=== design 1 ===
==> design_1/port_trees.png <==
Scale: 3 px per µm.
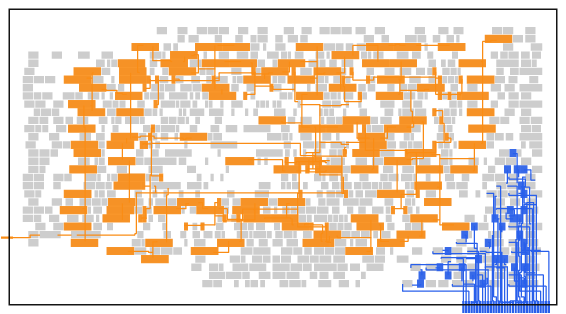

===== config.mk =====
export PLATFORM = sky130hd
export DESIGN_NAME = dmem_sram_bridge
export DESIGN_NICKNAME = d
export VERILOG_FILES = /design/src/rtl/dmem_sram_bridge.sv
export SDC_FILE = /design/constraint.sdc
export NUM_CORES = 1
export LEC_CHECK = 0
export CORE_AREA = 4 4 178 94
export CTS_BUF_LIST = sky130_fd_sc_hd__clkbuf_8
export DETAILED_ROUTE_END_ITERATION = 10
export DIE_AREA = 0 0 182 98
export GPL_TIMING_DRIVEN = 0
export PLACE_DENSITY = 0.78
export SYNTH_ARGS = -nofsm -noshare
export SYNTH_HDL_FRONTEND = slang
export SYNTH_SLANG_ARGS = --single-unit

===== constraint.sdc =====
create_clock -name clk -period 3.1 [get_ports clk]
set_input_delay 0.465 -clock clk [delete_from_list [all_inputs] [get_ports clk]]
set_output_delay 0.465 -clock clk [all_outputs]
set_load 0.005 [all_outputs]

===== src/rtl/dmem_sram_bridge.sv =====
// Data-memory slave: single-port SRAM behind a 2-entry posted-write buffer.
// Loads win the SRAM port. Buffered stores drain whenever no in-window load is accepted.
module dmem_sram_bridge #(
    parameter logic [31:0] BASE = 32'h0000_0000,
    parameter int unsigned AW   = 14
) (
    input  logic          clk,
    input  logic          resetb,
    input  logic          dmem_wready,
    output logic          dmem_wvalid,
    input  logic [31:0]   dmem_waddr,
    input  logic [31:0]   dmem_wdata,
    input  logic [3:0]    dmem_wstrb,
    input  logic          dmem_rready,
    output logic          dmem_rvalid,
    input  logic [31:0]   dmem_raddr,
    output logic          dmem_rresp,
    output logic [31:0]   dmem_rdata,
    output logic          werr,
    output logic          sram_ce,
    output logic          sram_we,
    output logic [AW-1:0] sram_addr,
    output logic [31:0]   sram_wdata,
    output logic [3:0]    sram_be,
    input  logic [31:0]   sram_rdata
);

    localparam logic [32:0] WinBytes = 33'd4 << AW;

    // Entry 0 is always the FIFO head
    logic [1:0]    r_cnt;
    logic [AW-1:0] r_idx  [2];
    logic [31:0]   r_data [2];
    logic [3:0]    r_strb [2];
    logic          r_rd;
    logic          r_rerr;
    logic          r_werr;

    logic [31:0]   w_woff, w_roff;
    logic          w_wwin, w_rwin;
    logic [AW-1:0] w_widx, w_ridx;
    logic          w_hazard, w_rd, w_drain, w_push;
    logic [1:0]    w_cnt_m, w_cnt_d;
    logic          w_slot;
    logic [AW-1:0] w_idx_d  [2];
    logic [31:0]   w_data_d [2];
    logic [3:0]    w_strb_d [2];

    assign w_woff = dmem_waddr - BASE;
    assign w_roff = dmem_raddr - BASE;
    assign w_wwin = ({1'b0, w_woff} < WinBytes);
    assign w_rwin = ({1'b0, w_roff} < WinBytes);
    assign w_widx = w_woff[AW+1:2];
    assign w_ridx = w_roff[AW+1:2];

    // Buffer entries are always in-window, so an out-of-window read cannot alias one
    assign w_hazard = w_rwin && (((r_cnt != 2'd0) && (r_idx[0] == w_ridx)) ||
                                 ((r_cnt == 2'd2) && (r_idx[1] == w_ridx)));

    assign dmem_wvalid = dmem_wready && (r_cnt != 2'd2);
    assign dmem_rvalid = dmem_rready && !w_hazard && (r_cnt != 2'd2);

    // resetb gates the read port so the SRAM sees no access while reset is held
    assign w_rd    = dmem_rvalid && w_rwin && resetb;
    assign w_drain = (r_cnt != 2'd0) && !w_rd;
    assign w_push  = dmem_wvalid && w_wwin;

    assign sram_ce    = w_rd || w_drain;
    assign sram_we    = w_drain;
    assign sram_addr  = w_rd ? w_ridx : r_idx[0];
    assign sram_wdata = r_data[0];
    assign sram_be    = w_drain ? r_strb[0] : 4'h0;

    assign dmem_rresp = !r_rerr;
    assign dmem_rdata = r_rd ? sram_rdata : 32'h0;
    assign werr       = r_werr;

    assign w_cnt_m = r_cnt - {1'b0, w_drain};
    assign w_slot  = w_cnt_m[0];
    assign w_cnt_d = w_cnt_m + {1'b0, w_push};

    always_comb begin
        w_idx_d  = r_idx;
        w_data_d = r_data;
        w_strb_d = r_strb;
        if (w_drain) begin
            w_idx_d[0]  = r_idx[1];
            w_data_d[0] = r_data[1];
            w_strb_d[0] = r_strb[1];
        end
        if (w_push) begin
            w_idx_d[w_slot]  = w_widx;
            w_data_d[w_slot] = dmem_wdata;
            w_strb_d[w_slot] = dmem_wstrb;
        end
    end

    always_ff @(posedge clk or negedge resetb) begin
        if (!resetb) begin
            r_cnt  <= 2'd0;
            r_rd   <= 1'b0;
            r_rerr <= 1'b0;
            r_werr <= 1'b0;
            for (int i = 0; i < 2; i++) begin
                r_idx[i]  <= '0;
                r_data[i] <= 32'h0;
                r_strb[i] <= 4'h0;
            end
        end else begin
            r_cnt  <= w_cnt_d;
            r_rd   <= w_rd;
            r_rerr <= dmem_rvalid && !w_rwin;
            r_werr <= dmem_wvalid && !w_wwin;
            r_idx  <= w_idx_d;
            r_data <= w_data_d;
            r_strb <= w_strb_d;
        end
    end

endmodule


=== design 2 ===
### config.mk
export PLATFORM = sky130hd
export DESIGN_NAME = mem_arbiter
export DESIGN_NICKNAME = d
export VERILOG_FILES = /design/src/rtl/mem_arbiter_pkg.sv /design/src/rtl/mem_arbiter.sv
export SDC_FILE = /design/constraint.sdc
export NUM_CORES = 1
export LEC_CHECK = 0
export CAP_MARGIN = 20
export CORE_ASPECT_RATIO = 0.9
export CORE_MARGIN = 2
export CORE_UTILIZATION = 37
export DETAILED_ROUTE_END_ITERATION = 8
export GPL_TIMING_DRIVEN = 0
export PLACE_DENSITY = 0.76
export SYNTH_ARGS = -nofsm -noshare
export SYNTH_HDL_FRONTEND = slang
export SYNTH_SLANG_ARGS = --single-unit
### constraint.sdc
create_clock -name clk -period 2.6 [get_ports clk]
set_input_delay 0.52 -clock clk [delete_from_list [all_inputs] [get_ports clk]]
set_output_delay 0.52 -clock clk [all_outputs]
set_load 0.1 [all_outputs]
### src/rtl/mem_arbiter_pkg.sv
// Shared definitions for the memory arbiter: FSM state encoding, SRAM
// bus widths and a saturating increment helper for the stall counter.
package mem_arbiter_pkg;

  localparam int RAM_AW = 18;
  localparam int RAM_DW = 16;

  typedef enum logic [1:0] {
    IDLE   = 2'd0,
    ACCESS = 2'd1,
    DONE   = 2'd2
  } arbState_t;

  // Increment that sticks at all-ones instead of wrapping.
  function automatic logic [15:0] satInc16(input logic [15:0] value);
    return (value == 16'hFFFF) ? value : value + 16'd1;
  endfunction

endpackage

### src/rtl/mem_arbiter.sv
// Memory arbiter: shares one SRAM controller between instruction fetch and
// data ports. Data has fixed priority over fetch; each access holds the SRAM
// bus for WAIT_CYCLES clocks and completes with a one-cycle ack pulse.
// Optional build macro MEM_PERF_CNT_EN adds the perf_stall cycle counter.
module mem_arbiter
  import mem_arbiter_pkg::*;
#(
  parameter int WAIT_CYCLES = 2
) (
  input  logic              clk,
  input  logic              rst,
  input  logic              if_req,
  input  logic [RAM_AW-1:0] if_addr,
  output logic [RAM_DW-1:0] if_rdata,
  output logic              if_ack,
  input  logic              d_req,
  input  logic              d_we,
  input  logic [RAM_AW-1:0] d_addr,
  input  logic [RAM_DW-1:0] d_wdata,
  output logic [RAM_DW-1:0] d_rdata,
  output logic              d_ack,
  output logic              ram_read,
  output logic [RAM_AW-1:0] ram_addr,
  output logic [RAM_DW-1:0] ram_wdata,
  input  logic [RAM_DW-1:0] ram_rdata,
`ifdef MEM_PERF_CNT_EN
  output logic              stall,
  output logic [15:0]       perf_stall
`else
  output logic              stall
`endif
);

  localparam logic [3:0] CNT_LOAD = 4'(WAIT_CYCLES - 1);

  arbState_t         stateR;
  arbState_t         stateNextS;
  logic [3:0]        cntR;
  logic [RAM_AW-1:0] latchAddrR;
  logic [RAM_DW-1:0] latchWdataR;
  logic              latchWeR;
  logic              latchIsDataR;
  logic              ramReadR;
  logic              startS;
  logic              finishS;

  // Next-state logic plus the start/finish strobes used by the datapath.
  always_comb begin
    stateNextS = stateR;
    startS     = 1'b0;
    finishS    = 1'b0;
    case (stateR)
      IDLE: begin
        if (d_req || if_req) begin
          startS     = 1'b1;
          stateNextS = ACCESS;
        end else begin
          stateNextS = IDLE;
        end
      end
      ACCESS: begin
        if (cntR == 4'd0) begin
          finishS    = 1'b1;
          stateNextS = DONE;
        end else begin
          stateNextS = ACCESS;
        end
      end
      DONE:    stateNextS = IDLE;
      default: stateNextS = IDLE;
    endcase
  end

  // State register.
  always_ff @(posedge clk or posedge rst) begin
    if (rst) begin
      stateR <= IDLE;
    end else begin
      stateR <= stateNextS;
    end
  end

  // Wait counter: loaded on grant, counts down through ACCESS.
  always_ff @(posedge clk or posedge rst) begin
    if (rst) begin
      cntR <= 4'd0;
    end else if (startS) begin
      cntR <= CNT_LOAD;
    end else if (stateR == ACCESS && cntR != 4'd0) begin
      cntR <= cntR - 4'd1;
    end else begin
      cntR <= cntR;
    end
  end

  // Latch the winner's request on grant; data wins over fetch.
  always_ff @(posedge clk or posedge rst) begin
    if (rst) begin
      latchAddrR   <= {RAM_AW{1'b0}};
      latchWdataR  <= {RAM_DW{1'b0}};
      latchWeR     <= 1'b0;
      latchIsDataR <= 1'b0;
    end else if (startS && d_req) begin
      latchAddrR   <= d_addr;
      latchWdataR  <= d_wdata;
      latchWeR     <= d_we;
      latchIsDataR <= 1'b1;
    end else if (startS) begin
      latchAddrR   <= if_addr;
      latchWdataR  <= {RAM_DW{1'b0}};
      latchWeR     <= 1'b0;
      latchIsDataR <= 1'b0;
    end else begin
      latchAddrR   <= latchAddrR;
      latchWdataR  <= latchWdataR;
      latchWeR     <= latchWeR;
      latchIsDataR <= latchIsDataR;
    end
  end

  // SRAM direction: low only while a write is in ACCESS, reset forces read.
  always_ff @(posedge clk or posedge rst) begin
    if (rst) begin
      ramReadR <= 1'b1;
    end else if (startS) begin
      ramReadR <= ~(d_req & d_we);
    end else if (finishS) begin
      ramReadR <= 1'b1;
    end else begin
      ramReadR <= ramReadR;
    end
  end

  // Completion: capture read data on the last ACCESS cycle and raise the ack.
  always_ff @(posedge clk or posedge rst) begin
    if (rst) begin
      if_ack   <= 1'b0;
      d_ack    <= 1'b0;
      if_rdata <= {RAM_DW{1'b0}};
      d_rdata  <= {RAM_DW{1'b0}};
    end else if (finishS && latchIsDataR) begin
      if_ack   <= 1'b0;
      d_ack    <= 1'b1;
      if_rdata <= if_rdata;
      d_rdata  <= latchWeR ? d_rdata : ram_rdata;
    end else if (finishS) begin
      if_ack   <= 1'b1;
      d_ack    <= 1'b0;
      if_rdata <= ram_rdata;
      d_rdata  <= d_rdata;
    end else begin
      if_ack   <= 1'b0;
      d_ack    <= 1'b0;
      if_rdata <= if_rdata;
      d_rdata  <= d_rdata;
    end
  end

  assign ram_read  = ramReadR;
  assign ram_addr  = latchAddrR;
  assign ram_wdata = latchWdataR;
  assign stall     = (if_req | d_req) & ~(if_ack | d_ack);

`ifdef MEM_PERF_CNT_EN
  logic [15:0] perfStallR;

  // Count stalled cycles, saturating at all-ones.
  always_ff @(posedge clk or posedge rst) begin
    if (rst) begin
      perfStallR <= 16'd0;
    end else if (stall) begin
      perfStallR <= satInc16(perfStallR);
    end else begin
      perfStallR <= perfStallR;
    end
  end

  assign perf_stall = perfStallR;
`endif

endmodule


## Gallery

Clock wires, drivers and flops.
shot_01.png
Scale: 3 px per µm.
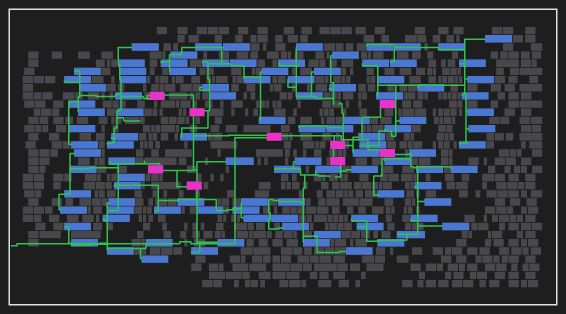
shot_02.png
Scale: 4 px per µm.
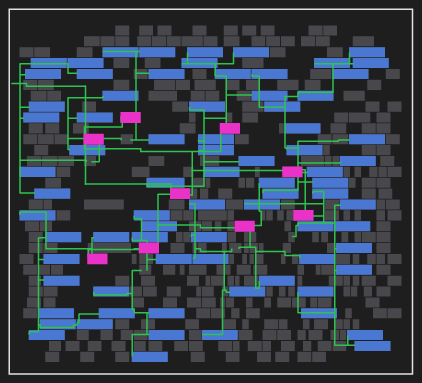
shot_02.png: design 2
shot_01.png: design 1

==> design_2/route_heat.png <==
Scale: 4 px per µm. 20 x 18 tiles, from white (low) to dark blue (high), scaled to the fullest tile. Values are wire area over tile area, all layers added.
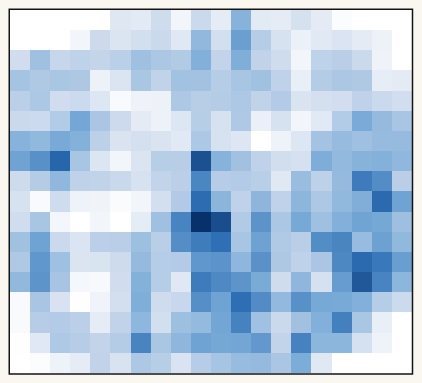
nearly empty tiles: 7.5%
mean over tiles: 0.14
fullest tile: 0.46
tiles over half the peak: 16%

==> results.cfg, design 2 <==
; yosys + openroad results
[logic_synthesis]
synth_top_cell_by_area = dfrtp_1
ff_type = dfrtp_1
top_logic_kind = AND-OR/OR-AND gates
ys_sh_mux_pct = 13.9
synth-simple-area-share_pct = 4.20
ys_sh_adder_pct = 0.404
area_leaders = dfrtp_1 61%, mux2_2 8.4%, o21ai_0 6.6%
async_flop_share_pct = 100
ys_warn_count = 0
ys_seq_share_pct = 62.3
fp_nets = 307
edf_count = 0

[clocking]
cts_sinks = 77
clockBufferDepth = 2
cts_inserted_buffers = 9
cts_tree = done
cts_setup_buffers = 0

[floorplan]
initCoreUtil_pct = 38.4
io_pins = 143
die_w_um = 100
die-area_mm2 = 0.00912
die_h_um = 90.8

[setup_path]
cpLargestDelayFamily = buffers and inverters
rr_worst_depth = 7
critPathKind = primary input to output pin
crit_fanout = 10
path_depth = 5
slowest_delay_ns = 0.54
worst_ep_required_time_ns = 2.08
timing.rr.start = cntR[0]$_DFFE_PP0P_
reg2reg_slack_ns = 0.51
cp_num_buf_inv = 3
reg2reg_to = d_rdata[1]$_DFFE_PP0P_

[min_path]
min_from = ram_wdata[3]$_DFFE_PP0P_
hold_end = ram_wdata[3]$_DFFE_PP0P_

[finish]
area_growth_pct = 57.6
mostFrequentLayoutCell = clkdlybuf4s50_1
comb_cells = 134
clock_buffers = 9
largest_class = flip-flops and latches
n_fill_cell = 663
diodes = 0
nNonClkBuffers = 158
comb_area_mm2 = 0.00107
drive_gt1_share_pct = 16.6
utilization_pct = 60.5

[timing]
relSlewSlack_pct = 33.2
min_period_ns = 2.48
tns_ns = 0
holdWs_ns = 0.504
setup_slack_ns = 0.117

[grt]
grt_first_pass_wirelength_um = 12900
grt-busiest-layer = met2
met2_usage_pct = 29.8
grt_pass1_vias = 2631
antenna_found_initial = 0

[placed_design]
dp_cells = 475
place_hpwl_um = 5880
gp_congestion = 0.741

[routing]
postRouteAntennaNets = 0
drt-total-wl_um = 8090
viasPerCell = 5.12
dr_total_vias = 2514

[outcome]
status = finished clean
[design 2: flip-flops by register name (all words and copies together), names as in the netlist]
signal and count:
ram_read 1, cntR 4, d_ack 1, d_rdata 16, latchWeR 1, if_ack 1, if_rdata 16, ram_addr 18
ram_wdata 16, stateR 2, latchIsDataR 1
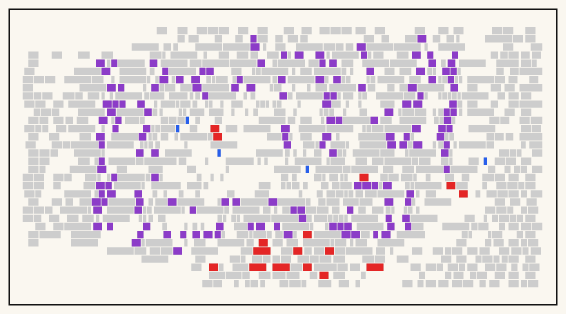
(design_1/gates.png)
Scale: 3 px per µm.
legend:
  purple:
    family: aoi and oai cells
    cells: 151
  red:
    family: xor and xnor cells
    cells: 16
    most_used: xor2_1
    where: bottom center
  blue:
    family: inv cells
    cells: 5
    most_used: inv_1
Post-Layout Cell Count: 1,136
Comb/total area: 34.6%
most frequent logic cell in the layout: clkdlybuf4s50_1

Notes on design_1/port_trees.png above:
legend:
  blue:
    port: `sram_rdata`
    bits: 32
    direction: input
    edge: bottom
    end_cells: 32
    buffers: 32
    wire: 1,050 µm
  orange:
    port: `resetb`
    bits: 1
    direction: input
    edge: left
    end_cells: 156
    buffers: 9
    wire: 1,430 µm

==> results.cfg, design 1 <==
; yosys + openroad results
[routing]
postRouteAntennaNets = 0
route.met3.wl_um = 2300

[logic_synthesis]
fp_nets = 802
synth_top_cell_by_area = dfrtp_1
synthCells = 664
ys_sh_adder_pct = 0.399
edf_count = 0
yosys_area_mm2 = 0.00627
numSynthFlops = 105
ys_sh_mux_pct = 11.5

[timing]
fin_worst_skew_ns = 0.0159

[floorplan]
io_pins = 224
initCoreUtil_pct = 41.6

[setup_path]
cpLargestDelayFamily = simple AND/OR/NAND/NOR gates
reg2reg_slack_ns = 0.14
cp_num_buf_inv = 5
slowest_stage = or3_4
crit_fanout = 4
slowest_delay_ns = 0.44
cp-startpoint = dmem_raddr[16]
critPathKind = primary input to output pin

[grt]
antenna_found_initial = 0
grt_util_all_layers_pct = 25.2
grt-busiest-layer = met2

[finish]
final_cell_mix = 175 x clkdlybuf4s50_1, 103 x dfrtp_1, 67 x buf_4, 55 x nor2_1, 51 x nand2_1

[clocking]
htreeDepth = 3
ctsResizeCount = 136

[placed_design]
gp_congestion = 0.895
place_ws_ns = -1.34

[outcome]
status = finished clean
## design 1: kinds of logic after synthesis
family,count (synthesis)
flip-flops,105
buffers and inverters,109
AND/OR/NAND/NOR,217
XOR/XNOR,16
adder cells (fa/ha/maj),2
multiplexers,64
AND-OR/OR-AND,151
## design 1: final cells by class
cell class / instances / area [µm²]
timing repair buffer: 256 / 2450
multi-input combinational: 450 / 3280
tap: 204 / 255
fill: 1269 / 5620
clock inverter: 7 / 76.3
sequential: 105 / 2630
buffer: 100 / 642
clock buffer: 9 / 124
inverter: 5 / 18.8

=== design 3 ===
==> design_3/congestion_map.png <==
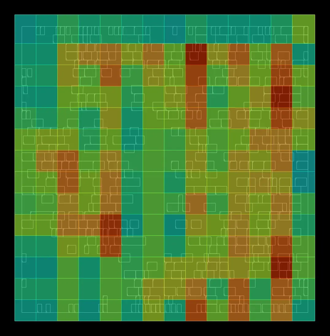

--- src/rtl/axis_arb_pkg.sv ---
// ---------------------------------------------------------------------------
// axis_arb_pkg
//   Shared types and helpers for the packet arbiter.
//   - arb_state_t : arbiter FSM states
//   - idx_w()     : index width for n sources, never less than 1
//   - onehot2idx(): position of the set bit in a one-hot vector
//                   (vectors up to MAX_N bits wide)
// ---------------------------------------------------------------------------
package axis_arb_pkg;

    typedef enum logic [0:0] {
        ARB_IDLE,
        ARB_LOCK
    } arb_state_t;

    localparam int MAX_N = 64;

    function automatic int idx_w(input int n);
        int w;
        w = $clog2(n);
        return (w < 1) ? 1 : w;
    endfunction

    function automatic int onehot2idx(input logic [MAX_N-1:0] oh);
        int idx;
        idx = 0;
        for (int i = 0; i < MAX_N; i++) begin
            if (oh[i]) begin
                idx = i;
            end
        end
        return idx;
    endfunction

endpackage

--- src/rtl/axis_packet_arbiter_rr_pick.sv ---
// ---------------------------------------------------------------------------
// rr_pick
//   Combinational round-robin picker.
//   Ports:
//     req  [N-1:0]  request vector
//     ptr  [IW-1:0] index of the highest-priority input
//     pick [N-1:0]  one-hot winner (all zero when req is empty)
// ---------------------------------------------------------------------------
module rr_pick
    import axis_arb_pkg::*;
#(
    parameter int N  = 4,
    parameter int IW = idx_w(N)
) (
    input  logic [N-1:0]  req,
    input  logic [IW-1:0] ptr,
    output logic [N-1:0]  pick
);

    logic [N-1:0] mask;
    logic [N-1:0] masked;
    logic [N-1:0] pick_m;
    logic [N-1:0] pick_u;

    // Requests at or above ptr form the preferred set.
    always_comb begin
        for (int i = 0; i < N; i++) begin
            mask[i] = (i >= int'(ptr));
        end
    end

    assign masked = req & mask;

    // x & -x isolates the lowest set bit: a lowest-index priority encoder.
    assign pick_m = masked & (~masked + N'(1));
    assign pick_u = req & (~req + N'(1));

    // Nothing at or above ptr: wrap around to the lowest requester overall.
    assign pick = (|masked) ? pick_m : pick_u;

endmodule

--- src/rtl/axis_packet_arbiter.sv ---
// ---------------------------------------------------------------------------
// axis_packet_arbiter
//   Packet-level round-robin arbiter: N AXI-Stream inputs share one output.
//   The grant is taken in IDLE and held until the granted input's tlast beat
//   is accepted downstream; IDLE always lasts at least one cycle between
//   packets.
//   Ports:
//     clk, res            clock, synchronous active-high reset
//     enable              allows new grants (a locked packet always finishes)
//     s_tdata/tvalid/tlast/tready   N input streams, stream i at [i*DW +: DW]
//     m_tdata/tvalid/tlast/tready   shared output stream
//     m_tid               index of the granted input (held through IDLE)
//     busy                high while a packet is locked
//     pkt_cnt             per-input completed-packet counters, i at [i*CW +: CW]
//   Build option:
//     ARB_STATS_EN        enables pkt_cnt counters; otherwise pkt_cnt is 0
// ---------------------------------------------------------------------------
module axis_packet_arbiter
    import axis_arb_pkg::*;
#(
    parameter int N  = 4,
    parameter int DW = 32,
    parameter int CW = 16
) (
    input  logic                 clk,
    input  logic                 res,
    input  logic                 enable,
    input  logic [N*DW-1:0]      s_tdata,
    input  logic [N-1:0]         s_tvalid,
    input  logic [N-1:0]         s_tlast,
    output logic [N-1:0]         s_tready,
    output logic [DW-1:0]        m_tdata,
    output logic                 m_tvalid,
    output logic                 m_tlast,
    output logic [$clog2(N)-1:0] m_tid,
    input  logic                 m_tready,
    output logic                 busy,
    output logic [N*CW-1:0]      pkt_cnt
);

    localparam int IW = idx_w(N);

    arb_state_t    state_q;
    logic [N-1:0]  grant_q;
    logic [IW-1:0] ptr_q;
    logic [IW-1:0] tid_q;

    logic [N-1:0]  pick;
    logic [IW-1:0] pick_idx;
    logic [IW-1:0] ptr_d;
    logic          end_beat;

    rr_pick #(
        .N  (N),
        .IW (IW)
    ) u_pick (
        .req  (s_tvalid),
        .ptr  (ptr_q),
        .pick (pick)
    );

    assign pick_idx = IW'(onehot2idx(MAX_N'(pick)));
    // The winner drops to lowest priority for the next round.
    assign ptr_d    = (int'(pick_idx) == N - 1) ? '0 : pick_idx + IW'(1);

    always_ff @(posedge clk) begin
        if (res) begin
            state_q <= ARB_IDLE;
            grant_q <= '0;
            ptr_q   <= '0;
            tid_q   <= '0;
        end else begin
            case (state_q)
                ARB_IDLE: begin
                    if (enable && (|s_tvalid)) begin
                        state_q <= ARB_LOCK;
                        grant_q <= pick;
                        ptr_q   <= ptr_d;
                        tid_q   <= pick_idx;
                    end
                end
                ARB_LOCK: begin
                    if (end_beat) begin
                        state_q <= ARB_IDLE;
                        grant_q <= '0;
                    end
                end
                default: state_q <= ARB_IDLE;
            endcase
        end
    end

    // grant_q is all-zero outside LOCK, so the mux output and s_tready
    // are naturally quiet in IDLE.
    always_comb begin
        m_tdata  = '0;
        m_tvalid = 1'b0;
        m_tlast  = 1'b0;
        for (int i = 0; i < N; i++) begin
            if (grant_q[i]) begin
                m_tdata  = s_tdata[i*DW +: DW];
                m_tvalid = s_tvalid[i];
                m_tlast  = s_tlast[i];
            end
        end
    end

    assign s_tready = grant_q & {N{m_tready}};
    assign end_beat = m_tvalid & m_tready & m_tlast;
    assign busy     = (state_q == ARB_LOCK);
    assign m_tid    = tid_q;

`ifdef ARB_STATS_EN
    logic [CW-1:0] cnt_q [N];

    always_ff @(posedge clk) begin
        for (int i = 0; i < N; i++) begin
            if (res) begin
                cnt_q[i] <= '0;
            end else if (grant_q[i] && end_beat) begin
                cnt_q[i] <= cnt_q[i] + CW'(1);
            end
        end
    end

    for (genvar g = 0; g < N; g++) begin : g_cnt
        assign pkt_cnt[g*CW +: CW] = cnt_q[g];
    end
`else
    assign pkt_cnt = '0;
`endif

endmodule

--- config.mk ---
export PLATFORM = sky130hd
export DESIGN_NAME = axis_packet_arbiter
export DESIGN_NICKNAME = d
export VERILOG_FILES = /design/src/rtl/axis_arb_pkg.sv /design/src/rtl/axis_packet_arbiter_rr_pick.sv /design/src/rtl/axis_packet_arbiter.sv
export SDC_FILE = /design/constraint.sdc
export NUM_CORES = 1
export LEC_CHECK = 0
export CAP_MARGIN = 20
export CORE_AREA = 2 2 95 97
export CTS_CLUSTER_DIAMETER = 120
export DETAILED_ROUTE_END_ITERATION = 8
export DIE_AREA = 0 0 97 99
export GPL_ROUTABILITY_DRIVEN = 0
export PLACE_DENSITY_LB_ADDON = 0.05
export SLEW_MARGIN = 10
export SYNTH_ARGS = -nofsm -noshare
export SYNTH_HDL_FRONTEND = slang
export SYNTH_SLANG_ARGS = --single-unit
--- constraint.sdc ---
create_clock -name clk -period 3.2 [get_ports clk]
set_input_delay 0.32 -clock clk [delete_from_list [all_inputs] [get_ports clk]]
set_output_delay 0.32 -clock clk [all_outputs]
set_load 0.01 [all_outputs]
=== design 4 ===
### config.mk
export PLATFORM = sky130hd
export DESIGN_NAME = sysid_rr_arbiter
export DESIGN_NICKNAME = d
export VERILOG_FILES = /design/src/rtl/sysid_rr_arbiter.sv
export SDC_FILE = /design/constraint.sdc
export NUM_CORES = 1
export LEC_CHECK = 0
export ABC_AREA = 1
export CORE_ASPECT_RATIO = 0.5
export CORE_MARGIN = 10
export CORE_UTILIZATION = 42
export CTS_CLUSTER_DIAMETER = 120
export CTS_CLUSTER_SIZE = 40
export DETAILED_ROUTE_END_ITERATION = 10
export PLACE_DENSITY_LB_ADDON = 0.05
export REMOVE_ABC_BUFFERS = 1
export SYNTH_ARGS = -nofsm -noshare
export SYNTH_HDL_FRONTEND = slang
export SYNTH_SLANG_ARGS = --single-unit
### constraint.sdc
create_clock -name clock -period 4.9 [get_ports clock]
set_input_delay 1.47 -clock clock [delete_from_list [all_inputs] [get_ports clock]]
set_output_delay 1.47 -clock clock [all_outputs]
set_load 0.01 [all_outputs]
### src/rtl/sysid_rr_arbiter.sv
`default_nettype none
// ============================================================================
// Module   : sysid_rr_arbiter
// Purpose  : Round-robin read arbiter that lets several Avalon-MM read masters
//            share one fixed-latency, no-waitrequest read-only slave (for
//            example the system-ID slave). At most one read is accepted per
//            cycle. Accepted reads go onto the single slave port, and the
//            returning data is routed back to the master that issued the read.
//
// Parameters:
//   NUM_MASTERS   number of requesting masters (2..8)
//   ADDR_W        slave word-address width
//   DATA_W        data width
//   SLAVE_LATENCY fixed slave read latency in cycles (0..3), where 0 means
//                 s_readdata is combinational from s_address
//
// Ports:
//   clock            in   rising-edge clock
//   reset            in   asynchronous active-high reset
//   m_read           in   per-master read request, held until accepted
//   m_address        in   per-master address, master i at [i*ADDR_W +: ADDR_W]
//   m_waitrequest    out  per-master stall; low means accepted this cycle
//   m_readdata       out  shared return data, held between returns
//   m_readdatavalid  out  one-hot return strobe
//   s_read           out  read strobe to slave
//   s_address        out  address to slave (zero when idle)
//   s_readdata       in   slave return data
//
// Revision : 1.0  initial release
// ============================================================================
module sysid_rr_arbiter #(
  parameter int NUM_MASTERS   = 4,
  parameter int ADDR_W        = 1,
  parameter int DATA_W        = 32,
  parameter int SLAVE_LATENCY = 0
) (
  input  logic                          clock,
  input  logic                          reset,
  input  logic [NUM_MASTERS-1:0]        m_read,
  input  logic [NUM_MASTERS*ADDR_W-1:0] m_address,
  output logic [NUM_MASTERS-1:0]        m_waitrequest,
  output logic [DATA_W-1:0]             m_readdata,
  output logic [NUM_MASTERS-1:0]        m_readdatavalid,
  output logic                          s_read,
  output logic [ADDR_W-1:0]             s_address,
  input  logic [DATA_W-1:0]             s_readdata
);

  localparam int               IDX_W    = (NUM_MASTERS > 1) ? $clog2(NUM_MASTERS) : 1;
  localparam logic [IDX_W-1:0] LAST_IDX = IDX_W'(NUM_MASTERS - 1);

  // --------------------------------------------------------------------------
  // Grant selection
  // --------------------------------------------------------------------------
  logic [NUM_MASTERS-1:0] w_req;
  logic [NUM_MASTERS-1:0] w_grant;
  logic                   w_accept;
  logic [IDX_W-1:0]       w_grant_idx;
  logic [IDX_W-1:0]       last_grant_q;
  logic [IDX_W-1:0]       last_grant_d;

  // Requests are masked during reset. This keeps waitrequest high and the
  // slave idle even while the masters are still driving m_read.
  assign w_req = m_read & {NUM_MASTERS{~reset}};

  // Rotating priority search. The search starts at the master after the last
  // winner and wraps around, so the last winner is checked last. Only the
  // first hit is taken, which keeps the grant one-hot or zero.
  always_comb begin
    int               cand;
    logic [IDX_W-1:0] cand_idx;
    cand        = 0;
    cand_idx    = '0;
    w_grant     = '0;
    w_grant_idx = '0;
    w_accept    = 1'b0;
    for (int off = 1; off <= NUM_MASTERS; off++) begin
      cand     = (int'(last_grant_q) + off) % NUM_MASTERS;
      cand_idx = IDX_W'(cand);
      if (!w_accept && w_req[cand_idx]) begin
        w_accept          = 1'b1;
        w_grant_idx       = cand_idx;
        w_grant[cand_idx] = 1'b1;
      end
    end
  end

  assign last_grant_d  = w_accept ? w_grant_idx : last_grant_q;
  assign m_waitrequest = ~w_grant;
  assign s_read        = w_accept;

  // The address mux uses the one-hot grant directly. This gives zero when
  // no master is granted.
  always_comb begin
    s_address = '0;
    for (int i = 0; i < NUM_MASTERS; i++) begin
      if (w_grant[i]) begin
        s_address = m_address[i*ADDR_W +: ADDR_W];
      end
    end
  end

  // --------------------------------------------------------------------------
  // Return pipeline
  // Stage 0 is loaded with {valid, master} when a read is accepted, and the
  // entry then moves down one stage per cycle. The slave drives the data
  // while the entry is moving into the last stage (stage SLAVE_LATENCY), so
  // the data is captured on that same edge. The return strobe is then
  // decoded from the last stage, which places it SLAVE_LATENCY+1 cycles
  // after acceptance.
  // --------------------------------------------------------------------------
  logic [SLAVE_LATENCY:0] pipe_v_q;
  logic [SLAVE_LATENCY:0] pipe_v_d;
  logic [IDX_W-1:0]       pipe_idx_q [SLAVE_LATENCY+1];
  logic [IDX_W-1:0]       pipe_idx_d [SLAVE_LATENCY+1];
  logic [DATA_W-1:0]      rdata_q;
  logic [DATA_W-1:0]      rdata_d;

  always_comb begin
    pipe_v_d[0]   = w_accept;
    pipe_idx_d[0] = w_grant_idx;
    for (int k = 1; k <= SLAVE_LATENCY; k++) begin
      pipe_v_d[k]   = pipe_v_q[k-1];
      pipe_idx_d[k] = pipe_idx_q[k-1];
    end
  end

  // m_readdata only changes on a return. Otherwise it holds the last value.
  assign rdata_d = pipe_v_d[SLAVE_LATENCY] ? s_readdata : rdata_q;

  always_ff @(posedge clock or posedge reset) begin
    if (reset) begin
      last_grant_q <= LAST_IDX;
      pipe_v_q     <= '0;
      rdata_q      <= '0;
      for (int k = 0; k <= SLAVE_LATENCY; k++) begin
        pipe_idx_q[k] <= '0;
      end
    end else begin
      last_grant_q <= last_grant_d;
      pipe_v_q     <= pipe_v_d;
      rdata_q      <= rdata_d;
      for (int k = 0; k <= SLAVE_LATENCY; k++) begin
        pipe_idx_q[k] <= pipe_idx_d[k];
      end
    end
  end

  always_comb begin
    m_readdatavalid = '0;
    for (int i = 0; i < NUM_MASTERS; i++) begin
      m_readdatavalid[i] = pipe_v_q[SLAVE_LATENCY] &&
                           (pipe_idx_q[SLAVE_LATENCY] == IDX_W'(i));
    end
  end

  assign m_readdata = rdata_q;

endmodule
`default_nettype wire

=== design 5 ===
**config.mk**
```make
export PLATFORM = sky130hd
export DESIGN_NAME = snn_run_ctrl
export DESIGN_NICKNAME = d
export VERILOG_FILES = /design/src/rtl/snn_pkg.sv /design/src/rtl/snn_argmax.sv /design/src/rtl/snn_run_ctrl.sv
export SDC_FILE = /design/constraint.sdc
export NUM_CORES = 1
export LEC_CHECK = 0
export ABC_CLOCK_PERIOD_IN_PS = 18250
export CAP_MARGIN = 20
export CORE_MARGIN = 4
export CORE_UTILIZATION = 45
export CTS_BUF_LIST = sky130_fd_sc_hd__clkbuf_4
export DETAILED_ROUTE_END_ITERATION = 6
export HOLD_SLACK_MARGIN = 0.1
export PLACE_DENSITY = 0.67
export SYNTH_ARGS = -nofsm -noshare
export SYNTH_HDL_FRONTEND = slang
export SYNTH_SLANG_ARGS = --single-unit
export TNS_END_PERCENT = 100
```
**constraint.sdc**
```tcl
create_clock -name S_AXI_ACLK -period 18.25 [get_ports S_AXI_ACLK]
set_input_delay 3.65 -clock S_AXI_ACLK [delete_from_list [all_inputs] [get_ports S_AXI_ACLK]]
set_output_delay 3.65 -clock S_AXI_ACLK [all_outputs]
set_load 0.1 [all_outputs]
```
**src/rtl/snn_pkg.sv**
```systemverilog
`default_nettype none
// ============================================================================
//  Module      : snn_pkg
//  Description : Shared types for the SNN inference-run sequencer:
//                FSM state encoding and winner-index width helper.
//  Revision    : 1.0 - initial release
// ============================================================================
package snn_pkg;

    // Run sequencer states; explicit 3-bit encoding.
    typedef enum logic [2:0] {
        ST_IDLE  = 3'd0,
        ST_CLEAR = 3'd1,
        ST_RUN   = 3'd2,
        ST_DRAIN = 3'd3,
        ST_DONE  = 3'd4
    } snn_state_e;

    // Width of an index into n outputs; never less than one bit.
    function automatic int WINNER_W(input int n);
        return (n > 1) ? $clog2(n) : 1;
    endfunction

endpackage
`default_nettype wire

```
**src/rtl/snn_argmax.sv**
```systemverilog
`default_nettype none
// ============================================================================
//  Module      : snn_argmax
//  Description : Combinational argmax over packed per-output spike counts.
//                Ties resolve to the lowest index; all-zero yields index 0.
//  Revision    : 1.0 - initial release
// ============================================================================
module snn_argmax
    import snn_pkg::*;
#(
    parameter int NUM_OUTPUTS = 4,
    parameter int COUNT_WIDTH = 16
) (
    input  logic [NUM_OUTPUTS*COUNT_WIDTH-1:0] counts,
    output logic [WINNER_W(NUM_OUTPUTS)-1:0]   winner
);

    localparam int WW = WINNER_W(NUM_OUTPUTS);

    logic [COUNT_WIDTH-1:0] best;

    // Linear scan; strict greater-than keeps the earliest maximum.
    always_comb begin
        best   = counts[0 +: COUNT_WIDTH];
        winner = '0;
        for (int j = 1; j < NUM_OUTPUTS; j++) begin
            if (counts[j*COUNT_WIDTH +: COUNT_WIDTH] > best) begin
                best   = counts[j*COUNT_WIDTH +: COUNT_WIDTH];
                winner = WW'(j);
            end
        end
    end

endmodule
`default_nettype wire

```
**src/rtl/snn_run_ctrl.sv**
```systemverilog
`default_nettype none
// ============================================================================
//  Module      : snn_run_ctrl
//  Description : Inference-run sequencer for the SNN core. Latches channel
//                config, clears the network, drives rate-coded input spikes
//                for num_timesteps, drains network latency, counts output
//                spikes and reports the winning output index.
//                Optional: define SNN_RUN_CTRL_EARLY_STOP_EN to add the
//                stop_count input that ends RUN once any count reaches it.
//  Revision    : 1.0 - initial release
// ============================================================================
module snn_run_ctrl
    import snn_pkg::*;
#(
    parameter int NUM_INPUTS     = 4,
    parameter int NUM_OUTPUTS    = 4,
    parameter int PERIOD_WIDTH   = 8,
    parameter int TIMESTEP_WIDTH = 16,
    parameter int COUNT_WIDTH    = 16,
    parameter int NET_LATENCY    = 2
) (
    input  logic                                S_AXI_ACLK,
    input  logic                                S_AXI_ARESETN,
    input  logic                                start,
    input  logic                                abort,
    input  logic [TIMESTEP_WIDTH-1:0]           num_timesteps,
    input  logic [NUM_INPUTS-1:0]               spike_en,
    input  logic [NUM_INPUTS*PERIOD_WIDTH-1:0]  spike_period,
`ifdef SNN_RUN_CTRL_EARLY_STOP_EN
    input  logic [COUNT_WIDTH-1:0]              stop_count,
`endif
    output logic                                net_rst,
    output logic [NUM_INPUTS-1:0]               spike_in_net,
    input  logic [NUM_OUTPUTS-1:0]              spike_out_net,
    output logic                                busy,
    output logic                                done,
    output logic [TIMESTEP_WIDTH-1:0]           timestep,
    output logic [NUM_OUTPUTS*COUNT_WIDTH-1:0]  spike_count,
    output logic [WINNER_W(NUM_OUTPUTS)-1:0]    winner,
    output logic                                winner_valid
);

    localparam int PW      = PERIOD_WIDTH;
    localparam int CW      = COUNT_WIDTH;
    localparam int WW      = WINNER_W(NUM_OUTPUTS);
    localparam int DRAIN_W = (NET_LATENCY > 1) ? $clog2(NET_LATENCY) : 1;
    localparam logic [DRAIN_W-1:0] DRAIN_LAST =
        DRAIN_W'((NET_LATENCY > 0) ? NET_LATENCY - 1 : 0);
    // With zero network latency the drain phase is skipped entirely.
    localparam snn_state_e END_STATE = (NET_LATENCY == 0) ? ST_DONE : ST_DRAIN;

    snn_state_e                   state_q,        state_d;
    logic [TIMESTEP_WIDTH-1:0]    num_ts_q,       num_ts_d;
    logic [NUM_INPUTS-1:0]        en_q,           en_d;
    logic [NUM_INPUTS*PW-1:0]     period_q,       period_d;
    logic [NUM_INPUTS*PW-1:0]     phase_q,        phase_d;
    logic [TIMESTEP_WIDTH-1:0]    timestep_q,     timestep_d;
    logic [DRAIN_W-1:0]           drain_q,        drain_d;
    logic [NUM_OUTPUTS*CW-1:0]    count_q,        count_d;
    logic [NUM_INPUTS-1:0]        spike_q,        spike_d;
    logic                         net_rst_q,      net_rst_d;
    logic                         busy_q,         busy_d;
    logic                         done_q,         done_d;
    logic [WW-1:0]                winner_q,       winner_d;
    logic                         winner_valid_q, winner_valid_d;

    logic [WW-1:0]                argmax_idx;
    logic                         stop_hit;
    logic                         abort_run;

    assign abort_run = abort && (state_q != ST_IDLE);

    // Phase for the following timestep: wraps at period-1, parked at 0 when disabled.
    function automatic logic [PW-1:0] next_phase(input logic [PW-1:0] ph,
                                                 input logic [PW-1:0] per);
        if ((per == '0) || (ph == per - PW'(1)))
            return '0;
        return ph + PW'(1);
    endfunction

    snn_argmax #(
        .NUM_OUTPUTS (NUM_OUTPUTS),
        .COUNT_WIDTH (COUNT_WIDTH)
    ) u_argmax (
        .counts (count_d),
        .winner (argmax_idx)
    );

    // Output spike counters: cleared in CLEAR, saturating in RUN/DRAIN, frozen on abort.
    always_comb begin
        count_d = count_q;
        if (abort_run) begin
            count_d = count_q;
        end else if (state_q == ST_CLEAR) begin
            count_d = '0;
        end else if ((state_q == ST_RUN) || (state_q == ST_DRAIN)) begin
            for (int j = 0; j < NUM_OUTPUTS; j++) begin
                if (spike_out_net[j] &&
                    (count_q[j*CW +: CW] != {CW{1'b1}})) begin
                    count_d[j*CW +: CW] = count_q[j*CW +: CW] + CW'(1);
                end
            end
        end
    end

`ifdef SNN_RUN_CTRL_EARLY_STOP_EN
    // Early stop fires when any updated count equals a nonzero threshold.
    always_comb begin
        stop_hit = 1'b0;
        if (stop_count != '0) begin
            for (int j = 0; j < NUM_OUTPUTS; j++) begin
                if (count_d[j*CW +: CW] == stop_count)
                    stop_hit = 1'b1;
            end
        end
    end
`else
    assign stop_hit = 1'b0;
`endif

    // Sequencer next-state and registered-output logic.
    always_comb begin
        state_d        = state_q;
        num_ts_d       = num_ts_q;
        en_d           = en_q;
        period_d       = period_q;
        phase_d        = phase_q;
        timestep_d     = timestep_q;
        drain_d        = drain_q;
        spike_d        = '0;
        done_d         = 1'b0;
        winner_d       = winner_q;
        winner_valid_d = winner_valid_q;

        case (state_q)
            ST_IDLE: begin
                if (abort) begin
                    winner_valid_d = 1'b0;
                end else if (start) begin
                    state_d        = ST_CLEAR;
                    winner_valid_d = 1'b0;
                end
            end

            ST_CLEAR: begin
                num_ts_d   = num_timesteps;
                en_d       = spike_en;
                period_d   = spike_period;
                timestep_d = '0;
                drain_d    = '0;
                // Spikes for timestep 0 come from phase 0; phase_q then holds timestep 1's phase.
                for (int i = 0; i < NUM_INPUTS; i++) begin
                    spike_d[i] = spike_en[i] &&
                                 (spike_period[i*PW +: PW] != '0);
                    phase_d[i*PW +: PW] = next_phase('0, spike_period[i*PW +: PW]);
                end
                if (num_timesteps == '0) begin
                    state_d = END_STATE;
                    spike_d = '0;
                    phase_d = '0;
                end else begin
                    state_d = ST_RUN;
                end
            end

            ST_RUN: begin
                if ((timestep_q == num_ts_q - TIMESTEP_WIDTH'(1)) || stop_hit) begin
                    state_d = END_STATE;
                end else begin
                    timestep_d = timestep_q + TIMESTEP_WIDTH'(1);
                    for (int i = 0; i < NUM_INPUTS; i++) begin
                        spike_d[i] = en_q[i] &&
                                     (period_q[i*PW +: PW] != '0) &&
                                     (phase_q[i*PW +: PW] == '0);
                        phase_d[i*PW +: PW] = next_phase(phase_q[i*PW +: PW],
                                                         period_q[i*PW +: PW]);
                    end
                end
            end

            ST_DRAIN: begin
                if (drain_q == DRAIN_LAST)
                    state_d = ST_DONE;
                else
                    drain_d = drain_q + DRAIN_W'(1);
            end

            ST_DONE: begin
                state_d = ST_IDLE;
            end

            default: begin
                state_d = ST_IDLE;
            end
        endcase

        // DONE is only ever entered, never held, so this marks the single done cycle.
        if (state_d == ST_DONE) begin
            done_d         = 1'b1;
            winner_valid_d = 1'b1;
            winner_d       = argmax_idx;
        end

        if (abort_run) begin
            state_d        = ST_IDLE;
            spike_d        = '0;
            done_d         = 1'b0;
            winner_d       = winner_q;
            winner_valid_d = 1'b0;
        end

        net_rst_d = (state_d == ST_CLEAR);
        busy_d    = (state_d != ST_IDLE);
    end

    // State and output registers with asynchronous active-low reset.
    always_ff @(posedge S_AXI_ACLK or negedge S_AXI_ARESETN) begin
        if (!S_AXI_ARESETN) begin
            state_q        <= ST_IDLE;
            num_ts_q       <= '0;
            en_q           <= '0;
            period_q       <= '0;
            phase_q        <= '0;
            timestep_q     <= '0;
            drain_q        <= '0;
            count_q        <= '0;
            spike_q        <= '0;
            net_rst_q      <= 1'b0;
            busy_q         <= 1'b0;
            done_q         <= 1'b0;
            winner_q       <= '0;
            winner_valid_q <= 1'b0;
        end else begin
            state_q        <= state_d;
            num_ts_q       <= num_ts_d;
            en_q           <= en_d;
            period_q       <= period_d;
            phase_q        <= phase_d;
            timestep_q     <= timestep_d;
            drain_q        <= drain_d;
            count_q        <= count_d;
            spike_q        <= spike_d;
            net_rst_q      <= net_rst_d;
            busy_q         <= busy_d;
            done_q         <= done_d;
            winner_q       <= winner_d;
            winner_valid_q <= winner_valid_d;
        end
    end

    assign net_rst      = net_rst_q;
    assign spike_in_net = spike_q;
    assign busy         = busy_q;
    assign done         = done_q;
    assign timestep     = timestep_q;
    assign spike_count  = count_q;
    assign winner       = winner_q;
    assign winner_valid = winner_valid_q;

endmodule
`default_nettype wire

```
=== design 6 ===
==> src/rtl/edge_stamper.sv <==
// edge_stamper: write side of the delay line.
// Stamps synchronized trigger edges with count + delay and pushes them to the FIFO.
module edge_stamper #(
   parameter int WIDTH       = 8,
   parameter int SYNC_STAGES = 2
) (
   input  logic             clk,
   input  logic             reset,
   input  logic             trigger_in,
   input  logic             enable,
   input  logic [WIDTH-1:0] delay,
   input  logic [WIDTH-1:0] count,
   input  logic             full,
   input  logic             clear,
   output logic             wr_en,
   output logic [WIDTH-1:0] data_out,
   output logic             overflow,
   output logic [7:0]       drop_count
);

   typedef enum logic [1:0] {
      SM_IDLE,
      SM_WRITE,
      SM_HOLD
   } state_t;

   state_t                 r_state;
   state_t                 w_state_next;
   logic [SYNC_STAGES-1:0] r_sync;
   logic [SYNC_STAGES-1:0] r_vld;
   logic                   r_sync_prev;
   logic                   r_seen_low;
   logic [WIDTH-1:0]       r_data;
   logic                   r_overflow;
   logic [7:0]             r_drop_count;
   logic                   w_sync_out;
   logic                   w_edge;
   logic                   w_event;
   logic [WIDTH-1:0]       w_stamp;
   logic                   w_capture;
   logic                   w_drop;
   logic                   w_stale;
   logic                   w_record;

   assign w_sync_out = r_sync[SYNC_STAGES-1];
   // r_seen_low blocks a false edge when trigger_in is high across reset release
   assign w_edge     = w_sync_out & ~r_sync_prev & r_seen_low;
   assign w_event    = w_edge & enable;
   assign w_stamp    = count + delay;

   always_ff @(posedge clk or posedge reset) begin
      if (reset) begin
         r_sync      <= '0;
         r_vld       <= '0;
         r_sync_prev <= 1'b0;
         r_seen_low  <= 1'b0;
      end else begin
         r_sync      <= {r_sync[SYNC_STAGES-2:0], trigger_in};
         r_vld       <= {r_vld[SYNC_STAGES-2:0], 1'b1};
         r_sync_prev <= w_sync_out;
         if (r_vld[SYNC_STAGES-1] && !w_sync_out)
            r_seen_low <= 1'b1;
      end
   end

   always_comb begin
      w_state_next = r_state;
      w_capture    = 1'b0;
      w_drop       = 1'b0;
      w_stale      = 1'b0;
      unique case (r_state)
         SM_IDLE: begin
            if (w_event) begin
               w_capture    = 1'b1;
               w_state_next = full ? SM_HOLD : SM_WRITE;
            end
         end
         SM_WRITE: begin
            w_drop       = w_event;
            w_state_next = SM_IDLE;
         end
         SM_HOLD: begin
            w_drop = w_event;
            // stale wins over the FIFO draining in the same cycle
            if (count == r_data) begin
               w_stale      = 1'b1;
               w_state_next = SM_IDLE;
            end else if (!full) begin
               w_state_next = SM_WRITE;
            end
         end
         default: w_state_next = SM_IDLE;
      endcase
   end

   assign w_record = w_drop | w_stale;

   always_ff @(posedge clk or posedge reset) begin
      if (reset) begin
         r_state      <= SM_IDLE;
         r_data       <= '0;
         r_overflow   <= 1'b0;
         r_drop_count <= '0;
      end else begin
         r_state <= w_state_next;
         if (w_capture)
            r_data <= w_stamp;
         if (clear) begin
            r_overflow   <= 1'b0;
            r_drop_count <= '0;
         end else if (w_record) begin
            r_overflow <= 1'b1;
            if (r_drop_count != 8'hFF)
               r_drop_count <= r_drop_count + 8'd1;
         end
      end
   end

   assign wr_en      = (r_state == SM_WRITE);
   assign data_out   = r_data;
   assign overflow   = r_overflow;
   assign drop_count = r_drop_count;

endmodule

==> config.mk <==
export PLATFORM = sky130hd
export DESIGN_NAME = edge_stamper
export DESIGN_NICKNAME = d
export VERILOG_FILES = /design/src/rtl/edge_stamper.sv
export SDC_FILE = /design/constraint.sdc
export NUM_CORES = 1
export LEC_CHECK = 0
export ABC_AREA = 0
export CAP_MARGIN = 10
export CORE_MARGIN = 1.5
export CORE_UTILIZATION = 52
export CTS_CLUSTER_SIZE = 25
export DETAILED_ROUTE_END_ITERATION = 7
export GPL_ROUTABILITY_DRIVEN = 0
export MAX_ROUTING_LAYER = met4
export PLACE_DENSITY = 0.86
export RECOVER_POWER = 100
export SLEW_MARGIN = 0
export SYNTH_ARGS = -nofsm -noshare
export SYNTH_HDL_FRONTEND = slang
export SYNTH_SLANG_ARGS = --single-unit
==> constraint.sdc <==
create_clock -name clk -period 2.8 [get_ports clk]
set_input_delay 0.56 -clock clk [delete_from_list [all_inputs] [get_ports clk]]
set_output_delay 0.56 -clock clk [all_outputs]
set_load 0.01 [all_outputs]

==> screenshots <==
Port wiring.
(a)
Scale: 6 px per µm.
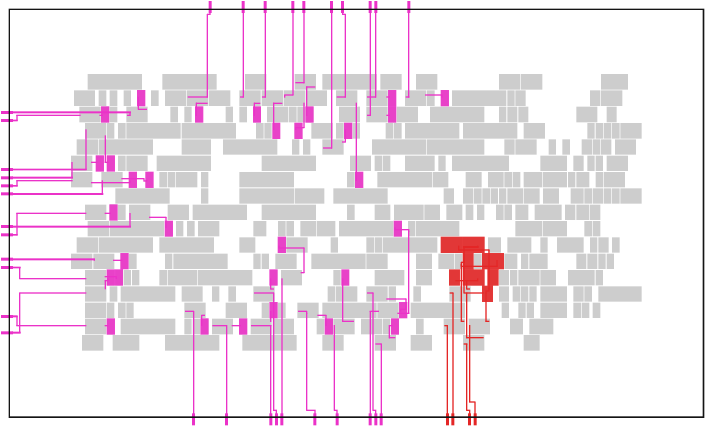
(b)
Scale: 3 px per µm.
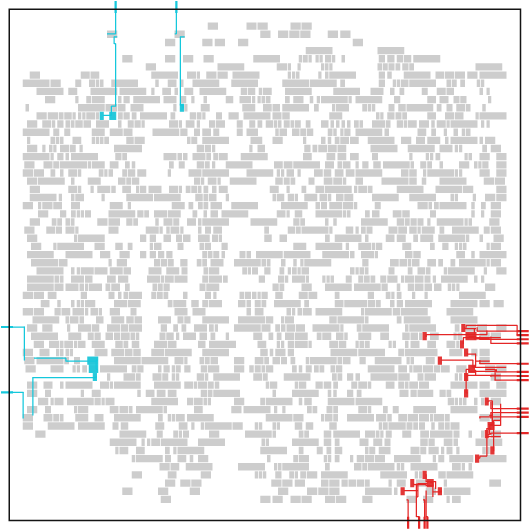
(c)
Scale: 8 px per µm.
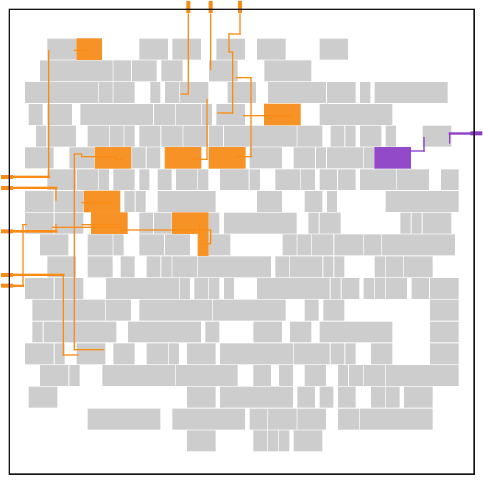
(d)
Scale: 4 px per µm.
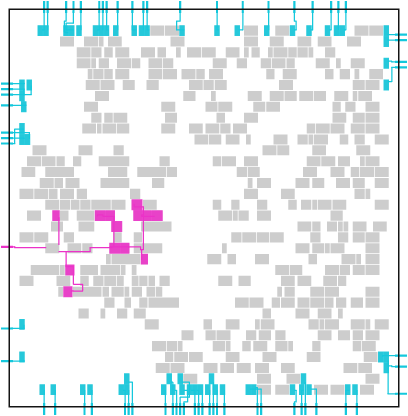
design 4 -> (a)
design 5 -> (b)
design 6 -> (c)
design 3 -> (d)

Key to (d):
legend:
  magenta:
    port: `res`
    bits: 1
    direction: input
    edge: left
    end_cells: 13
    buffers: 1
    wire: 88.7 µm
  cyan:
    port: `pkt_cnt`
    bits: 64
    direction: output
    edge: 27 bottom, 21 top, 9 left, 7 right
    end_cells: 64
    buffers: 0
    wire: 309 µm

==> design_5/congestion_map.png <==
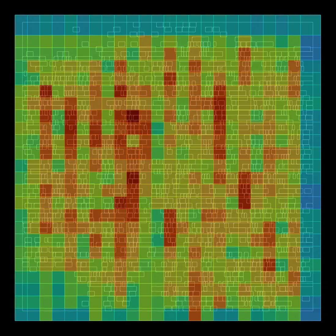
final core utilization: 53.4%
GRT met2 Usage: 38.9%
M3 GR Usage: 3.11%
GRT Total Usage: 22.4%
met1 usage: 29.8%

==> results.cfg, design 5 <==
; yosys + openroad results
[outcome]
status = finished clean

[grt]
antenna_found_initial = 1
grt-busiest-layer = met2

[logic_synthesis]
numSynthFlops = 178
synth-simple-area-share_pct = 25.5
ys_sh_aoi_pct = 15.2

[clocking]
clockBufferDepth = 2
cts_setup_buffers = 0
cts_sinks = 178
cts_tree = done

[routing]
top_layer_used = met4

[setup_path]
reg2reg_slack_ns = 9.06
cp-end-kind = flop
timing.rr.start = state_q[1]$_DFF_PN0_
arrival_ns = 12.65

[min_path]
min_from = en_q[1]$_DFFE_PN0P_

[floorplan]
die_h_um = 170

[placed_design]
place_hpwl_um = 24300

[finish]
final_cell_mix = 211 x nand2_1, 178 x dfrtp_1, 148 x clkdlybuf4s50_1, 101 x nor2_1, 81 x o21ai_0
design 5: cell type report:
type	instances	area [µm²]	area share, %
Timing Repair Buffer	157	1550	11.2
Clock buffer	17	128	0.922
Clock inverter	15	149	1.08
Multi-Input combinational cell	1069	6890	49.7
Sequential cell	178	4450	32.2
Tap cell	335	419	3.03
Antenna cell	1	2.50	0.0181
Inverter	68	255	1.84
design 5: worst max-delay path: cells and delay by family:
kind | cells | cell delay, ns
simple gates | 9 | 2.80
compound gates | 19 | 4.32
buf+inv | 3 | 0.99
fa+ha+maj | 3 | 0.87
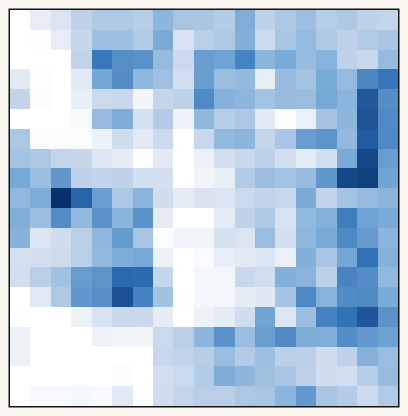
(design_3/route_heat.png)
Scale: 4 px per µm. 19 x 20 tiles, from white (low) to dark blue (high), scaled to the fullest tile. Values are wire area over tile area, all layers added.
nearly empty tiles: 12%
tiles over half the peak: 18%
fullest tile: 0.48
mean over tiles: 0.15

## Picture notes: design_3/congestion_map.png
DR WL/cell: 16.4 µm
M3 GR Usage: 2.91%
final core utilization: 43.0%
met1 usage: 23.2%
GRT met2 Usage: 28.3%

==> results.cfg, design 3 <==
; yosys + openroad results
[logic_synthesis]
async_flop_share_pct = 0
ys_sh_mux_pct = 0
synth-simple-area-share_pct = 25.6
ys_warn_count = 0
synth.distinct_cells = 37
synth.most_common_cell = buf_4
yosysCellCount = 285
area_leaders = buf_4 25%, a221oi_1 14%, o31ai_1 12%
yosys.area.top_type_share_pct = 24.9
synthCells = 285

[floorplan]
die-area_mm2 = 0.00960
core_region_area_mm2 = 0.00855
die_h_um = 99
io_pins = 245

[routing]
route.met3.wl_um = 644
drc = 0
postRouteAntennaNets = 0
drt_first_pass_iters = 5
dr_total_vias = 2527
wl_met1_um = 3930

[min_path]
hold_end = m_tid[0]$_SDFFE_PP0P_

[setup_path]
slowest_stage = dfxtp_2
cp-end-kind = output pin
reg2reg_to = grant_q[0]$_SDFFE_PP0P_
reg2reg_slack_ns = 1.24
endpoint = m_tdata[12]
rr_worst_depth = 5
startpoint_type = flop
worst_ep_required_time_ns = 2.88

[finish]
diodes = 0
comb_cells = 247
largest_register = grant_q
drive_gt1_share_pct = 3.58
mostFrequentLayoutCell = clkdlybuf4s50_1
n_fill_cell = 873
area_growth_pct = 81.9
register_area_um2 = 183
seq_share_pct = 4.96
nNonClkBuffers = 185
inv_count = 2
largest_reg_flops = 4

[clocking]
cts.clk_slew.worst_paths_ns = 0.05
ctsResizeCount = 0
cts_inserted_buffers = 3
cts_tree = done
htreeDepth = 1
clockBufferDepth = 2
cts_setup_buffers = 0
clockRootBuffer = clkbuf_8

[grt]
grt_first_pass_wirelength_um = 13400
overflow = 0
grt_util_all_layers_pct = 16.9
grt_max_degree = 45
grt_pass1_vias = 2348
grt-busiest-layer = met2

[timing]
setup_slack_ns = 0.544
tns_ns = 0
finalClockPeriodUsage_pct = 83.0
holdWs_ns = 0.496

[power]
pg_clk_w = 0.000135
powerDensity_mw_per_mm2 = 213
power_frac_comb_pct = 65.2

[outcome]
status = finished clean

[flow_run]
warnings = 26

[placed_design]
port_buffers = 180
## design 3: per-stage QoR
| step | std cells | power (W) | area [µm²] |
|---|---|---|---|
| after floorplan | 348 | 0.000393 | 2260 |
| after global placement | 551 | 0.000651 | 3630 |
| after detailed placement | 551 | 0.000649 | 3630 |
| after CTS | 555 | 0.000784 | 3680 |
| after global routing | 555 | 0.000825 | 3680 |
| final | 555 | 0.000783 | 3680 |
## design 3: worst register-to-register path, delay by kind of cell, from the launching register on
kind	cells	cell delay (ns)
buffers and inverters	1	0.31
AOI/OAI and AO/OA	3	0.50
DFF	1	0.73
and+or+nand+nor	1	0.29
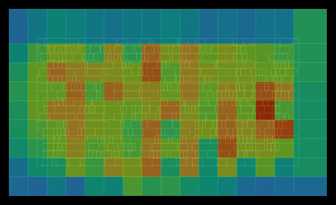
(design_4/congestion_map.png)
GR peak layer: met2
GRT met2 Usage: 24.9%
GRT Total Usage: 14.1%

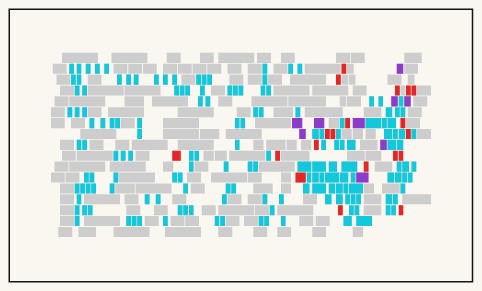
(design_4/gates.png)
Scale: 4 px per µm.
legend:
  cyan:
    family: nand cells
    cells: 156
    most_used: nand2_1
  red:
    family: inv cells
    cells: 19
    most_used: inv_1
    where: middle right
  purple:
    family: aoi and oai cells
    cells: 9
    most_used: a21oi_1
    where: middle right
Comb/total area: 30.0%
Post-Layout Cell Count: 395

==> results.cfg, design 4 <==
; yosys + openroad results
[routing]
postRouteAntennaNets = 0
viasPerCell = 4.65
dr_total_vias = 1838
drt-total-wl_um = 5330
wl_met1_um = 2140
drt_iter0_drc = 88
wl_met2_um = 2700

[setup_path]
rr_worst_depth = 15
reg2reg_to = last_grant_q[0]$_DFFE_PP1P_
endpoint = m_waitrequest[2]
cpLargestDelayFamily = buffers and inverters
cp_num_buf_inv = 4
worst_ep_required_time_ns = 3.43
path_depth = 11
arrival_ns = 3.28
reg2reg_slack_ns = 2.21
critPathKind = primary input to output pin

[timing]
max_freq_mhz = 211
slew_violations = 0
tns_ns = 0
grt_setup_unrepaired = false
min_period_ns = 4.75
finalClockPeriodUsage_pct = 96.9
setup_viol = 0
finalHoldViolations = 0
worst_pin_slew_ns = 0.458

[power]
power-top-group = combinational logic
pg_clk_w = 0.000213
pg_seq_w = 0.000583
clock_power_share_pct = 9.5
total_power_w = 0.00223

[min_path]
hold_end = m_readdata[9]$_DFFE_PP0P_
hold_depth = 2

[logic_synthesis]
numSynthFlops = 37
synth.distinct_cells = 23
ys_seq_share_pct = 48.5
ys_sh_mux_pct = 0
netlist_top_cells_count = 127 x nand2_1, 35 x dfrtp_1, 15 x nand3_1, 14 x inv_1, 7 x ha_1
ys_sh_adder_pct = 4.58
top_logic_kind = simple AND/OR/NAND/NOR gates
yosys.area.top_type_share_pct = 45.8
syn_avg_cell_area_um2 = 7.94
synth_top_cell_by_area = dfrtp_1
ff_type = dfrtp_1
ys_warn_count = 0
synthXorXnorAreaFrac_pct = 0

[grt]
grt_pass1_vias = 1863
antenna_found_initial = 0
grtUsageMet3_pct = 7.07
grt_first_pass_wirelength_um = 8850

[flow_run]
warnings = 31
maxCapViolCount = 0

[clocking]
cts_tree = done
cts.clk_slew.worst_paths_ns = 0.07
ctsResizeCount = 3
cts_sinks = 37
cts_setup_buffers = 2

[placed_design]
placed_cell_area_mm2 = 0.00286
place_ws_ns = -0.257
port_buffers = 83
place_hpwl_um = 4160

[floorplan]
initCoreUtil_pct = 43.4
io_pins = 84
core_region_area_mm2 = 0.00440
num_rows = 17

[finish]
design_area_mm2 = 0.00298
drive_gt1_share_pct = 12.7
diodes = 0
final_cell_mix = 127 x nand2_1, 79 x clkdlybuf4s50_1, 35 x dfrtp_1, 14 x nand3_1, 14 x inv_1

[outcome]
status = finished clean
## design 4: final cells by class
type                       instances  area, µm²  share of cell area (%)
timing repair buffer              95        920                    30.8
timing repair inverter             1       7.51                   0.252
clock inverter                     1       7.51                   0.252
inverter                          18       70.1                    2.35
sequential                        37        928                    31.1
multi-input combinational        180        895                    30.0
tap                               57       71.3                    2.39
clock buffer                       6       82.6                    2.77
## design 4: flip-flops by register name, indices dropped and copies added, names as in the netlist
signal        cells
pipe_idx_q        2
pipe_v_q          1
m_readdata       32
last_grant_q      2
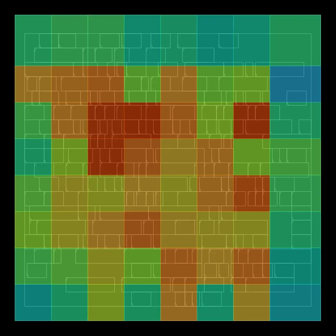
(design_6/congestion_map.png)
met1 usage: 26.5%
final core utilization: 71.9%
DR WL/cell: 14.6 µm
M3 GR Usage: 4.69%
GRT Total Usage: 23.8%

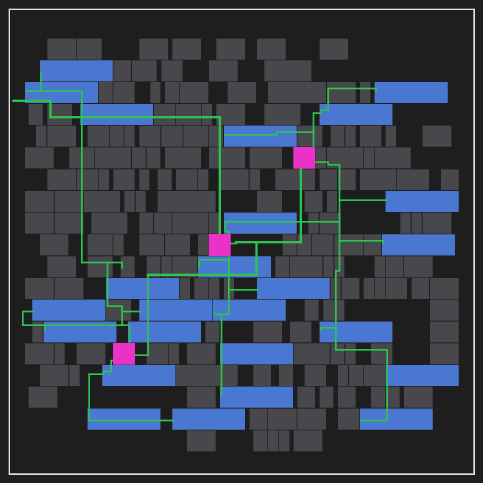
(design_6/clock_wires.png)
Scale: 8 px per µm.
legend:
  blue:
    item: flip-flops
    count: 25
  magenta:
    item: clock-net drivers
    count: 3
  green:
    item: clock wires
    length: 322 µm
routed clock nets: 4
flops lie: spread over the die

==> results.cfg, design 6 <==
; yosys + openroad results
[outcome]
status = finished clean

[timing]
setup_slack_ns = 0.252
fin_worst_skew_ns = 0.0166
grt_setup_unrepaired = false
min_period_ns = 2.55
holdWs_ns = 0.375
tns_ns = 0

[power]
power_frac_comb_pct = 43.6
p_leak_nw = 0.878
pg_clk_w = 0.000168
power-top-group = combinational logic
pg_seq_w = 0.000507

[clocking]
htreeDepth = 1
ctsResizeCount = 0
clockBufferDepth = 2

[routing]
viasPerCell = 5.69
wl_met1_um = 1420
postRouteAntennaNets = 0
drt_first_pass_iters = 6
drc = 0

[floorplan]
num_rows = 19
io_pins = 40

[logic_synthesis]
synth-simple-area-share_pct = 19.9
yosys_area_mm2 = 0.00157
ys_sh_aoi_pct = 15.9
ys_sh_adder_pct = 10.0
ys_warn_count = 0
numSynthFlops = 25
yosysCellCount = 162

[grt]
grt-busiest-layer = met2
overflow = 0
grt_first_pass_wirelength_um = 5870
grt_max_degree = 26

[setup_path]
cpLargestDelayFamily = buffers and inverters
startpoint_type = primary input
worst_ep_required_time_ns = 3.07
critPathKind = primary input to flop

[placed_design]
dp_cells = 231

[finish]
largest_class = combinational gates
comb_area_um2 = 870

[min_path]
hold_class = flop to flop
min_from = r_sync[0]$_DFF_PP0_
==> design 6: cells in the final DEF (no fill, tap or decap), types with 5 or more instances in the layout <==
cell             Yosys  layout
dfrtp_1             25      25
dlygate4sd3_1        0      24
nand2_1             16      16
clkdlybuf4s50_1      0      15
inv_1               13      13
ha_1                11      11
xor2_1              10      10
a21oi_1             10      10
o21ai_0              9       9
nor2_1               8       8
nand3_1              6       6
o31ai_1              5       5
==> design 6: registers in the layout, summed over array words and instances, names as in the netlist <==
signal       count
r_seen_low       1
overflow         1
r_vld            2
drop_count       8
r_state          2
data_out         8
r_sync           2
r_sync_prev      1

=== design 7 ===
==> design_7/route_heat.png <==
24 x 24 tiles, from white (low) to dark blue (high), scaled to the fullest tile. Values are wire area over tile area, all layers added.
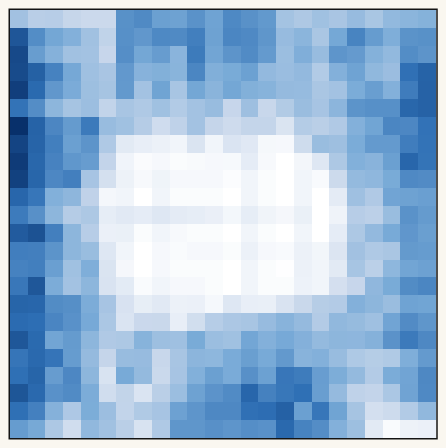

$ cat src/rtl/ifetch_line_fill_if.sv
// Bundle of the fetch-side miss handshake, local-store read port and fill outputs.
interface ifetch_line_fill_if;
  logic          miss_req;
  logic [0:14]   miss_pc;
  logic          miss_rdy;
  logic          flush;
  logic          ls_rd_en;
  logic [0:14]   ls_rd_addr;
  logic          ls_rd_gnt;
  logic          ls_rd_valid;
  logic [0:127]  ls_rd_data;
  logic          fill_valid;
  logic [0:7]    fill_tag;
  logic [0:1023] fill_line;
  logic          busy;
  logic          proto_err;

  modport slave (
    input  miss_req, miss_pc, flush, ls_rd_gnt, ls_rd_valid, ls_rd_data,
    output miss_rdy, ls_rd_en, ls_rd_addr, fill_valid, fill_tag, fill_line, busy, proto_err
  );

  modport master (
    output miss_req, miss_pc, flush, ls_rd_gnt, ls_rd_valid, ls_rd_data,
    input  miss_rdy, ls_rd_en, ls_rd_addr, fill_valid, fill_tag, fill_line, busy, proto_err
  );
endinterface

$ cat src/rtl/ifetch_line_fill.sv
// Instruction line-fill unit: fetches a 128-byte line as eight 16-byte beats from
// local store, assembles it, and hands it to fetch with a one-cycle fill pulse.
module ifetch_line_fill #(
  parameter int LINE_BEATS = 8,
  parameter int LS_MAX_OUT = 8
) (
  input logic              clk,
  input logic              rst_n,
  ifetch_line_fill_if.slave bus
);

  localparam logic [3:0] BEATS_C   = 4'(LINE_BEATS);
  localparam logic [3:0] LAST_C    = 4'(LINE_BEATS - 1);
  localparam logic [3:0] MAX_OUT_C = 4'(LS_MAX_OUT);

  typedef enum logic [1:0] {IDLE, FILL, DRAIN, DONE} state_t;

  state_t        state_q, state_d;
  logic [3:0]    issue_cnt_q, issue_cnt_d;
  logic [3:0]    rcv_cnt_q, rcv_cnt_d;
  logic [3:0]    outst_q, outst_d;
  logic [0:7]    tag_q, tag_d;
  logic [0:1023] line_q, line_d;
  logic          proto_err_q, proto_err_d;

  logic          rd_en;
  logic          issue_fire;
  logic          ret_take;
  logic          unsolicited;
  logic          beat_wr;
  logic [7:0]    beat_we;
  logic          pc_low_unused;

  // Only the line index of the PC matters; the offset within the line is dropped.
  assign pc_low_unused = ^bus.miss_pc[8:14];

  // Flush gates the request in the same cycle so no new read escapes during abort.
  assign rd_en = (state_q == FILL) && (issue_cnt_q < BEATS_C) &&
                 (outst_q < MAX_OUT_C) && !bus.flush;
  assign issue_fire  = rd_en && bus.ls_rd_gnt;
  assign ret_take    = bus.ls_rd_valid && (outst_q != 4'd0);
  assign unsolicited = bus.ls_rd_valid && (outst_q == 4'd0);
  assign beat_wr     = (state_q == FILL) && ret_take && !bus.flush;

  genvar gi;
  generate
    for (gi = 0; gi < 8; gi++) begin : g_beat_we
      assign beat_we[gi] = beat_wr && (rcv_cnt_q[2:0] == 3'(gi));
    end
  endgenerate

  always_comb begin
    state_d     = state_q;
    issue_cnt_d = issue_cnt_q;
    rcv_cnt_d   = rcv_cnt_q;
    tag_d       = tag_q;
    line_d      = line_q;
    proto_err_d = proto_err_q | unsolicited;
    outst_d     = outst_q + {3'b000, issue_fire} - {3'b000, ret_take};

    for (int b = 0; b < 8; b++) begin
      if (beat_we[b]) begin
        line_d[128*b +: 128] = bus.ls_rd_data;
      end
    end

    case (state_q)
      IDLE: begin
        if (bus.miss_req) begin
          state_d     = FILL;
          tag_d       = bus.miss_pc[0:7];
          issue_cnt_d = 4'd0;
          rcv_cnt_d   = 4'd0;
        end
      end
      FILL: begin
        if (issue_fire) begin
          issue_cnt_d = issue_cnt_q + 4'd1;
        end
        if (beat_wr) begin
          rcv_cnt_d = rcv_cnt_q + 4'd1;
        end
        // A flush that coincides with the last outstanding return needs no drain.
        if (bus.flush) begin
          state_d = (outst_d == 4'd0) ? IDLE : DRAIN;
        end else if (beat_wr && (rcv_cnt_q == LAST_C)) begin
          state_d = DONE;
        end
      end
      DRAIN: begin
        if (outst_d == 4'd0) begin
          state_d = IDLE;
        end
      end
      DONE: begin
        state_d = IDLE;
      end
      default: begin
        state_d = IDLE;
      end
    endcase
  end

  always_ff @(posedge clk or negedge rst_n) begin
    if (!rst_n) begin
      state_q     <= IDLE;
      issue_cnt_q <= 4'd0;
      rcv_cnt_q   <= 4'd0;
      outst_q     <= 4'd0;
      tag_q       <= '0;
      line_q      <= '0;
      proto_err_q <= 1'b0;
    end else begin
      state_q     <= state_d;
      issue_cnt_q <= issue_cnt_d;
      rcv_cnt_q   <= rcv_cnt_d;
      outst_q     <= outst_d;
      tag_q       <= tag_d;
      line_q      <= line_d;
      proto_err_q <= proto_err_d;
    end
  end

  assign bus.miss_rdy   = (state_q == IDLE);
  assign bus.busy       = (state_q != IDLE);
  assign bus.ls_rd_en   = rd_en;
  assign bus.ls_rd_addr = {tag_q, issue_cnt_q[2:0], 4'b0000};
  assign bus.fill_valid = (state_q == DONE) && !bus.flush;
  assign bus.fill_tag   = tag_q;
  assign bus.fill_line  = line_q;
  assign bus.proto_err  = proto_err_q;

endmodule

$ cat src/flat_wrapper.sv
// flat-port wrapper written by rule: the top's interface ports become plain ports
module ifetch_line_fill_flat 
#(
  parameter int LINE_BEATS = 8,
  parameter int LS_MAX_OUT = 8
)
  (clk, rst_n, bus_miss_req, bus_miss_pc, bus_flush, bus_ls_rd_gnt, bus_ls_rd_valid, bus_ls_rd_data, bus_miss_rdy, bus_ls_rd_en, bus_ls_rd_addr, bus_fill_valid, bus_fill_tag, bus_fill_line, bus_busy, bus_proto_err);
  ifetch_line_fill_if bus_i ();
  input logic clk;
  input logic rst_n;
  input wire logic [$bits(bus_i.miss_req)-1:0] bus_miss_req;
  input wire logic [$bits(bus_i.miss_pc)-1:0] bus_miss_pc;
  input wire logic [$bits(bus_i.flush)-1:0] bus_flush;
  input wire logic [$bits(bus_i.ls_rd_gnt)-1:0] bus_ls_rd_gnt;
  input wire logic [$bits(bus_i.ls_rd_valid)-1:0] bus_ls_rd_valid;
  input wire logic [$bits(bus_i.ls_rd_data)-1:0] bus_ls_rd_data;
  output wire logic [$bits(bus_i.miss_rdy)-1:0] bus_miss_rdy;
  output wire logic [$bits(bus_i.ls_rd_en)-1:0] bus_ls_rd_en;
  output wire logic [$bits(bus_i.ls_rd_addr)-1:0] bus_ls_rd_addr;
  output wire logic [$bits(bus_i.fill_valid)-1:0] bus_fill_valid;
  output wire logic [$bits(bus_i.fill_tag)-1:0] bus_fill_tag;
  output wire logic [$bits(bus_i.fill_line)-1:0] bus_fill_line;
  output wire logic [$bits(bus_i.busy)-1:0] bus_busy;
  output wire logic [$bits(bus_i.proto_err)-1:0] bus_proto_err;
  assign bus_i.miss_req = bus_miss_req;
  assign bus_i.miss_pc = bus_miss_pc;
  assign bus_i.flush = bus_flush;
  assign bus_i.ls_rd_gnt = bus_ls_rd_gnt;
  assign bus_i.ls_rd_valid = bus_ls_rd_valid;
  assign bus_i.ls_rd_data = bus_ls_rd_data;
  assign bus_miss_rdy = bus_i.miss_rdy;
  assign bus_ls_rd_en = bus_i.ls_rd_en;
  assign bus_ls_rd_addr = bus_i.ls_rd_addr;
  assign bus_fill_valid = bus_i.fill_valid;
  assign bus_fill_tag = bus_i.fill_tag;
  assign bus_fill_line = bus_i.fill_line;
  assign bus_busy = bus_i.busy;
  assign bus_proto_err = bus_i.proto_err;
  ifetch_line_fill #(.LINE_BEATS(LINE_BEATS), .LS_MAX_OUT(LS_MAX_OUT)) u_core (.clk(clk), .rst_n(rst_n), .bus(bus_i));
endmodule
$ cat config.mk
export PLATFORM = sky130hd
export DESIGN_NAME = ifetch_line_fill_flat
export DESIGN_NICKNAME = d
export VERILOG_FILES = /design/src/rtl/ifetch_line_fill_if.sv /design/src/rtl/ifetch_line_fill.sv /design/src/flat_wrapper.sv
export SDC_FILE = /design/constraint.sdc
export NUM_CORES = 1
export LEC_CHECK = 0
export ABC_AREA = 1
export CAP_MARGIN = 10
export CELL_PAD_IN_SITES_DETAIL_PLACEMENT = 0
export CELL_PAD_IN_SITES_GLOBAL_PLACEMENT = 1
export CORE_AREA = 3 3 467 469
export DETAILED_ROUTE_END_ITERATION = 7
export DIE_AREA = 0 0 470 472
export PLACE_DENSITY_LB_ADDON = 0.1
export SYNTH_ARGS = -nofsm -noshare
export SYNTH_HDL_FRONTEND = slang
export SYNTH_SLANG_ARGS = --single-unit
export TNS_END_PERCENT = 1
$ cat constraint.sdc
create_clock -name clk -period 3.9 [get_ports clk]
set_input_delay 0.78 -clock clk [delete_from_list [all_inputs] [get_ports clk]]
set_output_delay 0.78 -clock clk [all_outputs]
set_load 0.01 [all_outputs]
=== design 8 ===
<file path="src/rtl/debouncer_pkg.sv">
// Shared state encoding and default settling length for the button debouncer.
package debouncer_pkg;

  localparam int unsigned STABLE_CYCLES_DEFAULT = 4;

  typedef enum logic [1:0] {
    STATE_STABLE_LOW  = 2'b00,
    STATE_WAIT_HIGH   = 2'b01,
    STATE_STABLE_HIGH = 2'b10,
    STATE_WAIT_LOW    = 2'b11
  } state_e;

endpackage

</file>
<file path="src/rtl/sync_2ff.sv">
// Two-stage synchronizer for an asynchronous single-bit input; both stages reset to 0.
module sync_2ff (
  input  logic i_w_clk,
  input  logic i_w_reset,
  input  logic i_w_d,
  output logic o_w_q
);

  logic r_sync1;
  logic r_sync2;

  always_ff @(posedge i_w_clk) begin
    if (i_w_reset) begin
      r_sync1 <= 1'b0;
      r_sync2 <= 1'b0;
    end else begin
      r_sync1 <= i_w_d;
      r_sync2 <= r_sync1;
    end
  end

  assign o_w_q = r_sync2;

endmodule

</file>
<file path="src/rtl/button_debouncer.sv">
// Debounces a bouncing button into a stable level plus one-cycle rise/fall pulses.
module button_debouncer
  import debouncer_pkg::*;
#(
  parameter int unsigned STABLE_CYCLES = STABLE_CYCLES_DEFAULT,
  parameter int unsigned CNT_WIDTH     = 3
) (
  input  logic i_w_clk,
  input  logic i_w_reset,
  input  logic i_w_in,
  output logic o_w_level,
  output logic o_w_rise,
  output logic o_w_fall
);

  localparam logic [CNT_WIDTH-1:0] CNT_ONE  = CNT_WIDTH'(1);
  localparam logic [CNT_WIDTH-1:0] CNT_LAST = CNT_WIDTH'(STABLE_CYCLES - 1);

  logic                 w_s;
  state_e               r_state;
  logic [CNT_WIDTH-1:0] r_cnt;
  logic                 r_rise;
  logic                 r_fall;

  sync_2ff u_sync (
    .i_w_clk   (i_w_clk),
    .i_w_reset (i_w_reset),
    .i_w_d     (i_w_in),
    .o_w_q     (w_s)
  );

  // r_cnt counts consecutive samples disagreeing with the current level; capped at CNT_LAST.
  always_ff @(posedge i_w_clk) begin
    if (i_w_reset) begin
      r_state <= STATE_STABLE_LOW;
      r_cnt   <= '0;
      r_rise  <= 1'b0;
      r_fall  <= 1'b0;
    end else begin
      r_rise <= 1'b0;
      r_fall <= 1'b0;
      case (r_state)
        STATE_STABLE_LOW: begin
          if (w_s) begin
            r_state <= STATE_WAIT_HIGH;
            r_cnt   <= CNT_ONE;
          end
        end
        STATE_WAIT_HIGH: begin
          if (!w_s) begin
            r_state <= STATE_STABLE_LOW;
            r_cnt   <= '0;
          end else if (r_cnt == CNT_LAST) begin
            r_state <= STATE_STABLE_HIGH;
            r_cnt   <= '0;
            r_rise  <= 1'b1;
          end else begin
            r_cnt <= r_cnt + CNT_ONE;
          end
        end
        STATE_STABLE_HIGH: begin
          if (!w_s) begin
            r_state <= STATE_WAIT_LOW;
            r_cnt   <= CNT_ONE;
          end
        end
        STATE_WAIT_LOW: begin
          if (w_s) begin
            r_state <= STATE_STABLE_HIGH;
            r_cnt   <= '0;
          end else if (r_cnt == CNT_LAST) begin
            r_state <= STATE_STABLE_LOW;
            r_cnt   <= '0;
            r_fall  <= 1'b1;
          end else begin
            r_cnt <= r_cnt + CNT_ONE;
          end
        end
        default: begin
          r_state <= STATE_STABLE_LOW;
          r_cnt   <= '0;
        end
      endcase
    end
  end

  assign o_w_level = (r_state == STATE_STABLE_HIGH) || (r_state == STATE_WAIT_LOW);
  assign o_w_rise  = r_rise;
  assign o_w_fall  = r_fall;

endmodule

</file>
<file path="config.mk">
export PLATFORM = sky130hd
export DESIGN_NAME = button_debouncer
export DESIGN_NICKNAME = d
export VERILOG_FILES = /design/src/rtl/debouncer_pkg.sv /design/src/rtl/sync_2ff.sv /design/src/rtl/button_debouncer.sv
export SDC_FILE = /design/constraint.sdc
export NUM_CORES = 1
export LEC_CHECK = 0
export CORE_AREA = 2 2 39 41
export DETAILED_ROUTE_END_ITERATION = 10
export DIE_AREA = 0 0 41 43
export PLACE_DENSITY_LB_ADDON = 0.2
export SYNTH_ARGS = -nofsm -noshare
export SYNTH_HDL_FRONTEND = slang
export SYNTH_SLANG_ARGS = --single-unit
</file>
<file path="constraint.sdc">
create_clock -name i_w_clk -period 2.5 [get_ports i_w_clk]
set_clock_uncertainty 0.05 [all_clocks]
set_input_delay 0.75 -clock i_w_clk [delete_from_list [all_inputs] [get_ports i_w_clk]]
set_output_delay 0.75 -clock i_w_clk [all_outputs]
set_load 0.01 [all_outputs]
</file>
=== design 9 ===
[src/rtl/uart_prog_loader_if.sv]
// Program-memory write port of the UART program loader.
// The loader drives the master side; the memory (or a model) drives the slave side.
interface uart_prog_loader_if #(
  parameter int ADDR_W = 16
);
  logic [ADDR_W-1:0] mem_addr;
  logic [7:0]        mem_wdata;
  logic              mem_we;
  logic              mem_ready;

  modport master (output mem_addr, output mem_wdata, output mem_we, input mem_ready);
  modport slave  (input mem_addr, input mem_wdata, input mem_we, output mem_ready);
endinterface

[src/rtl/uart_prog_loader.sv]
// Load-frame parser and program-memory writer behind a UART byte receiver.
// Optional macro UART_LOADER_CHECKSUM_EN adds the trailing CSUM byte and its check.
module uart_prog_loader #(
  parameter int ADDR_W         = 16,
  parameter int FIFO_DEPTH     = 4,
  parameter int TIMEOUT_CYCLES = 3840
) (
  input  logic                clk,
  input  logic                rst_n,
  input  logic [7:0]          rx_data,
  input  logic                rx_valid,
  uart_prog_loader_if.master  mem,
  output logic                busy,
  output logic                frame_done,
  output logic                frame_err,
  output logic [1:0]          err_code
);
  localparam int PTR_W = $clog2(FIFO_DEPTH);
  localparam int TMR_W = $clog2(TIMEOUT_CYCLES + 1);
  localparam int ENT_W = ADDR_W + 8;

  typedef enum logic [2:0] {
    S_IDLE, S_AHI, S_ALO, S_LEN, S_DATA, S_CSUM, S_DRAIN
  } state_t;

  state_t              state_q, state_d;
  logic [7:0]          ahi_q, ahi_d;
  logic [ADDR_W-1:0]   addr_q, addr_d;
  logic [8:0]          rem_q, rem_d;
  logic [TMR_W-1:0]    tmr_q, tmr_d;
  logic [ENT_W-1:0]    fifo_q [FIFO_DEPTH];
  logic [ENT_W-1:0]    fifo_d [FIFO_DEPTH];
  logic [PTR_W-1:0]    wr_ptr_q, wr_ptr_d, rd_ptr_q, rd_ptr_d;
  logic [PTR_W:0]      cnt_q, cnt_d;
  logic [ADDR_W-1:0]   mem_addr_q, mem_addr_d;
  logic [7:0]          mem_wdata_q, mem_wdata_d;
  logic                mem_we_q, mem_we_d;
  logic                frame_done_q, frame_done_d;
  logic                frame_err_q, frame_err_d;
  logic [1:0]          err_code_q, err_code_d;
`ifdef UART_LOADER_CHECKSUM_EN
  logic [7:0]          sum_q, sum_d;
`endif
  logic                push, pop, timed;

  always_comb begin
    state_d      = state_q;
    ahi_d        = ahi_q;
    addr_d       = addr_q;
    rem_d        = rem_q;
    fifo_d       = fifo_q;
    wr_ptr_d     = wr_ptr_q;
    rd_ptr_d     = rd_ptr_q;
    mem_addr_d   = mem_addr_q;
    mem_wdata_d  = mem_wdata_q;
    mem_we_d     = mem_we_q;
    frame_done_d = 1'b0;
    frame_err_d  = 1'b0;
    err_code_d   = err_code_q;
`ifdef UART_LOADER_CHECKSUM_EN
    sum_d        = sum_q;
`endif
    push  = 1'b0;
    pop   = (cnt_q != '0) && (!mem_we_q || mem.mem_ready);
    timed = state_q inside {S_AHI, S_ALO, S_LEN, S_DATA, S_CSUM};

    // Inter-byte timer: reloaded on every strobe, terminal count at zero.
    if (rx_valid)
      tmr_d = TMR_W'(TIMEOUT_CYCLES - 1);
    else if (tmr_q != '0)
      tmr_d = tmr_q - 1'b1;
    else
      tmr_d = tmr_q;

    case (state_q)
      S_IDLE:
        if (rx_valid && rx_data == 8'hA5) state_d = S_AHI;
      S_AHI:
        if (rx_valid) begin
          ahi_d   = rx_data;
          state_d = S_ALO;
`ifdef UART_LOADER_CHECKSUM_EN
          sum_d   = rx_data;
`endif
        end
      S_ALO:
        if (rx_valid) begin
          addr_d  = ADDR_W'({ahi_q, rx_data});
          state_d = S_LEN;
`ifdef UART_LOADER_CHECKSUM_EN
          sum_d   = sum_q + rx_data;
`endif
        end
      S_LEN:
        if (rx_valid) begin
          rem_d   = (rx_data == 8'h00) ? 9'd256 : {1'b0, rx_data};
          state_d = S_DATA;
`ifdef UART_LOADER_CHECKSUM_EN
          sum_d   = sum_q + rx_data;
`endif
        end
      S_DATA:
        if (rx_valid) begin
          if (cnt_q == (PTR_W+1)'(FIFO_DEPTH) && !pop) begin
            frame_err_d = 1'b1;
            err_code_d  = 2'b10;
            state_d     = S_IDLE;
          end else begin
            push   = 1'b1;
            addr_d = addr_q + 1'b1;
            rem_d  = rem_q - 9'd1;
`ifdef UART_LOADER_CHECKSUM_EN
            sum_d  = sum_q + rx_data;
            if (rem_q == 9'd1) state_d = S_CSUM;
`else
            if (rem_q == 9'd1) state_d = S_DRAIN;
`endif
          end
        end
`ifdef UART_LOADER_CHECKSUM_EN
      S_CSUM:
        if (rx_valid) begin
          if (8'(sum_q + rx_data) == 8'h00) begin
            state_d = S_DRAIN;
          end else begin
            frame_err_d = 1'b1;
            err_code_d  = 2'b01;
            state_d     = S_IDLE;
          end
        end
`endif
      S_DRAIN:
        if (cnt_q == '0 && !mem_we_q) begin
          frame_done_d = 1'b1;
          state_d      = S_IDLE;
        end
      default: state_d = S_IDLE;
    endcase

    if (timed && !rx_valid && tmr_q == '0) begin
      frame_err_d = 1'b1;
      err_code_d  = 2'b11;
      state_d     = S_IDLE;
    end

    if (push) begin
      fifo_d[wr_ptr_q] = {addr_q, rx_data};
      wr_ptr_d         = wr_ptr_q + 1'b1;
    end

    // Write stage: refill from the FIFO whenever the current write retires.
    if (pop) begin
      rd_ptr_d    = rd_ptr_q + 1'b1;
      mem_addr_d  = fifo_q[rd_ptr_q][ENT_W-1:8];
      mem_wdata_d = fifo_q[rd_ptr_q][7:0];
      mem_we_d    = 1'b1;
    end else if (mem_we_q && mem.mem_ready) begin
      mem_we_d    = 1'b0;
    end

    cnt_d = cnt_q + {{PTR_W{1'b0}}, push} - {{PTR_W{1'b0}}, pop};
  end

  always_ff @(posedge clk) begin
    if (!rst_n) begin
      state_q      <= S_IDLE;
      ahi_q        <= '0;
      addr_q       <= '0;
      rem_q        <= '0;
      tmr_q        <= '0;
      fifo_q       <= '{default: '0};
      wr_ptr_q     <= '0;
      rd_ptr_q     <= '0;
      cnt_q        <= '0;
      mem_addr_q   <= '0;
      mem_wdata_q  <= '0;
      mem_we_q     <= 1'b0;
      frame_done_q <= 1'b0;
      frame_err_q  <= 1'b0;
      err_code_q   <= 2'b00;
`ifdef UART_LOADER_CHECKSUM_EN
      sum_q        <= '0;
`endif
    end else begin
      state_q      <= state_d;
      ahi_q        <= ahi_d;
      addr_q       <= addr_d;
      rem_q        <= rem_d;
      tmr_q        <= tmr_d;
      fifo_q       <= fifo_d;
      wr_ptr_q     <= wr_ptr_d;
      rd_ptr_q     <= rd_ptr_d;
      cnt_q        <= cnt_d;
      mem_addr_q   <= mem_addr_d;
      mem_wdata_q  <= mem_wdata_d;
      mem_we_q     <= mem_we_d;
      frame_done_q <= frame_done_d;
      frame_err_q  <= frame_err_d;
      err_code_q   <= err_code_d;
`ifdef UART_LOADER_CHECKSUM_EN
      sum_q        <= sum_d;
`endif
    end
  end

  assign mem.mem_addr  = mem_addr_q;
  assign mem.mem_wdata = mem_wdata_q;
  assign mem.mem_we    = mem_we_q;
  assign frame_done    = frame_done_q;
  assign frame_err     = frame_err_q;
  assign err_code      = err_code_q;
  assign busy          = (state_q != S_IDLE) || (cnt_q != '0) || mem_we_q;
endmodule

[src/flat_wrapper.sv]
// flat-port wrapper written by rule: the top's interface ports become plain ports
module uart_prog_loader_flat 
#(
  parameter int ADDR_W         = 16,
  parameter int FIFO_DEPTH     = 4,
  parameter int TIMEOUT_CYCLES = 3840
)
  (clk, rst_n, rx_data, rx_valid, busy, frame_done, frame_err, err_code, mem_mem_addr, mem_mem_wdata, mem_mem_we, mem_mem_ready);
  uart_prog_loader_if #(.ADDR_W(ADDR_W)) mem_i ();
  input  logic clk;
  input  logic rst_n;
  input  logic [7:0] rx_data;
  input  logic rx_valid;
  output logic busy;
  output logic frame_done;
  output logic frame_err;
  output logic [1:0] err_code;
  output wire logic [$bits(mem_i.mem_addr)-1:0] mem_mem_addr;
  output wire logic [$bits(mem_i.mem_wdata)-1:0] mem_mem_wdata;
  output wire logic [$bits(mem_i.mem_we)-1:0] mem_mem_we;
  input wire logic [$bits(mem_i.mem_ready)-1:0] mem_mem_ready;
  assign mem_mem_addr = mem_i.mem_addr;
  assign mem_mem_wdata = mem_i.mem_wdata;
  assign mem_mem_we = mem_i.mem_we;
  assign mem_i.mem_ready = mem_mem_ready;
  uart_prog_loader #(.ADDR_W(ADDR_W), .FIFO_DEPTH(FIFO_DEPTH), .TIMEOUT_CYCLES(TIMEOUT_CYCLES)) u_core (.clk(clk), .rst_n(rst_n), .rx_data(rx_data), .rx_valid(rx_valid), .mem(mem_i), .busy(busy), .frame_done(frame_done), .frame_err(frame_err), .err_code(err_code));
endmodule
[config.mk]
export PLATFORM = sky130hd
export DESIGN_NAME = uart_prog_loader_flat
export DESIGN_NICKNAME = d
export VERILOG_FILES = /design/src/rtl/uart_prog_loader_if.sv /design/src/rtl/uart_prog_loader.sv /design/src/flat_wrapper.sv
export SDC_FILE = /design/constraint.sdc
export NUM_CORES = 1
export LEC_CHECK = 0
export CAP_MARGIN = 20
export CORE_MARGIN = 10
export CORE_UTILIZATION = 40
export CTS_BUF_LIST = sky130_fd_sc_hd__clkbuf_16
export DETAILED_ROUTE_END_ITERATION = 12
export PLACE_DENSITY_LB_ADDON = 0.1
export REMOVE_ABC_BUFFERS = 1
export SETUP_SLACK_MARGIN = 0.5
export SLEW_MARGIN = 10
export SYNTH_ARGS = -nofsm -noshare
export SYNTH_HDL_FRONTEND = slang
export SYNTH_SLANG_ARGS = --single-unit
export TNS_END_PERCENT = 10
[constraint.sdc]
create_clock -name clk -period 3 [get_ports clk]
set_input_delay 0.9 -clock clk [delete_from_list [all_inputs] [get_ports clk]]
set_output_delay 0.9 -clock clk [all_outputs]
set_load 0.005 [all_outputs]

==> notes/layouts.md <==
Pictures saved along the way, in no particular order.

Port wiring.
picture 1
Scale: 3 px per µm.
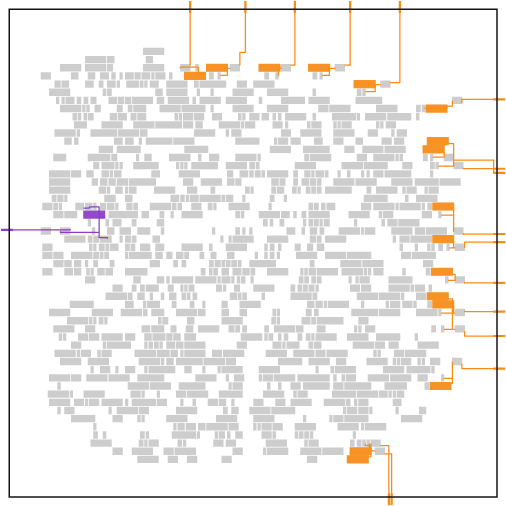
picture 2
Scale: 1 px per µm.
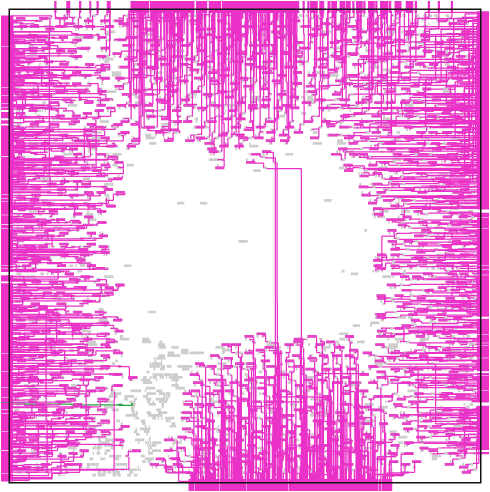
picture 3
Scale: 12 px per µm.
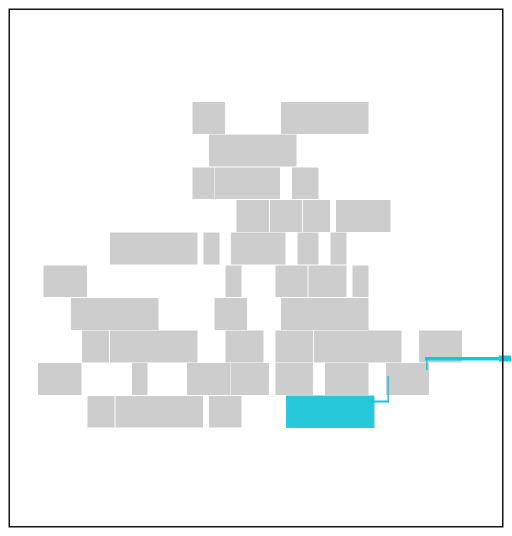
For design 9, see picture 1.
For design 7, see picture 2.
For design 8, see picture 3.
The one with the smallest die is picture 3.
The one with the most cells is picture 2.

==> design_7/congestion_map.png <==
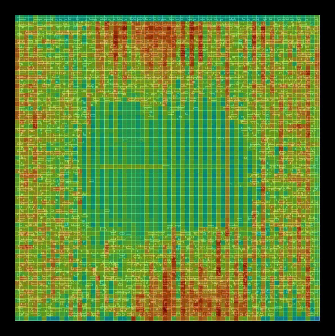
M3 GR Usage: 8.17%
met1 usage: 19.2%
GR peak layer: met2
GRT Total Usage: 16.3%

Notes on design_7/route_heat.png above:
emptiest ninth of the die: center
nearly empty tiles: 2.8%
mean over tiles: 0.14
tiles over half the peak: 36%
fullest tile: 0.35

==> results.cfg, design 7 <==
; yosys + openroad results
[outcome]
status = finished clean

[finish]
seq_share_pct = 45.8
nNetsFinal = 4906
n_fill_cell = 22800
mostFrequentLayoutCell = clkdlybuf4s50_1

[clocking]
worst_skew_pair.late_latency_ns = 0.76
cts_inserted_buffers = 138

[floorplan]
num_rows = 170

[grt]
met2_usage_pct = 26.2

[power]
power-top-group = sequential cells
power_frac_seq_pct = 37.8

[setup_path]
crit_top_cell = clkdlybuf4s50_1
slowest_delay_ns = 0.68
cp-end-kind = output pin
critPathKind = primary input to output pin
crit_fanout = 3

[routing]
drt_iter0_drc = 1898
top_layer_used = met5
drt_first_pass_iters = 6
drc = 0
drt-wirelength-per-cell_um = 24.0

[logic_synthesis]
edf_count = 0
yosys.area.top_type_share_pct = 69.5
top_logic_kind = AND-OR/OR-AND gates
synthCells = 3599

[timing]
fin_worst_skew_ns = 0.0280

[placed_design]
dp_cells = 7442

[flow_run]
maxCapViolCount = 0
==> design 7: Yosys cell counts (all sizes together) (3+ instances only) <==
cell    number
a21oi        6
buf        160
clkbuf      81
dfrtp     1047
ha          12
inv        155
nand2     1071
nand3       15
nor2        12
nor3         3
o21ai     1029
==> design 7: critical path: cells and delay by family <==
| kind | cells | cell delay [ns] |
|---|---|---|
| buffers and inverters | 2 | 1.16 |
| AND/OR/NAND/NOR | 1 | 0.24 |
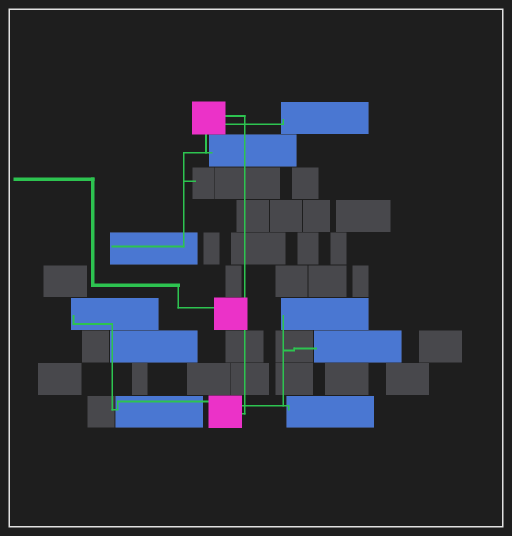
(design_8/clock_wires.png)
Scale: 12 px per µm.
legend:
  blue:
    item: flip-flops
    count: 9
  magenta:
    item: clock-net drivers
    count: 3
  green:
    item: clock wires
    length: 120 µm
routed clock nets: 4
Insertion Delay late pin: 0.26 ns
Clock power frac: 40.6%
Clock group: 0.000110 W

==> results.cfg, design 8 <==
; yosys + openroad results
[outcome]
status = finished clean

[grt]
grt_first_pass_wirelength_um = 931
grt_use_met1_pct = 9.39
grt_pass1_vias = 237

[logic_synthesis]
synth-simple-area-share_pct = 25.9
async_flop_share_pct = 0
numSynthFlops = 9
ys_sh_adder_pct = 3.50
ff_type = dfxtp_1
yosys.area.top_type_share_pct = 50.3
ys_seq_share_pct = 50.3
syn_avg_cell_area_um2 = 10.8
ys_sh_aoi_pct = 3.85
synthXorXnorAreaFrac_pct = 4.90
edf_count = 0
synthCells = 33
synth.most_common_cell = dfxtp_1

[timing]
min_period_ns = 2.07
holdWs_ns = 0.395
grt_setup_unrepaired = false
tns_ns = 0
slew_violations = 0
worst_pin_slew_ns = 0.310

[clocking]
cts_tree = done
cts_inserted_buffers = 3
ctsResizeCount = 0
clockRootBuffer = clkbuf_4

[finish]
final_cell_mix = 9 x dfxtp_1, 5 x clkdlybuf4s50_1, 3 x clkbuf_4
comb_area_um2 = 161
area_growth_pct = 23.8
clock_buffers = 3
diodes = 0
seq_share_pct = 40.7
nNetsFinal = 45
comb_area_share_pct = 36.4
mostFrequentLayoutCell = dfxtp_1
n_fill_cell = 145
inv_count = 1
comb_cells = 21
nNonClkBuffers = 5

[setup_path]
crit_fanout = 6
cp_num_buf_inv = 1
cp-end-kind = output pin
worst_ep_required_time_ns = 1.70
critPathKind = flop to output pin
slowest_delay_ns = 0.58
slowest_stage = clkdlybuf4s50_1

[routing]
dr_total_vias = 242
route.met3.wl_um = 38
drc = 0
wl_met1_um = 223
drt_iter0_drc = 3
drt_first_pass_iters = 2

[power]
total_power_w = 0.000271
switching_share_pct = 21.5
power_frac_comb_pct = 4.6
internal_power_w = 0.000213
peakVddDrop_mv = 0.285
pg_seq_w = 0.000148

[placed_design]
port_buffers = 5

[floorplan]
num_rows = 14
die-area_mm2 = 0.00176
io_pins = 6

[flow_run]
maxCapViolCount = 0
==> design 8: final timing paths <==
kind	startpoint	endpoint	slack, ns	depth (start not counted)
hold reg to reg	u_sync.r_sync1$_SDFF_PP0_	u_sync.o_w_q$_SDFF_PP0_	0.40	1
setup reg to reg	flop	r_cnt[2]$_SDFFE_PP0P_	1.15	3
hold / removal	u_sync.r_sync1$_SDFF_PP0_	u_sync.o_w_q$_SDFF_PP0_	0.40	1
setup / recovery	flop	o_w_level	0.43	1
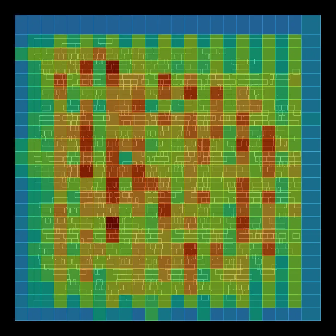
(design_9/congestion_map.png)
DR WL/cell: 16.7 µm
M3 GR Usage: 4.20%
GRT Total Usage: 15.4%

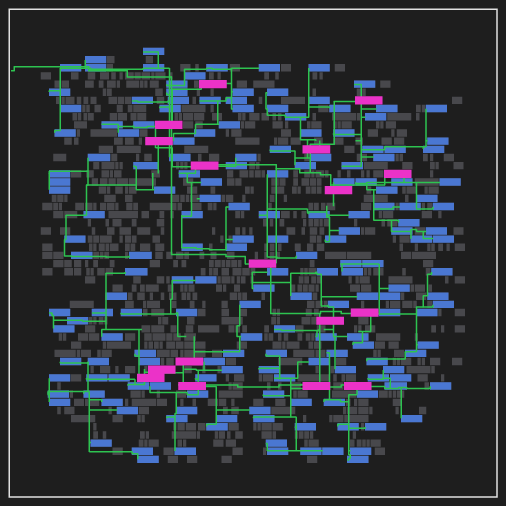
(design_9/clock_wires.png)
Scale: 3 px per µm.
legend:
  magenta:
    item: clock-net drivers
    count: 17
  blue:
    item: flip-flops
    count: 180
  green:
    item: clock wires
    length: 2,260 µm
routed clock nets: 18
Clock power frac: 38.7%
Post-Route Skew: 0.0101 ns
Clock group: 0.00214 W
Insertion Delay late pin: 0.43 ns

==> results.cfg, design 9 <==
; yosys + openroad results
[outcome]
status = finished clean

[logic_synthesis]
ff_type = dfxtp_1
edf_count = 0
ys_sh_mux_pct = 19.0
ys_sh_adder_pct = 1.80
netlist_top_cells_count = 180 x dfxtp_1, 135 x nor2_1, 100 x nand2_1, 98 x mux2i_1, 67 x a21oi_1
area_leaders = dfxtp_1 45%, mux2i_1 12%, mux4_2 6.7%
top_logic_kind = multiplexers
async_flop_share_pct = 0
ys_sh_aoi_pct = 10.6

[routing]
wl_met2_um = 9530
postRouteAntennaNets = 0
route.met3.wl_um = 839

[timing]
setup_viol = 0
holdWs_ns = 0.453

[setup_path]
arrival_ns = 1.57
cp-startpoint = u_core.cnt_q[1]$_SDFF_PN0_
cp_num_buf_inv = 1
slowest_delay_ns = 0.41
timing.rr.start = u_core.cnt_q[1]$_SDFF_PN0_
cpLargestDelayFamily = simple AND/OR/NAND/NOR gates
rr_worst_depth = 12
reg2reg_to = u_core.cnt_q[2]$_SDFF_PN0_
startpoint_type = flop

[finish]
diodes = 0
n_fill_cell = 1888
clk_share_pct = 5.84
comb_area_share_pct = 42.9
comb_cells = 603
utilization_pct = 48.7
bufAreaShareNonClock_pct = 9.35
area_growth_pct = 18.7
drive_gt1_share_pct = 13.4
seq_share_pct = 37.7

[power]
peakVddDrop_mv = 0.451
total_power_w = 0.00553

[clocking]
cts_tree = done
cts_sinks = 180
htreeDepth = 4
cts.clk_slew.worst_paths_ns = 0.07
cts_setup_buffers = 3

[placed_design]
placed_cell_area_mm2 = 0.00893
port_buffers = 41

[flow_run]
warnings = 31

[floorplan]
die_h_um = 162
io_pins = 42

[grt]
antenna_found_initial = 0
==> design 9: power by group <==
part	internal [W]	switching, W
Combinational	0.000354	0.000541
Clock	0.00115	0.000987
Sequential	0.00244	0.0000568
Total	0.00394	0.00159
==> design 9: flip-flops by register name, summed over array words and instances, names as in the netlist, 3 cells and up <==
signal,cells
u_core.rem_q,9
u_core.fifo_q,96
u_core.mem.mem_addr,16
u_core.ahi_q,8
u_core.cnt_q,3
u_core.addr_q,16
u_core.state_q,3
u_core.mem.mem_wdata,8
u_core.tmr_q,12

=== design 10 ===
==> design_10/route_heat.png <==
Scale: 4 px per µm. 17 x 17 tiles, from white (low) to dark blue (high), scaled to the fullest tile. Values are wire area over tile area, all layers added.
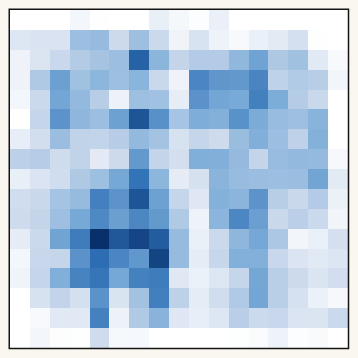

### config.mk
export PLATFORM = sky130hd
export DESIGN_NAME = tmds_channel_decoder
export DESIGN_NICKNAME = d
export VERILOG_FILES = /design/src/rtl/tmds_channel_decoder.sv
export SDC_FILE = /design/constraint.sdc
export NUM_CORES = 1
export LEC_CHECK = 0
export CAP_MARGIN = 10
export CELL_PAD_IN_SITES_DETAIL_PLACEMENT = 0
export CELL_PAD_IN_SITES_GLOBAL_PLACEMENT = 1
export CORE_UTILIZATION = 49
export CTS_BUF_LIST = sky130_fd_sc_hd__clkbuf_4 sky130_fd_sc_hd__clkbuf_8 sky130_fd_sc_hd__clkbuf_16
export DETAILED_ROUTE_END_ITERATION = 8
export GPL_TIMING_DRIVEN = 0
export PLACE_DENSITY_LB_ADDON = 0.1
export SLEW_MARGIN = 0
export SYNTH_ARGS = -nofsm -noshare
export SYNTH_HDL_FRONTEND = slang
export SYNTH_SLANG_ARGS = --single-unit
### constraint.sdc
create_clock -name clk_pixel -period 4 [get_ports clk_pixel]
set_clock_uncertainty 0.1 [all_clocks]
set_input_delay 0.6 -clock clk_pixel [delete_from_list [all_inputs] [get_ports clk_pixel]]
set_output_delay 0.6 -clock clk_pixel [all_outputs]
set_load 0.005 [all_outputs]
### src/rtl/tmds_channel_decoder.sv
// TMDS receive channel: word-aligns the deserialized 10-bit stream by hunting for
// control tokens, then decodes each aligned symbol into a video byte or control value.
module tmds_channel_decoder #(
    parameter int LOCK_TOKENS    = 8,
    parameter int SEARCH_TIMEOUT = 1024,
    parameter int LOSS_TIMEOUT   = 4096
) (
    input  logic       clk_pixel,
    input  logic       reset,
    input  logic [9:0] raw_in,
    output logic [7:0] data,
    output logic [1:0] ctrl,
    output logic       de,
    output logic       locked,
    output logic [3:0] bit_offset
);

    localparam int TOK_W  = (LOCK_TOKENS    > 1) ? $clog2(LOCK_TOKENS)    : 1;
    localparam int TMO_W  = (SEARCH_TIMEOUT > 1) ? $clog2(SEARCH_TIMEOUT) : 1;
    localparam int LOSS_W = (LOSS_TIMEOUT   > 1) ? $clog2(LOSS_TIMEOUT)   : 1;

    localparam logic [TOK_W-1:0]  TOK_LAST  = TOK_W'(LOCK_TOKENS - 1);
    localparam logic [TMO_W-1:0]  TMO_LAST  = TMO_W'(SEARCH_TIMEOUT - 1);
    localparam logic [LOSS_W-1:0] LOSS_LAST = LOSS_W'(LOSS_TIMEOUT - 1);

    typedef enum logic {
        SEARCH = 1'b0,
        LOCKED = 1'b1
    } state_t;

    state_t             state_q, state_d;
    logic [9:0]         prev_raw_q, prev_raw_d;
    logic [9:0]         aligned_q, aligned_d;
    logic [7:0]         data_q, data_d;
    logic [1:0]         ctrl_q, ctrl_d;
    logic               de_q, de_d;
    logic [3:0]         bit_offset_q, bit_offset_d;
    logic [TOK_W-1:0]   tok_cnt_q, tok_cnt_d;
    logic [TMO_W-1:0]   tmo_cnt_q, tmo_cnt_d;
    logic [LOSS_W-1:0]  loss_cnt_q, loss_cnt_d;

    logic [19:0] window;
    logic [19:0] window_shifted;
    logic        is_token;
    logic [1:0]  token_val;
    logic [7:0]  q_bits;
    logic [7:0]  video_byte;

    // Two consecutive words cover every possible symbol boundary at offsets 0..9.
    always_comb begin
        window         = {raw_in, prev_raw_q};
        window_shifted = window >> bit_offset_q;
        aligned_d      = window_shifted[9:0];
        prev_raw_d     = raw_in;
    end

    always_comb begin
        is_token  = 1'b0;
        token_val = 2'b00;
        case (aligned_q)
            10'h354: begin is_token = 1'b1; token_val = 2'b00; end
            10'h0AB: begin is_token = 1'b1; token_val = 2'b01; end
            10'h154: begin is_token = 1'b1; token_val = 2'b10; end
            10'h2AB: begin is_token = 1'b1; token_val = 2'b11; end
            default: begin is_token = 1'b0; token_val = 2'b00; end
        endcase
    end

    // Undo the optional inversion (bit 9), then the XOR/XNOR chain (bit 8 selects).
    always_comb begin
        q_bits        = aligned_q[9] ? ~aligned_q[7:0] : aligned_q[7:0];
        video_byte    = '0;
        video_byte[0] = q_bits[0];
        for (int i = 1; i < 8; i++) begin
            video_byte[i] = aligned_q[8] ? (q_bits[i] ^ q_bits[i-1])
                                         : ~(q_bits[i] ^ q_bits[i-1]);
        end
    end

    always_comb begin
        if (is_token) begin
            de_d   = 1'b0;
            data_d = 8'h00;
            ctrl_d = token_val;
        end else begin
            de_d   = 1'b1;
            data_d = video_byte;
            ctrl_d = ctrl_q;
        end
    end

    always_comb begin
        state_d      = state_q;
        bit_offset_d = bit_offset_q;
        tok_cnt_d    = tok_cnt_q;
        tmo_cnt_d    = tmo_cnt_q;
        loss_cnt_d   = loss_cnt_q;
        case (state_q)
            SEARCH: begin
                tmo_cnt_d = tmo_cnt_q + 1'b1;
                tok_cnt_d = is_token ? tok_cnt_q + 1'b1 : '0;
                // Lock takes priority over a timeout landing on the same cycle.
                if (is_token && (tok_cnt_q == TOK_LAST)) begin
                    state_d    = LOCKED;
                    loss_cnt_d = '0;
                end else if (tmo_cnt_q == TMO_LAST) begin
                    bit_offset_d = (bit_offset_q == 4'd9) ? 4'd0 : bit_offset_q + 4'd1;
                    tok_cnt_d    = '0;
                    tmo_cnt_d    = '0;
                end
            end
            LOCKED: begin
                if (is_token) begin
                    loss_cnt_d = '0;
                end else if (loss_cnt_q == LOSS_LAST) begin
                    state_d   = SEARCH;
                    tok_cnt_d = '0;
                    tmo_cnt_d = '0;
                end else begin
                    loss_cnt_d = loss_cnt_q + 1'b1;
                end
            end
            default: state_d = SEARCH;
        endcase
    end

    always_ff @(posedge clk_pixel or posedge reset) begin
        if (reset) begin
            state_q      <= SEARCH;
            prev_raw_q   <= '0;
            aligned_q    <= '0;
            data_q       <= '0;
            ctrl_q       <= '0;
            de_q         <= 1'b0;
            bit_offset_q <= '0;
            tok_cnt_q    <= '0;
            tmo_cnt_q    <= '0;
            loss_cnt_q   <= '0;
        end else begin
            state_q      <= state_d;
            prev_raw_q   <= prev_raw_d;
            aligned_q    <= aligned_d;
            data_q       <= data_d;
            ctrl_q       <= ctrl_d;
            de_q         <= de_d;
            bit_offset_q <= bit_offset_d;
            tok_cnt_q    <= tok_cnt_d;
            tmo_cnt_q    <= tmo_cnt_d;
            loss_cnt_q   <= loss_cnt_d;
        end
    end

    assign data       = data_q;
    assign ctrl       = ctrl_q;
    assign de         = de_q;
    assign locked     = (state_q == LOCKED);
    assign bit_offset = bit_offset_q;

endmodule

=== design 11 ===
[src/rtl/npc_ras_pc.sv]
// Registered fetch-PC generator with next-PC select, stall hold,
// exception/eret redirect and a circular return-address stack whose
// predictions are checked against the authoritative jr target.
module npc_ras_pc #(
  parameter int               WIDTH      = 32,
  parameter logic [WIDTH-1:0] RESET_PC   = 32'h0000_3000,
  parameter logic [WIDTH-1:0] EXC_VECTOR = 32'h0000_4180,
  parameter int               RAS_DEPTH  = 4,
  parameter int               CNT_W      = 16
) (
  input  logic             clk,
  input  logic             reset,
  input  logic             stall,
  input  logic [2:0]       pc_sel,
  input  logic [WIDTH-1:0] id_pc4,
  input  logic [15:0]      br_offset,
  input  logic [25:0]      j_index,
  input  logic [WIDTH-1:0] jr_target,
  input  logic             exc_req,
  input  logic             eret,
  input  logic [WIDTH-1:0] epc,
  output logic [WIDTH-1:0] pc,
  output logic [WIDTH-1:0] pc4,
  output logic             pc_adel,
  output logic [WIDTH-1:0] ras_top,
  output logic             ras_empty,
  output logic             ras_miss,
  output logic [CNT_W-1:0] ras_miss_cnt
);

  localparam int PTR_W = $clog2(RAS_DEPTH);
  localparam logic [PTR_W:0]   DEPTH_C = (PTR_W+1)'(RAS_DEPTH);
  localparam logic [PTR_W:0]   CNT_ONE = (PTR_W+1)'(1);
  localparam logic [PTR_W-1:0] PTR_ONE = PTR_W'(1);

  localparam logic [2:0] SEL_SEQ    = 3'b000;
  localparam logic [2:0] SEL_BR     = 3'b001;
  localparam logic [2:0] SEL_J      = 3'b010;
  localparam logic [2:0] SEL_JAL    = 3'b011;
  localparam logic [2:0] SEL_JR     = 3'b100;
  localparam logic [2:0] SEL_JR_RET = 3'b101;

  logic [WIDTH-1:0] ras_mem [RAS_DEPTH];
  logic [PTR_W-1:0] ras_ptr;
  logic [PTR_W-1:0] ras_ptr_m1;
  logic [PTR_W:0]   ras_count;

  logic [WIDTH-1:0] br_target;
  logic [WIDTH-1:0] j_target;
  logic [WIDTH-1:0] push_val;
  logic [WIDTH-1:0] next_pc;
  logic             push;
  logic             pop;
  logic             miss;

  assign pc4        = pc + WIDTH'(4);
  assign pc_adel    = |pc[1:0];
  assign br_target  = id_pc4 + {{(WIDTH-18){br_offset[15]}}, br_offset, 2'b00};
  assign j_target   = {id_pc4[WIDTH-1:28], j_index, 2'b00};
  assign push_val   = id_pc4 + WIDTH'(4);
  assign ras_ptr_m1 = ras_ptr - PTR_ONE;
  assign ras_empty  = (ras_count == '0);
  assign ras_top    = ras_empty ? '0 : ras_mem[ras_ptr_m1];

  // Next-PC priority select: exception, eret, stall, then pc_sel decode.
  // An empty-stack return is a miss but leaves the stack untouched.
  always_comb begin
    next_pc = pc;
    push    = 1'b0;
    pop     = 1'b0;
    miss    = 1'b0;
    if (exc_req) begin
      next_pc = EXC_VECTOR;
    end else if (eret) begin
      next_pc = epc;
    end else if (!stall) begin
      case (pc_sel)
        SEL_BR:  next_pc = br_target;
        SEL_J:   next_pc = j_target;
        SEL_JAL: begin
          next_pc = j_target;
          push    = 1'b1;
        end
        SEL_JR:  next_pc = jr_target;
        SEL_JR_RET: begin
          next_pc = jr_target;
          if (ras_empty) begin
            miss = 1'b1;
          end else begin
            pop  = 1'b1;
            miss = (ras_top != jr_target);
          end
        end
        default: next_pc = pc4;
      endcase
    end
  end

  // PC register.
  always_ff @(posedge clk or negedge reset) begin
    if (!reset) pc <= RESET_PC;
    else        pc <= next_pc;
  end

  // Circular return-address stack; a push when full overwrites the oldest.
  always_ff @(posedge clk or negedge reset) begin
    if (!reset) begin
      ras_ptr   <= '0;
      ras_count <= '0;
      for (int i = 0; i < RAS_DEPTH; i++) ras_mem[i] <= '0;
    end else if (push) begin
      ras_mem[ras_ptr] <= push_val;
      ras_ptr          <= ras_ptr + PTR_ONE;
      if (ras_count != DEPTH_C) ras_count <= ras_count + CNT_ONE;
    end else if (pop) begin
      ras_ptr   <= ras_ptr_m1;
      ras_count <= ras_count - CNT_ONE;
    end
  end

  // Registered miss pulse and saturating miss counter.
  always_ff @(posedge clk or negedge reset) begin
    if (!reset) begin
      ras_miss     <= 1'b0;
      ras_miss_cnt <= '0;
    end else begin
      ras_miss <= miss;
      if (miss && !(&ras_miss_cnt)) ras_miss_cnt <= ras_miss_cnt + CNT_W'(1);
    end
  end

endmodule

[config.mk]
export PLATFORM = sky130hd
export DESIGN_NAME = npc_ras_pc
export DESIGN_NICKNAME = d
export VERILOG_FILES = /design/src/rtl/npc_ras_pc.sv
export SDC_FILE = /design/constraint.sdc
export NUM_CORES = 1
export LEC_CHECK = 0
export ABC_AREA = 1
export CORE_MARGIN = 3
export CORE_UTILIZATION = 45
export CTS_CLUSTER_SIZE = 12
export DETAILED_ROUTE_END_ITERATION = 6
export GPL_ROUTABILITY_DRIVEN = 0
export PLACE_DENSITY = 0.71
export SYNTH_ARGS = -nofsm -noshare
export SYNTH_HDL_FRONTEND = slang
export SYNTH_SLANG_ARGS = --single-unit
[constraint.sdc]
create_clock -name clk -period 6.6 [get_ports clk]
set_input_delay 1.32 -clock clk [delete_from_list [all_inputs] [get_ports clk]]
set_output_delay 1.32 -clock clk [all_outputs]
set_load 0.05 [all_outputs]

==> notes/layouts.md <==
Pictures saved along the way, in no particular order.

Clock wires, drivers and flops.
panel A
Scale: 6 px per µm.
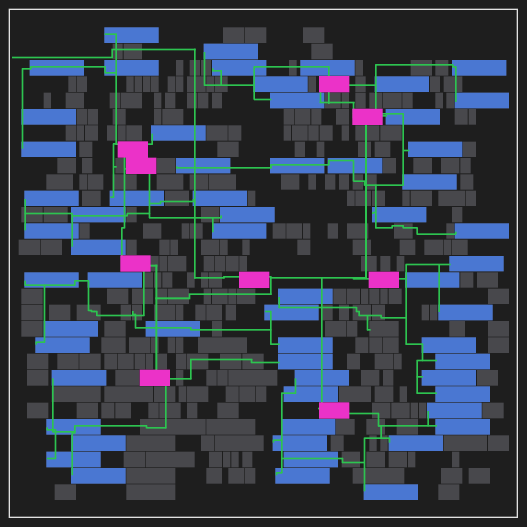
panel B
Scale: 2 px per µm.
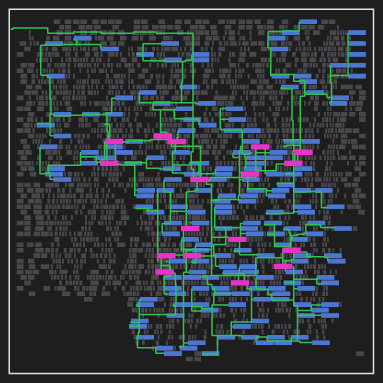
panel B: design 11
panel A: design 10
- largest die: panel B
- most sequential cells: panel B

Key to panel B:
legend:
  magenta:
    item: clock-net drivers
    count: 17
  blue:
    item: flip-flops
    count: 182
  green:
    item: clock wires
    length: 2,450 µm
routed clock nets: 18

==> design_10/gates.png <==
Scale: 4 px per µm.
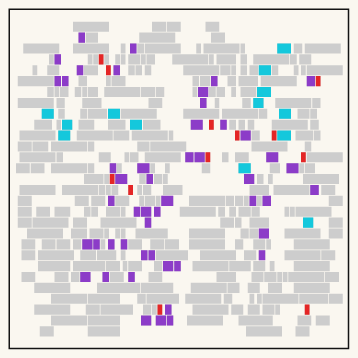
legend:
  red:
    family: inv cells
    cells: 12
    most_used: inv_1
  purple:
    family: aoi and oai cells
    cells: 49
    most_used: a21oi_1
  cyan:
    family: non-inverting ao/oa cells
    cells: 13
    most_used: a22o_1

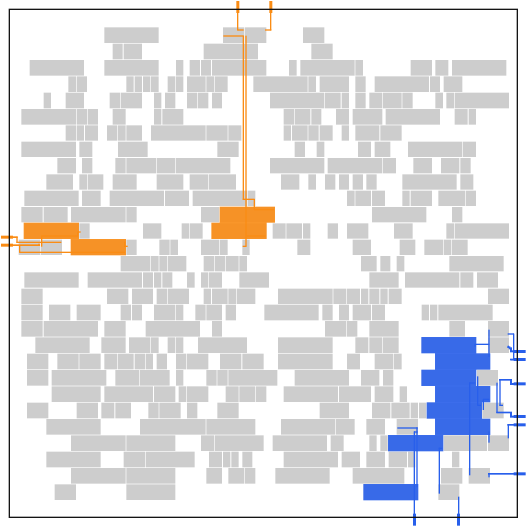
(design_10/port_trees.png)
Scale: 6 px per µm.
legend:
  orange:
    port: `bit_offset`
    bits: 4
    direction: output
    edge: 2 left, 2 top
    end_cells: 4
    buffers: 4
    wire: 125 µm
  blue:
    port: `data`
    bits: 8
    direction: output
    edge: 6 right, 2 bottom
    end_cells: 8
    buffers: 8
    wire: 104 µm

About design_10/route_heat.png:
densest ninth of the die: center
fullest tile: 0.51
mean over tiles: 0.15
tiles over half the peak: 19%
nearly empty tiles: 11%
WL final: 6880 µm
DR WL/cell: 15.7 µm

==> results.cfg, design 10 <==
; yosys + openroad results
[outcome]
violations = design-rule violations
status = finished, violations left

[logic_synthesis]
syn_area_mm2 = 0.00333
yosysCellCount = 316
synth.distinct_cells = 58
syn_avg_cell_area_um2 = 10.5

[timing]
grt_setup_unrepaired = false
holdWs_ns = 0.389
finalHoldViolations = 0

[floorplan]
num_rows = 29
die-area_mm2 = 0.00713

[finish]
inv_count = 12
seq_share_pct = 39.0
comb_area_share_pct = 43.2

[routing]
viasPerCell = 5.78
wl_met1_um = 3190
drc = 4
drt_first_pass_iters = 6
postRouteAntennaNets = 0

[power]
peakVddDrop_mv = 0.240

[clocking]
worst_skew_pair.late_latency_ns = 0.33
postCtsHoldBufs = 0
cts_tree = done

[placed_design]
place_ws_ns = 1.71

[grt]
grt_max_degree = 32

[setup_path]
endpoint = tmo_cnt_q[3]$_DFFE_PP0P_
timing.rr.start = tmo_cnt_q[0]$_DFFE_PP0P_
design 10: worst max-delay path, stage by stage (launching register included):
cell      delay [ns]
dfrtp_1         0.39
ha_1            0.23
nand4_1         0.23
nor3_2          0.43
o211ai_1        0.26
a21o_1          0.22
a22o_1          0.22
design 10: where the power goes:
group	total, W	leakage, nW	switching [W]	internal, W
Sequential	0.000655	0.767	0.0000147	0.000640
Combinational	0.000112	0.747	0.0000491	0.0000633
Clock	0.000543	0.106	0.000236	0.000307
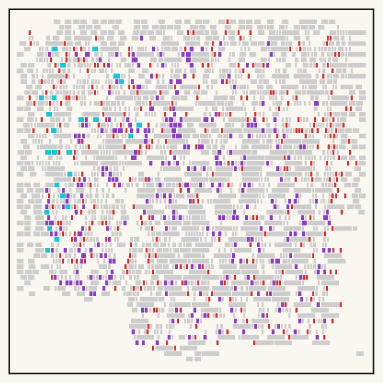
(design_11/gates.png)
Scale: 2 px per µm.
legend:
  purple:
    family: aoi and oai cells
    cells: 293
    most_used: o21ai_0
  red:
    family: inv cells
    cells: 314
    most_used: inv_1
    where: spread over the die
  cyan:
    family: non-inverting ao/oa cells
    cells: 24
    most_used: a22o_1

==> results.cfg, design 11 <==
; yosys + openroad results
[outcome]
status = finished clean

[logic_synthesis]
yosys_area_mm2 = 0.0138
yosys.area.top_type_share_pct = 32.6
top_logic_kind = simple AND/OR/NAND/NOR gates
synth-simple-area-share_pct = 34.7
ff_type = dfrtp_1
syn_avg_cell_area_um2 = 6.44
synth.distinct_cells = 51
fp_nets = 2334
synth_top_cell_by_area = dfrtp_1
area_leaders = dfrtp_1 33%, nand2_1 20%, inv_1 8.4%

[timing]
slew_violations = 0
relSlewSlack_pct = 18.9
grt_setup_unrepaired = false
finalHoldViolations = 0
setup_viol = 0
min_period_ns = 5.00

[clocking]
clockRootBuffer = clkbuf_16
cts_setup_buffers = 0

[finish]
comb_area_mm2 = 0.00766
nNetsFinal = 2548
comb_area_share_pct = 44.6
numSequentialCells = 182
mostFrequentLayoutCell = nand2_1
largest_class = combinational gates
instances_no_fill = 2765
design_area_mm2 = 0.0172

[grt]
grt_max_degree = 76
overflow = 0

[routing]
dr_total_vias = 15600

[setup_path]
cp-end-kind = output pin
crit_fanout = 6
arrival_ns = 3.68
worst_ep_required_time_ns = 5.28
slowest_delay_ns = 0.86

[min_path]
hold_class = flop to flop
hold_depth = 2

[flow_run]
warnings = 30

[power]
total_power_w = 0.00624

[floorplan]
die_h_um = 181
design 11: worst max-delay path, delay by kind of cell (launching register included):
family	cells	cell delay (ns)
buf+inv	4	1.18
fa+ha+maj	1	0.35
flops	1	0.52
simple gates	7	1.16
design 11: metal layers:
metal	vias to the layer above	wire [µm]
met2	968	24100
met4	0	2330
met5	-	0
met1	7238	22200
met3	139	5630
li1	7221	-
design 11: state kept, by name, summed over array words and instances, names as in the netlist:
name / flops
pc: 32
ras_count: 3
ras_ptr: 2
ras_mem: 128
ras_miss_cnt: 16
ras_miss: 1


## Gallery

Wiring heat map.
image #1
Scale: 4 px per µm. 23 x 14 tiles, from white (low) to dark blue (high), scaled to the fullest tile. Values are wire area over tile area, all layers added.
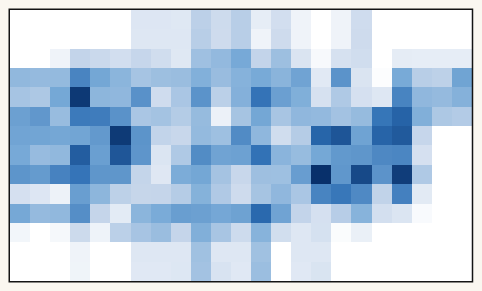
image #2
Scale: 6 px per µm. 12 x 12 tiles, from white (low) to dark blue (high), scaled to the fullest tile. Values are wire area over tile area, all layers added.
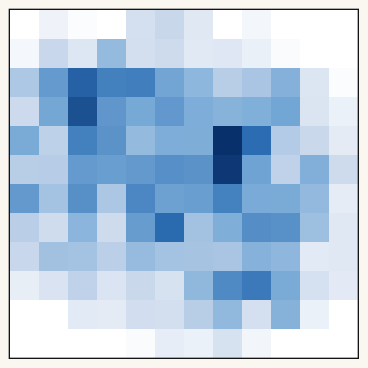
image #3
Scale: 2 px per µm. 34 x 34 tiles, from white (low) to dark blue (high), scaled to the fullest tile. Values are wire area over tile area, all layers added.
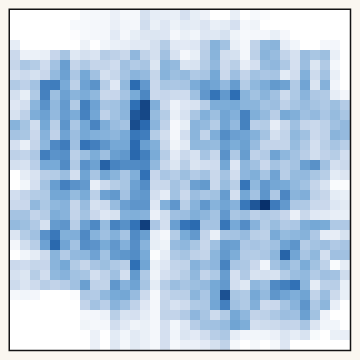
image #4
Scale: 3 px per µm. 36 x 20 tiles, from white (low) to dark blue (high), scaled to the fullest tile. Values are wire area over tile area, all layers added.
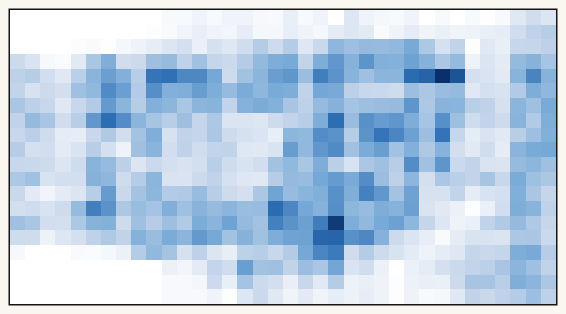
image #5
Scale: 2 px per µm. 36 x 36 tiles, from white (low) to dark blue (high), scaled to the fullest tile. Values are wire area over tile area, all layers added.
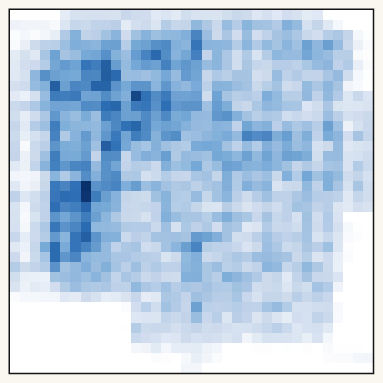
image #6
Scale: 2 px per µm. 32 x 32 tiles, from white (low) to dark blue (high), scaled to the fullest tile. Values are wire area over tile area, all layers added.
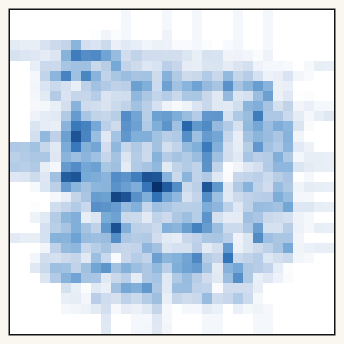
Of these, smallest die: image #2
| picture | from |
|---|---|
| image #6 | design 9 |
| image #2 | design 6 |
| image #4 | design 1 |
| image #3 | design 5 |
| image #5 | design 11 |
| image #1 | design 4 |

Key to image #6:
densest ninth of the die: center
fullest tile: 0.55
mean over tiles: 0.12


==> layout pictures side by side <==
Gate-type map.
Plate I
Scale: 2 px per µm.
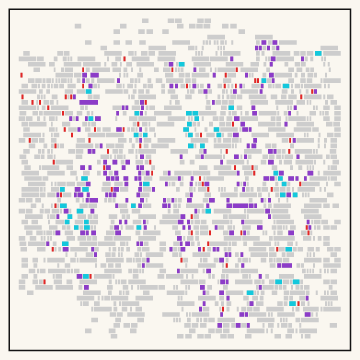
Plate II
Scale: 2 px per µm.
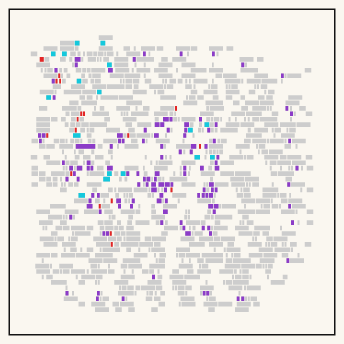
Plate III
Scale: 4 px per µm.
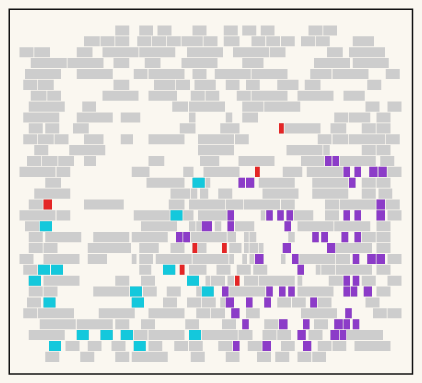
Plate IV
Scale: 4 px per µm.
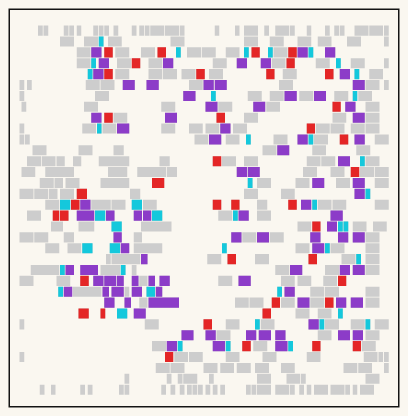
Plate V
Scale: 6 px per µm.
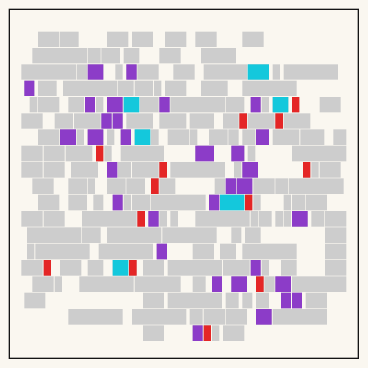
Plate VI
Scale: 8 px per µm.
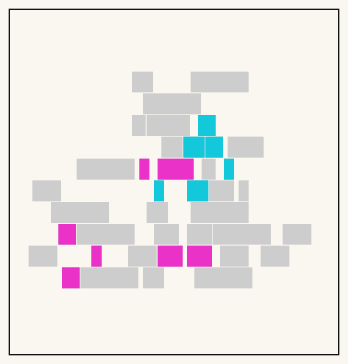
- Plate II = design 9
- Plate III = design 2
- Plate I = design 5
- Plate IV = design 3
- Plate V = design 6
- Plate VI = design 8
- fewest cells: Plate VI

Power is estimated from default activity; no workload was simulated.
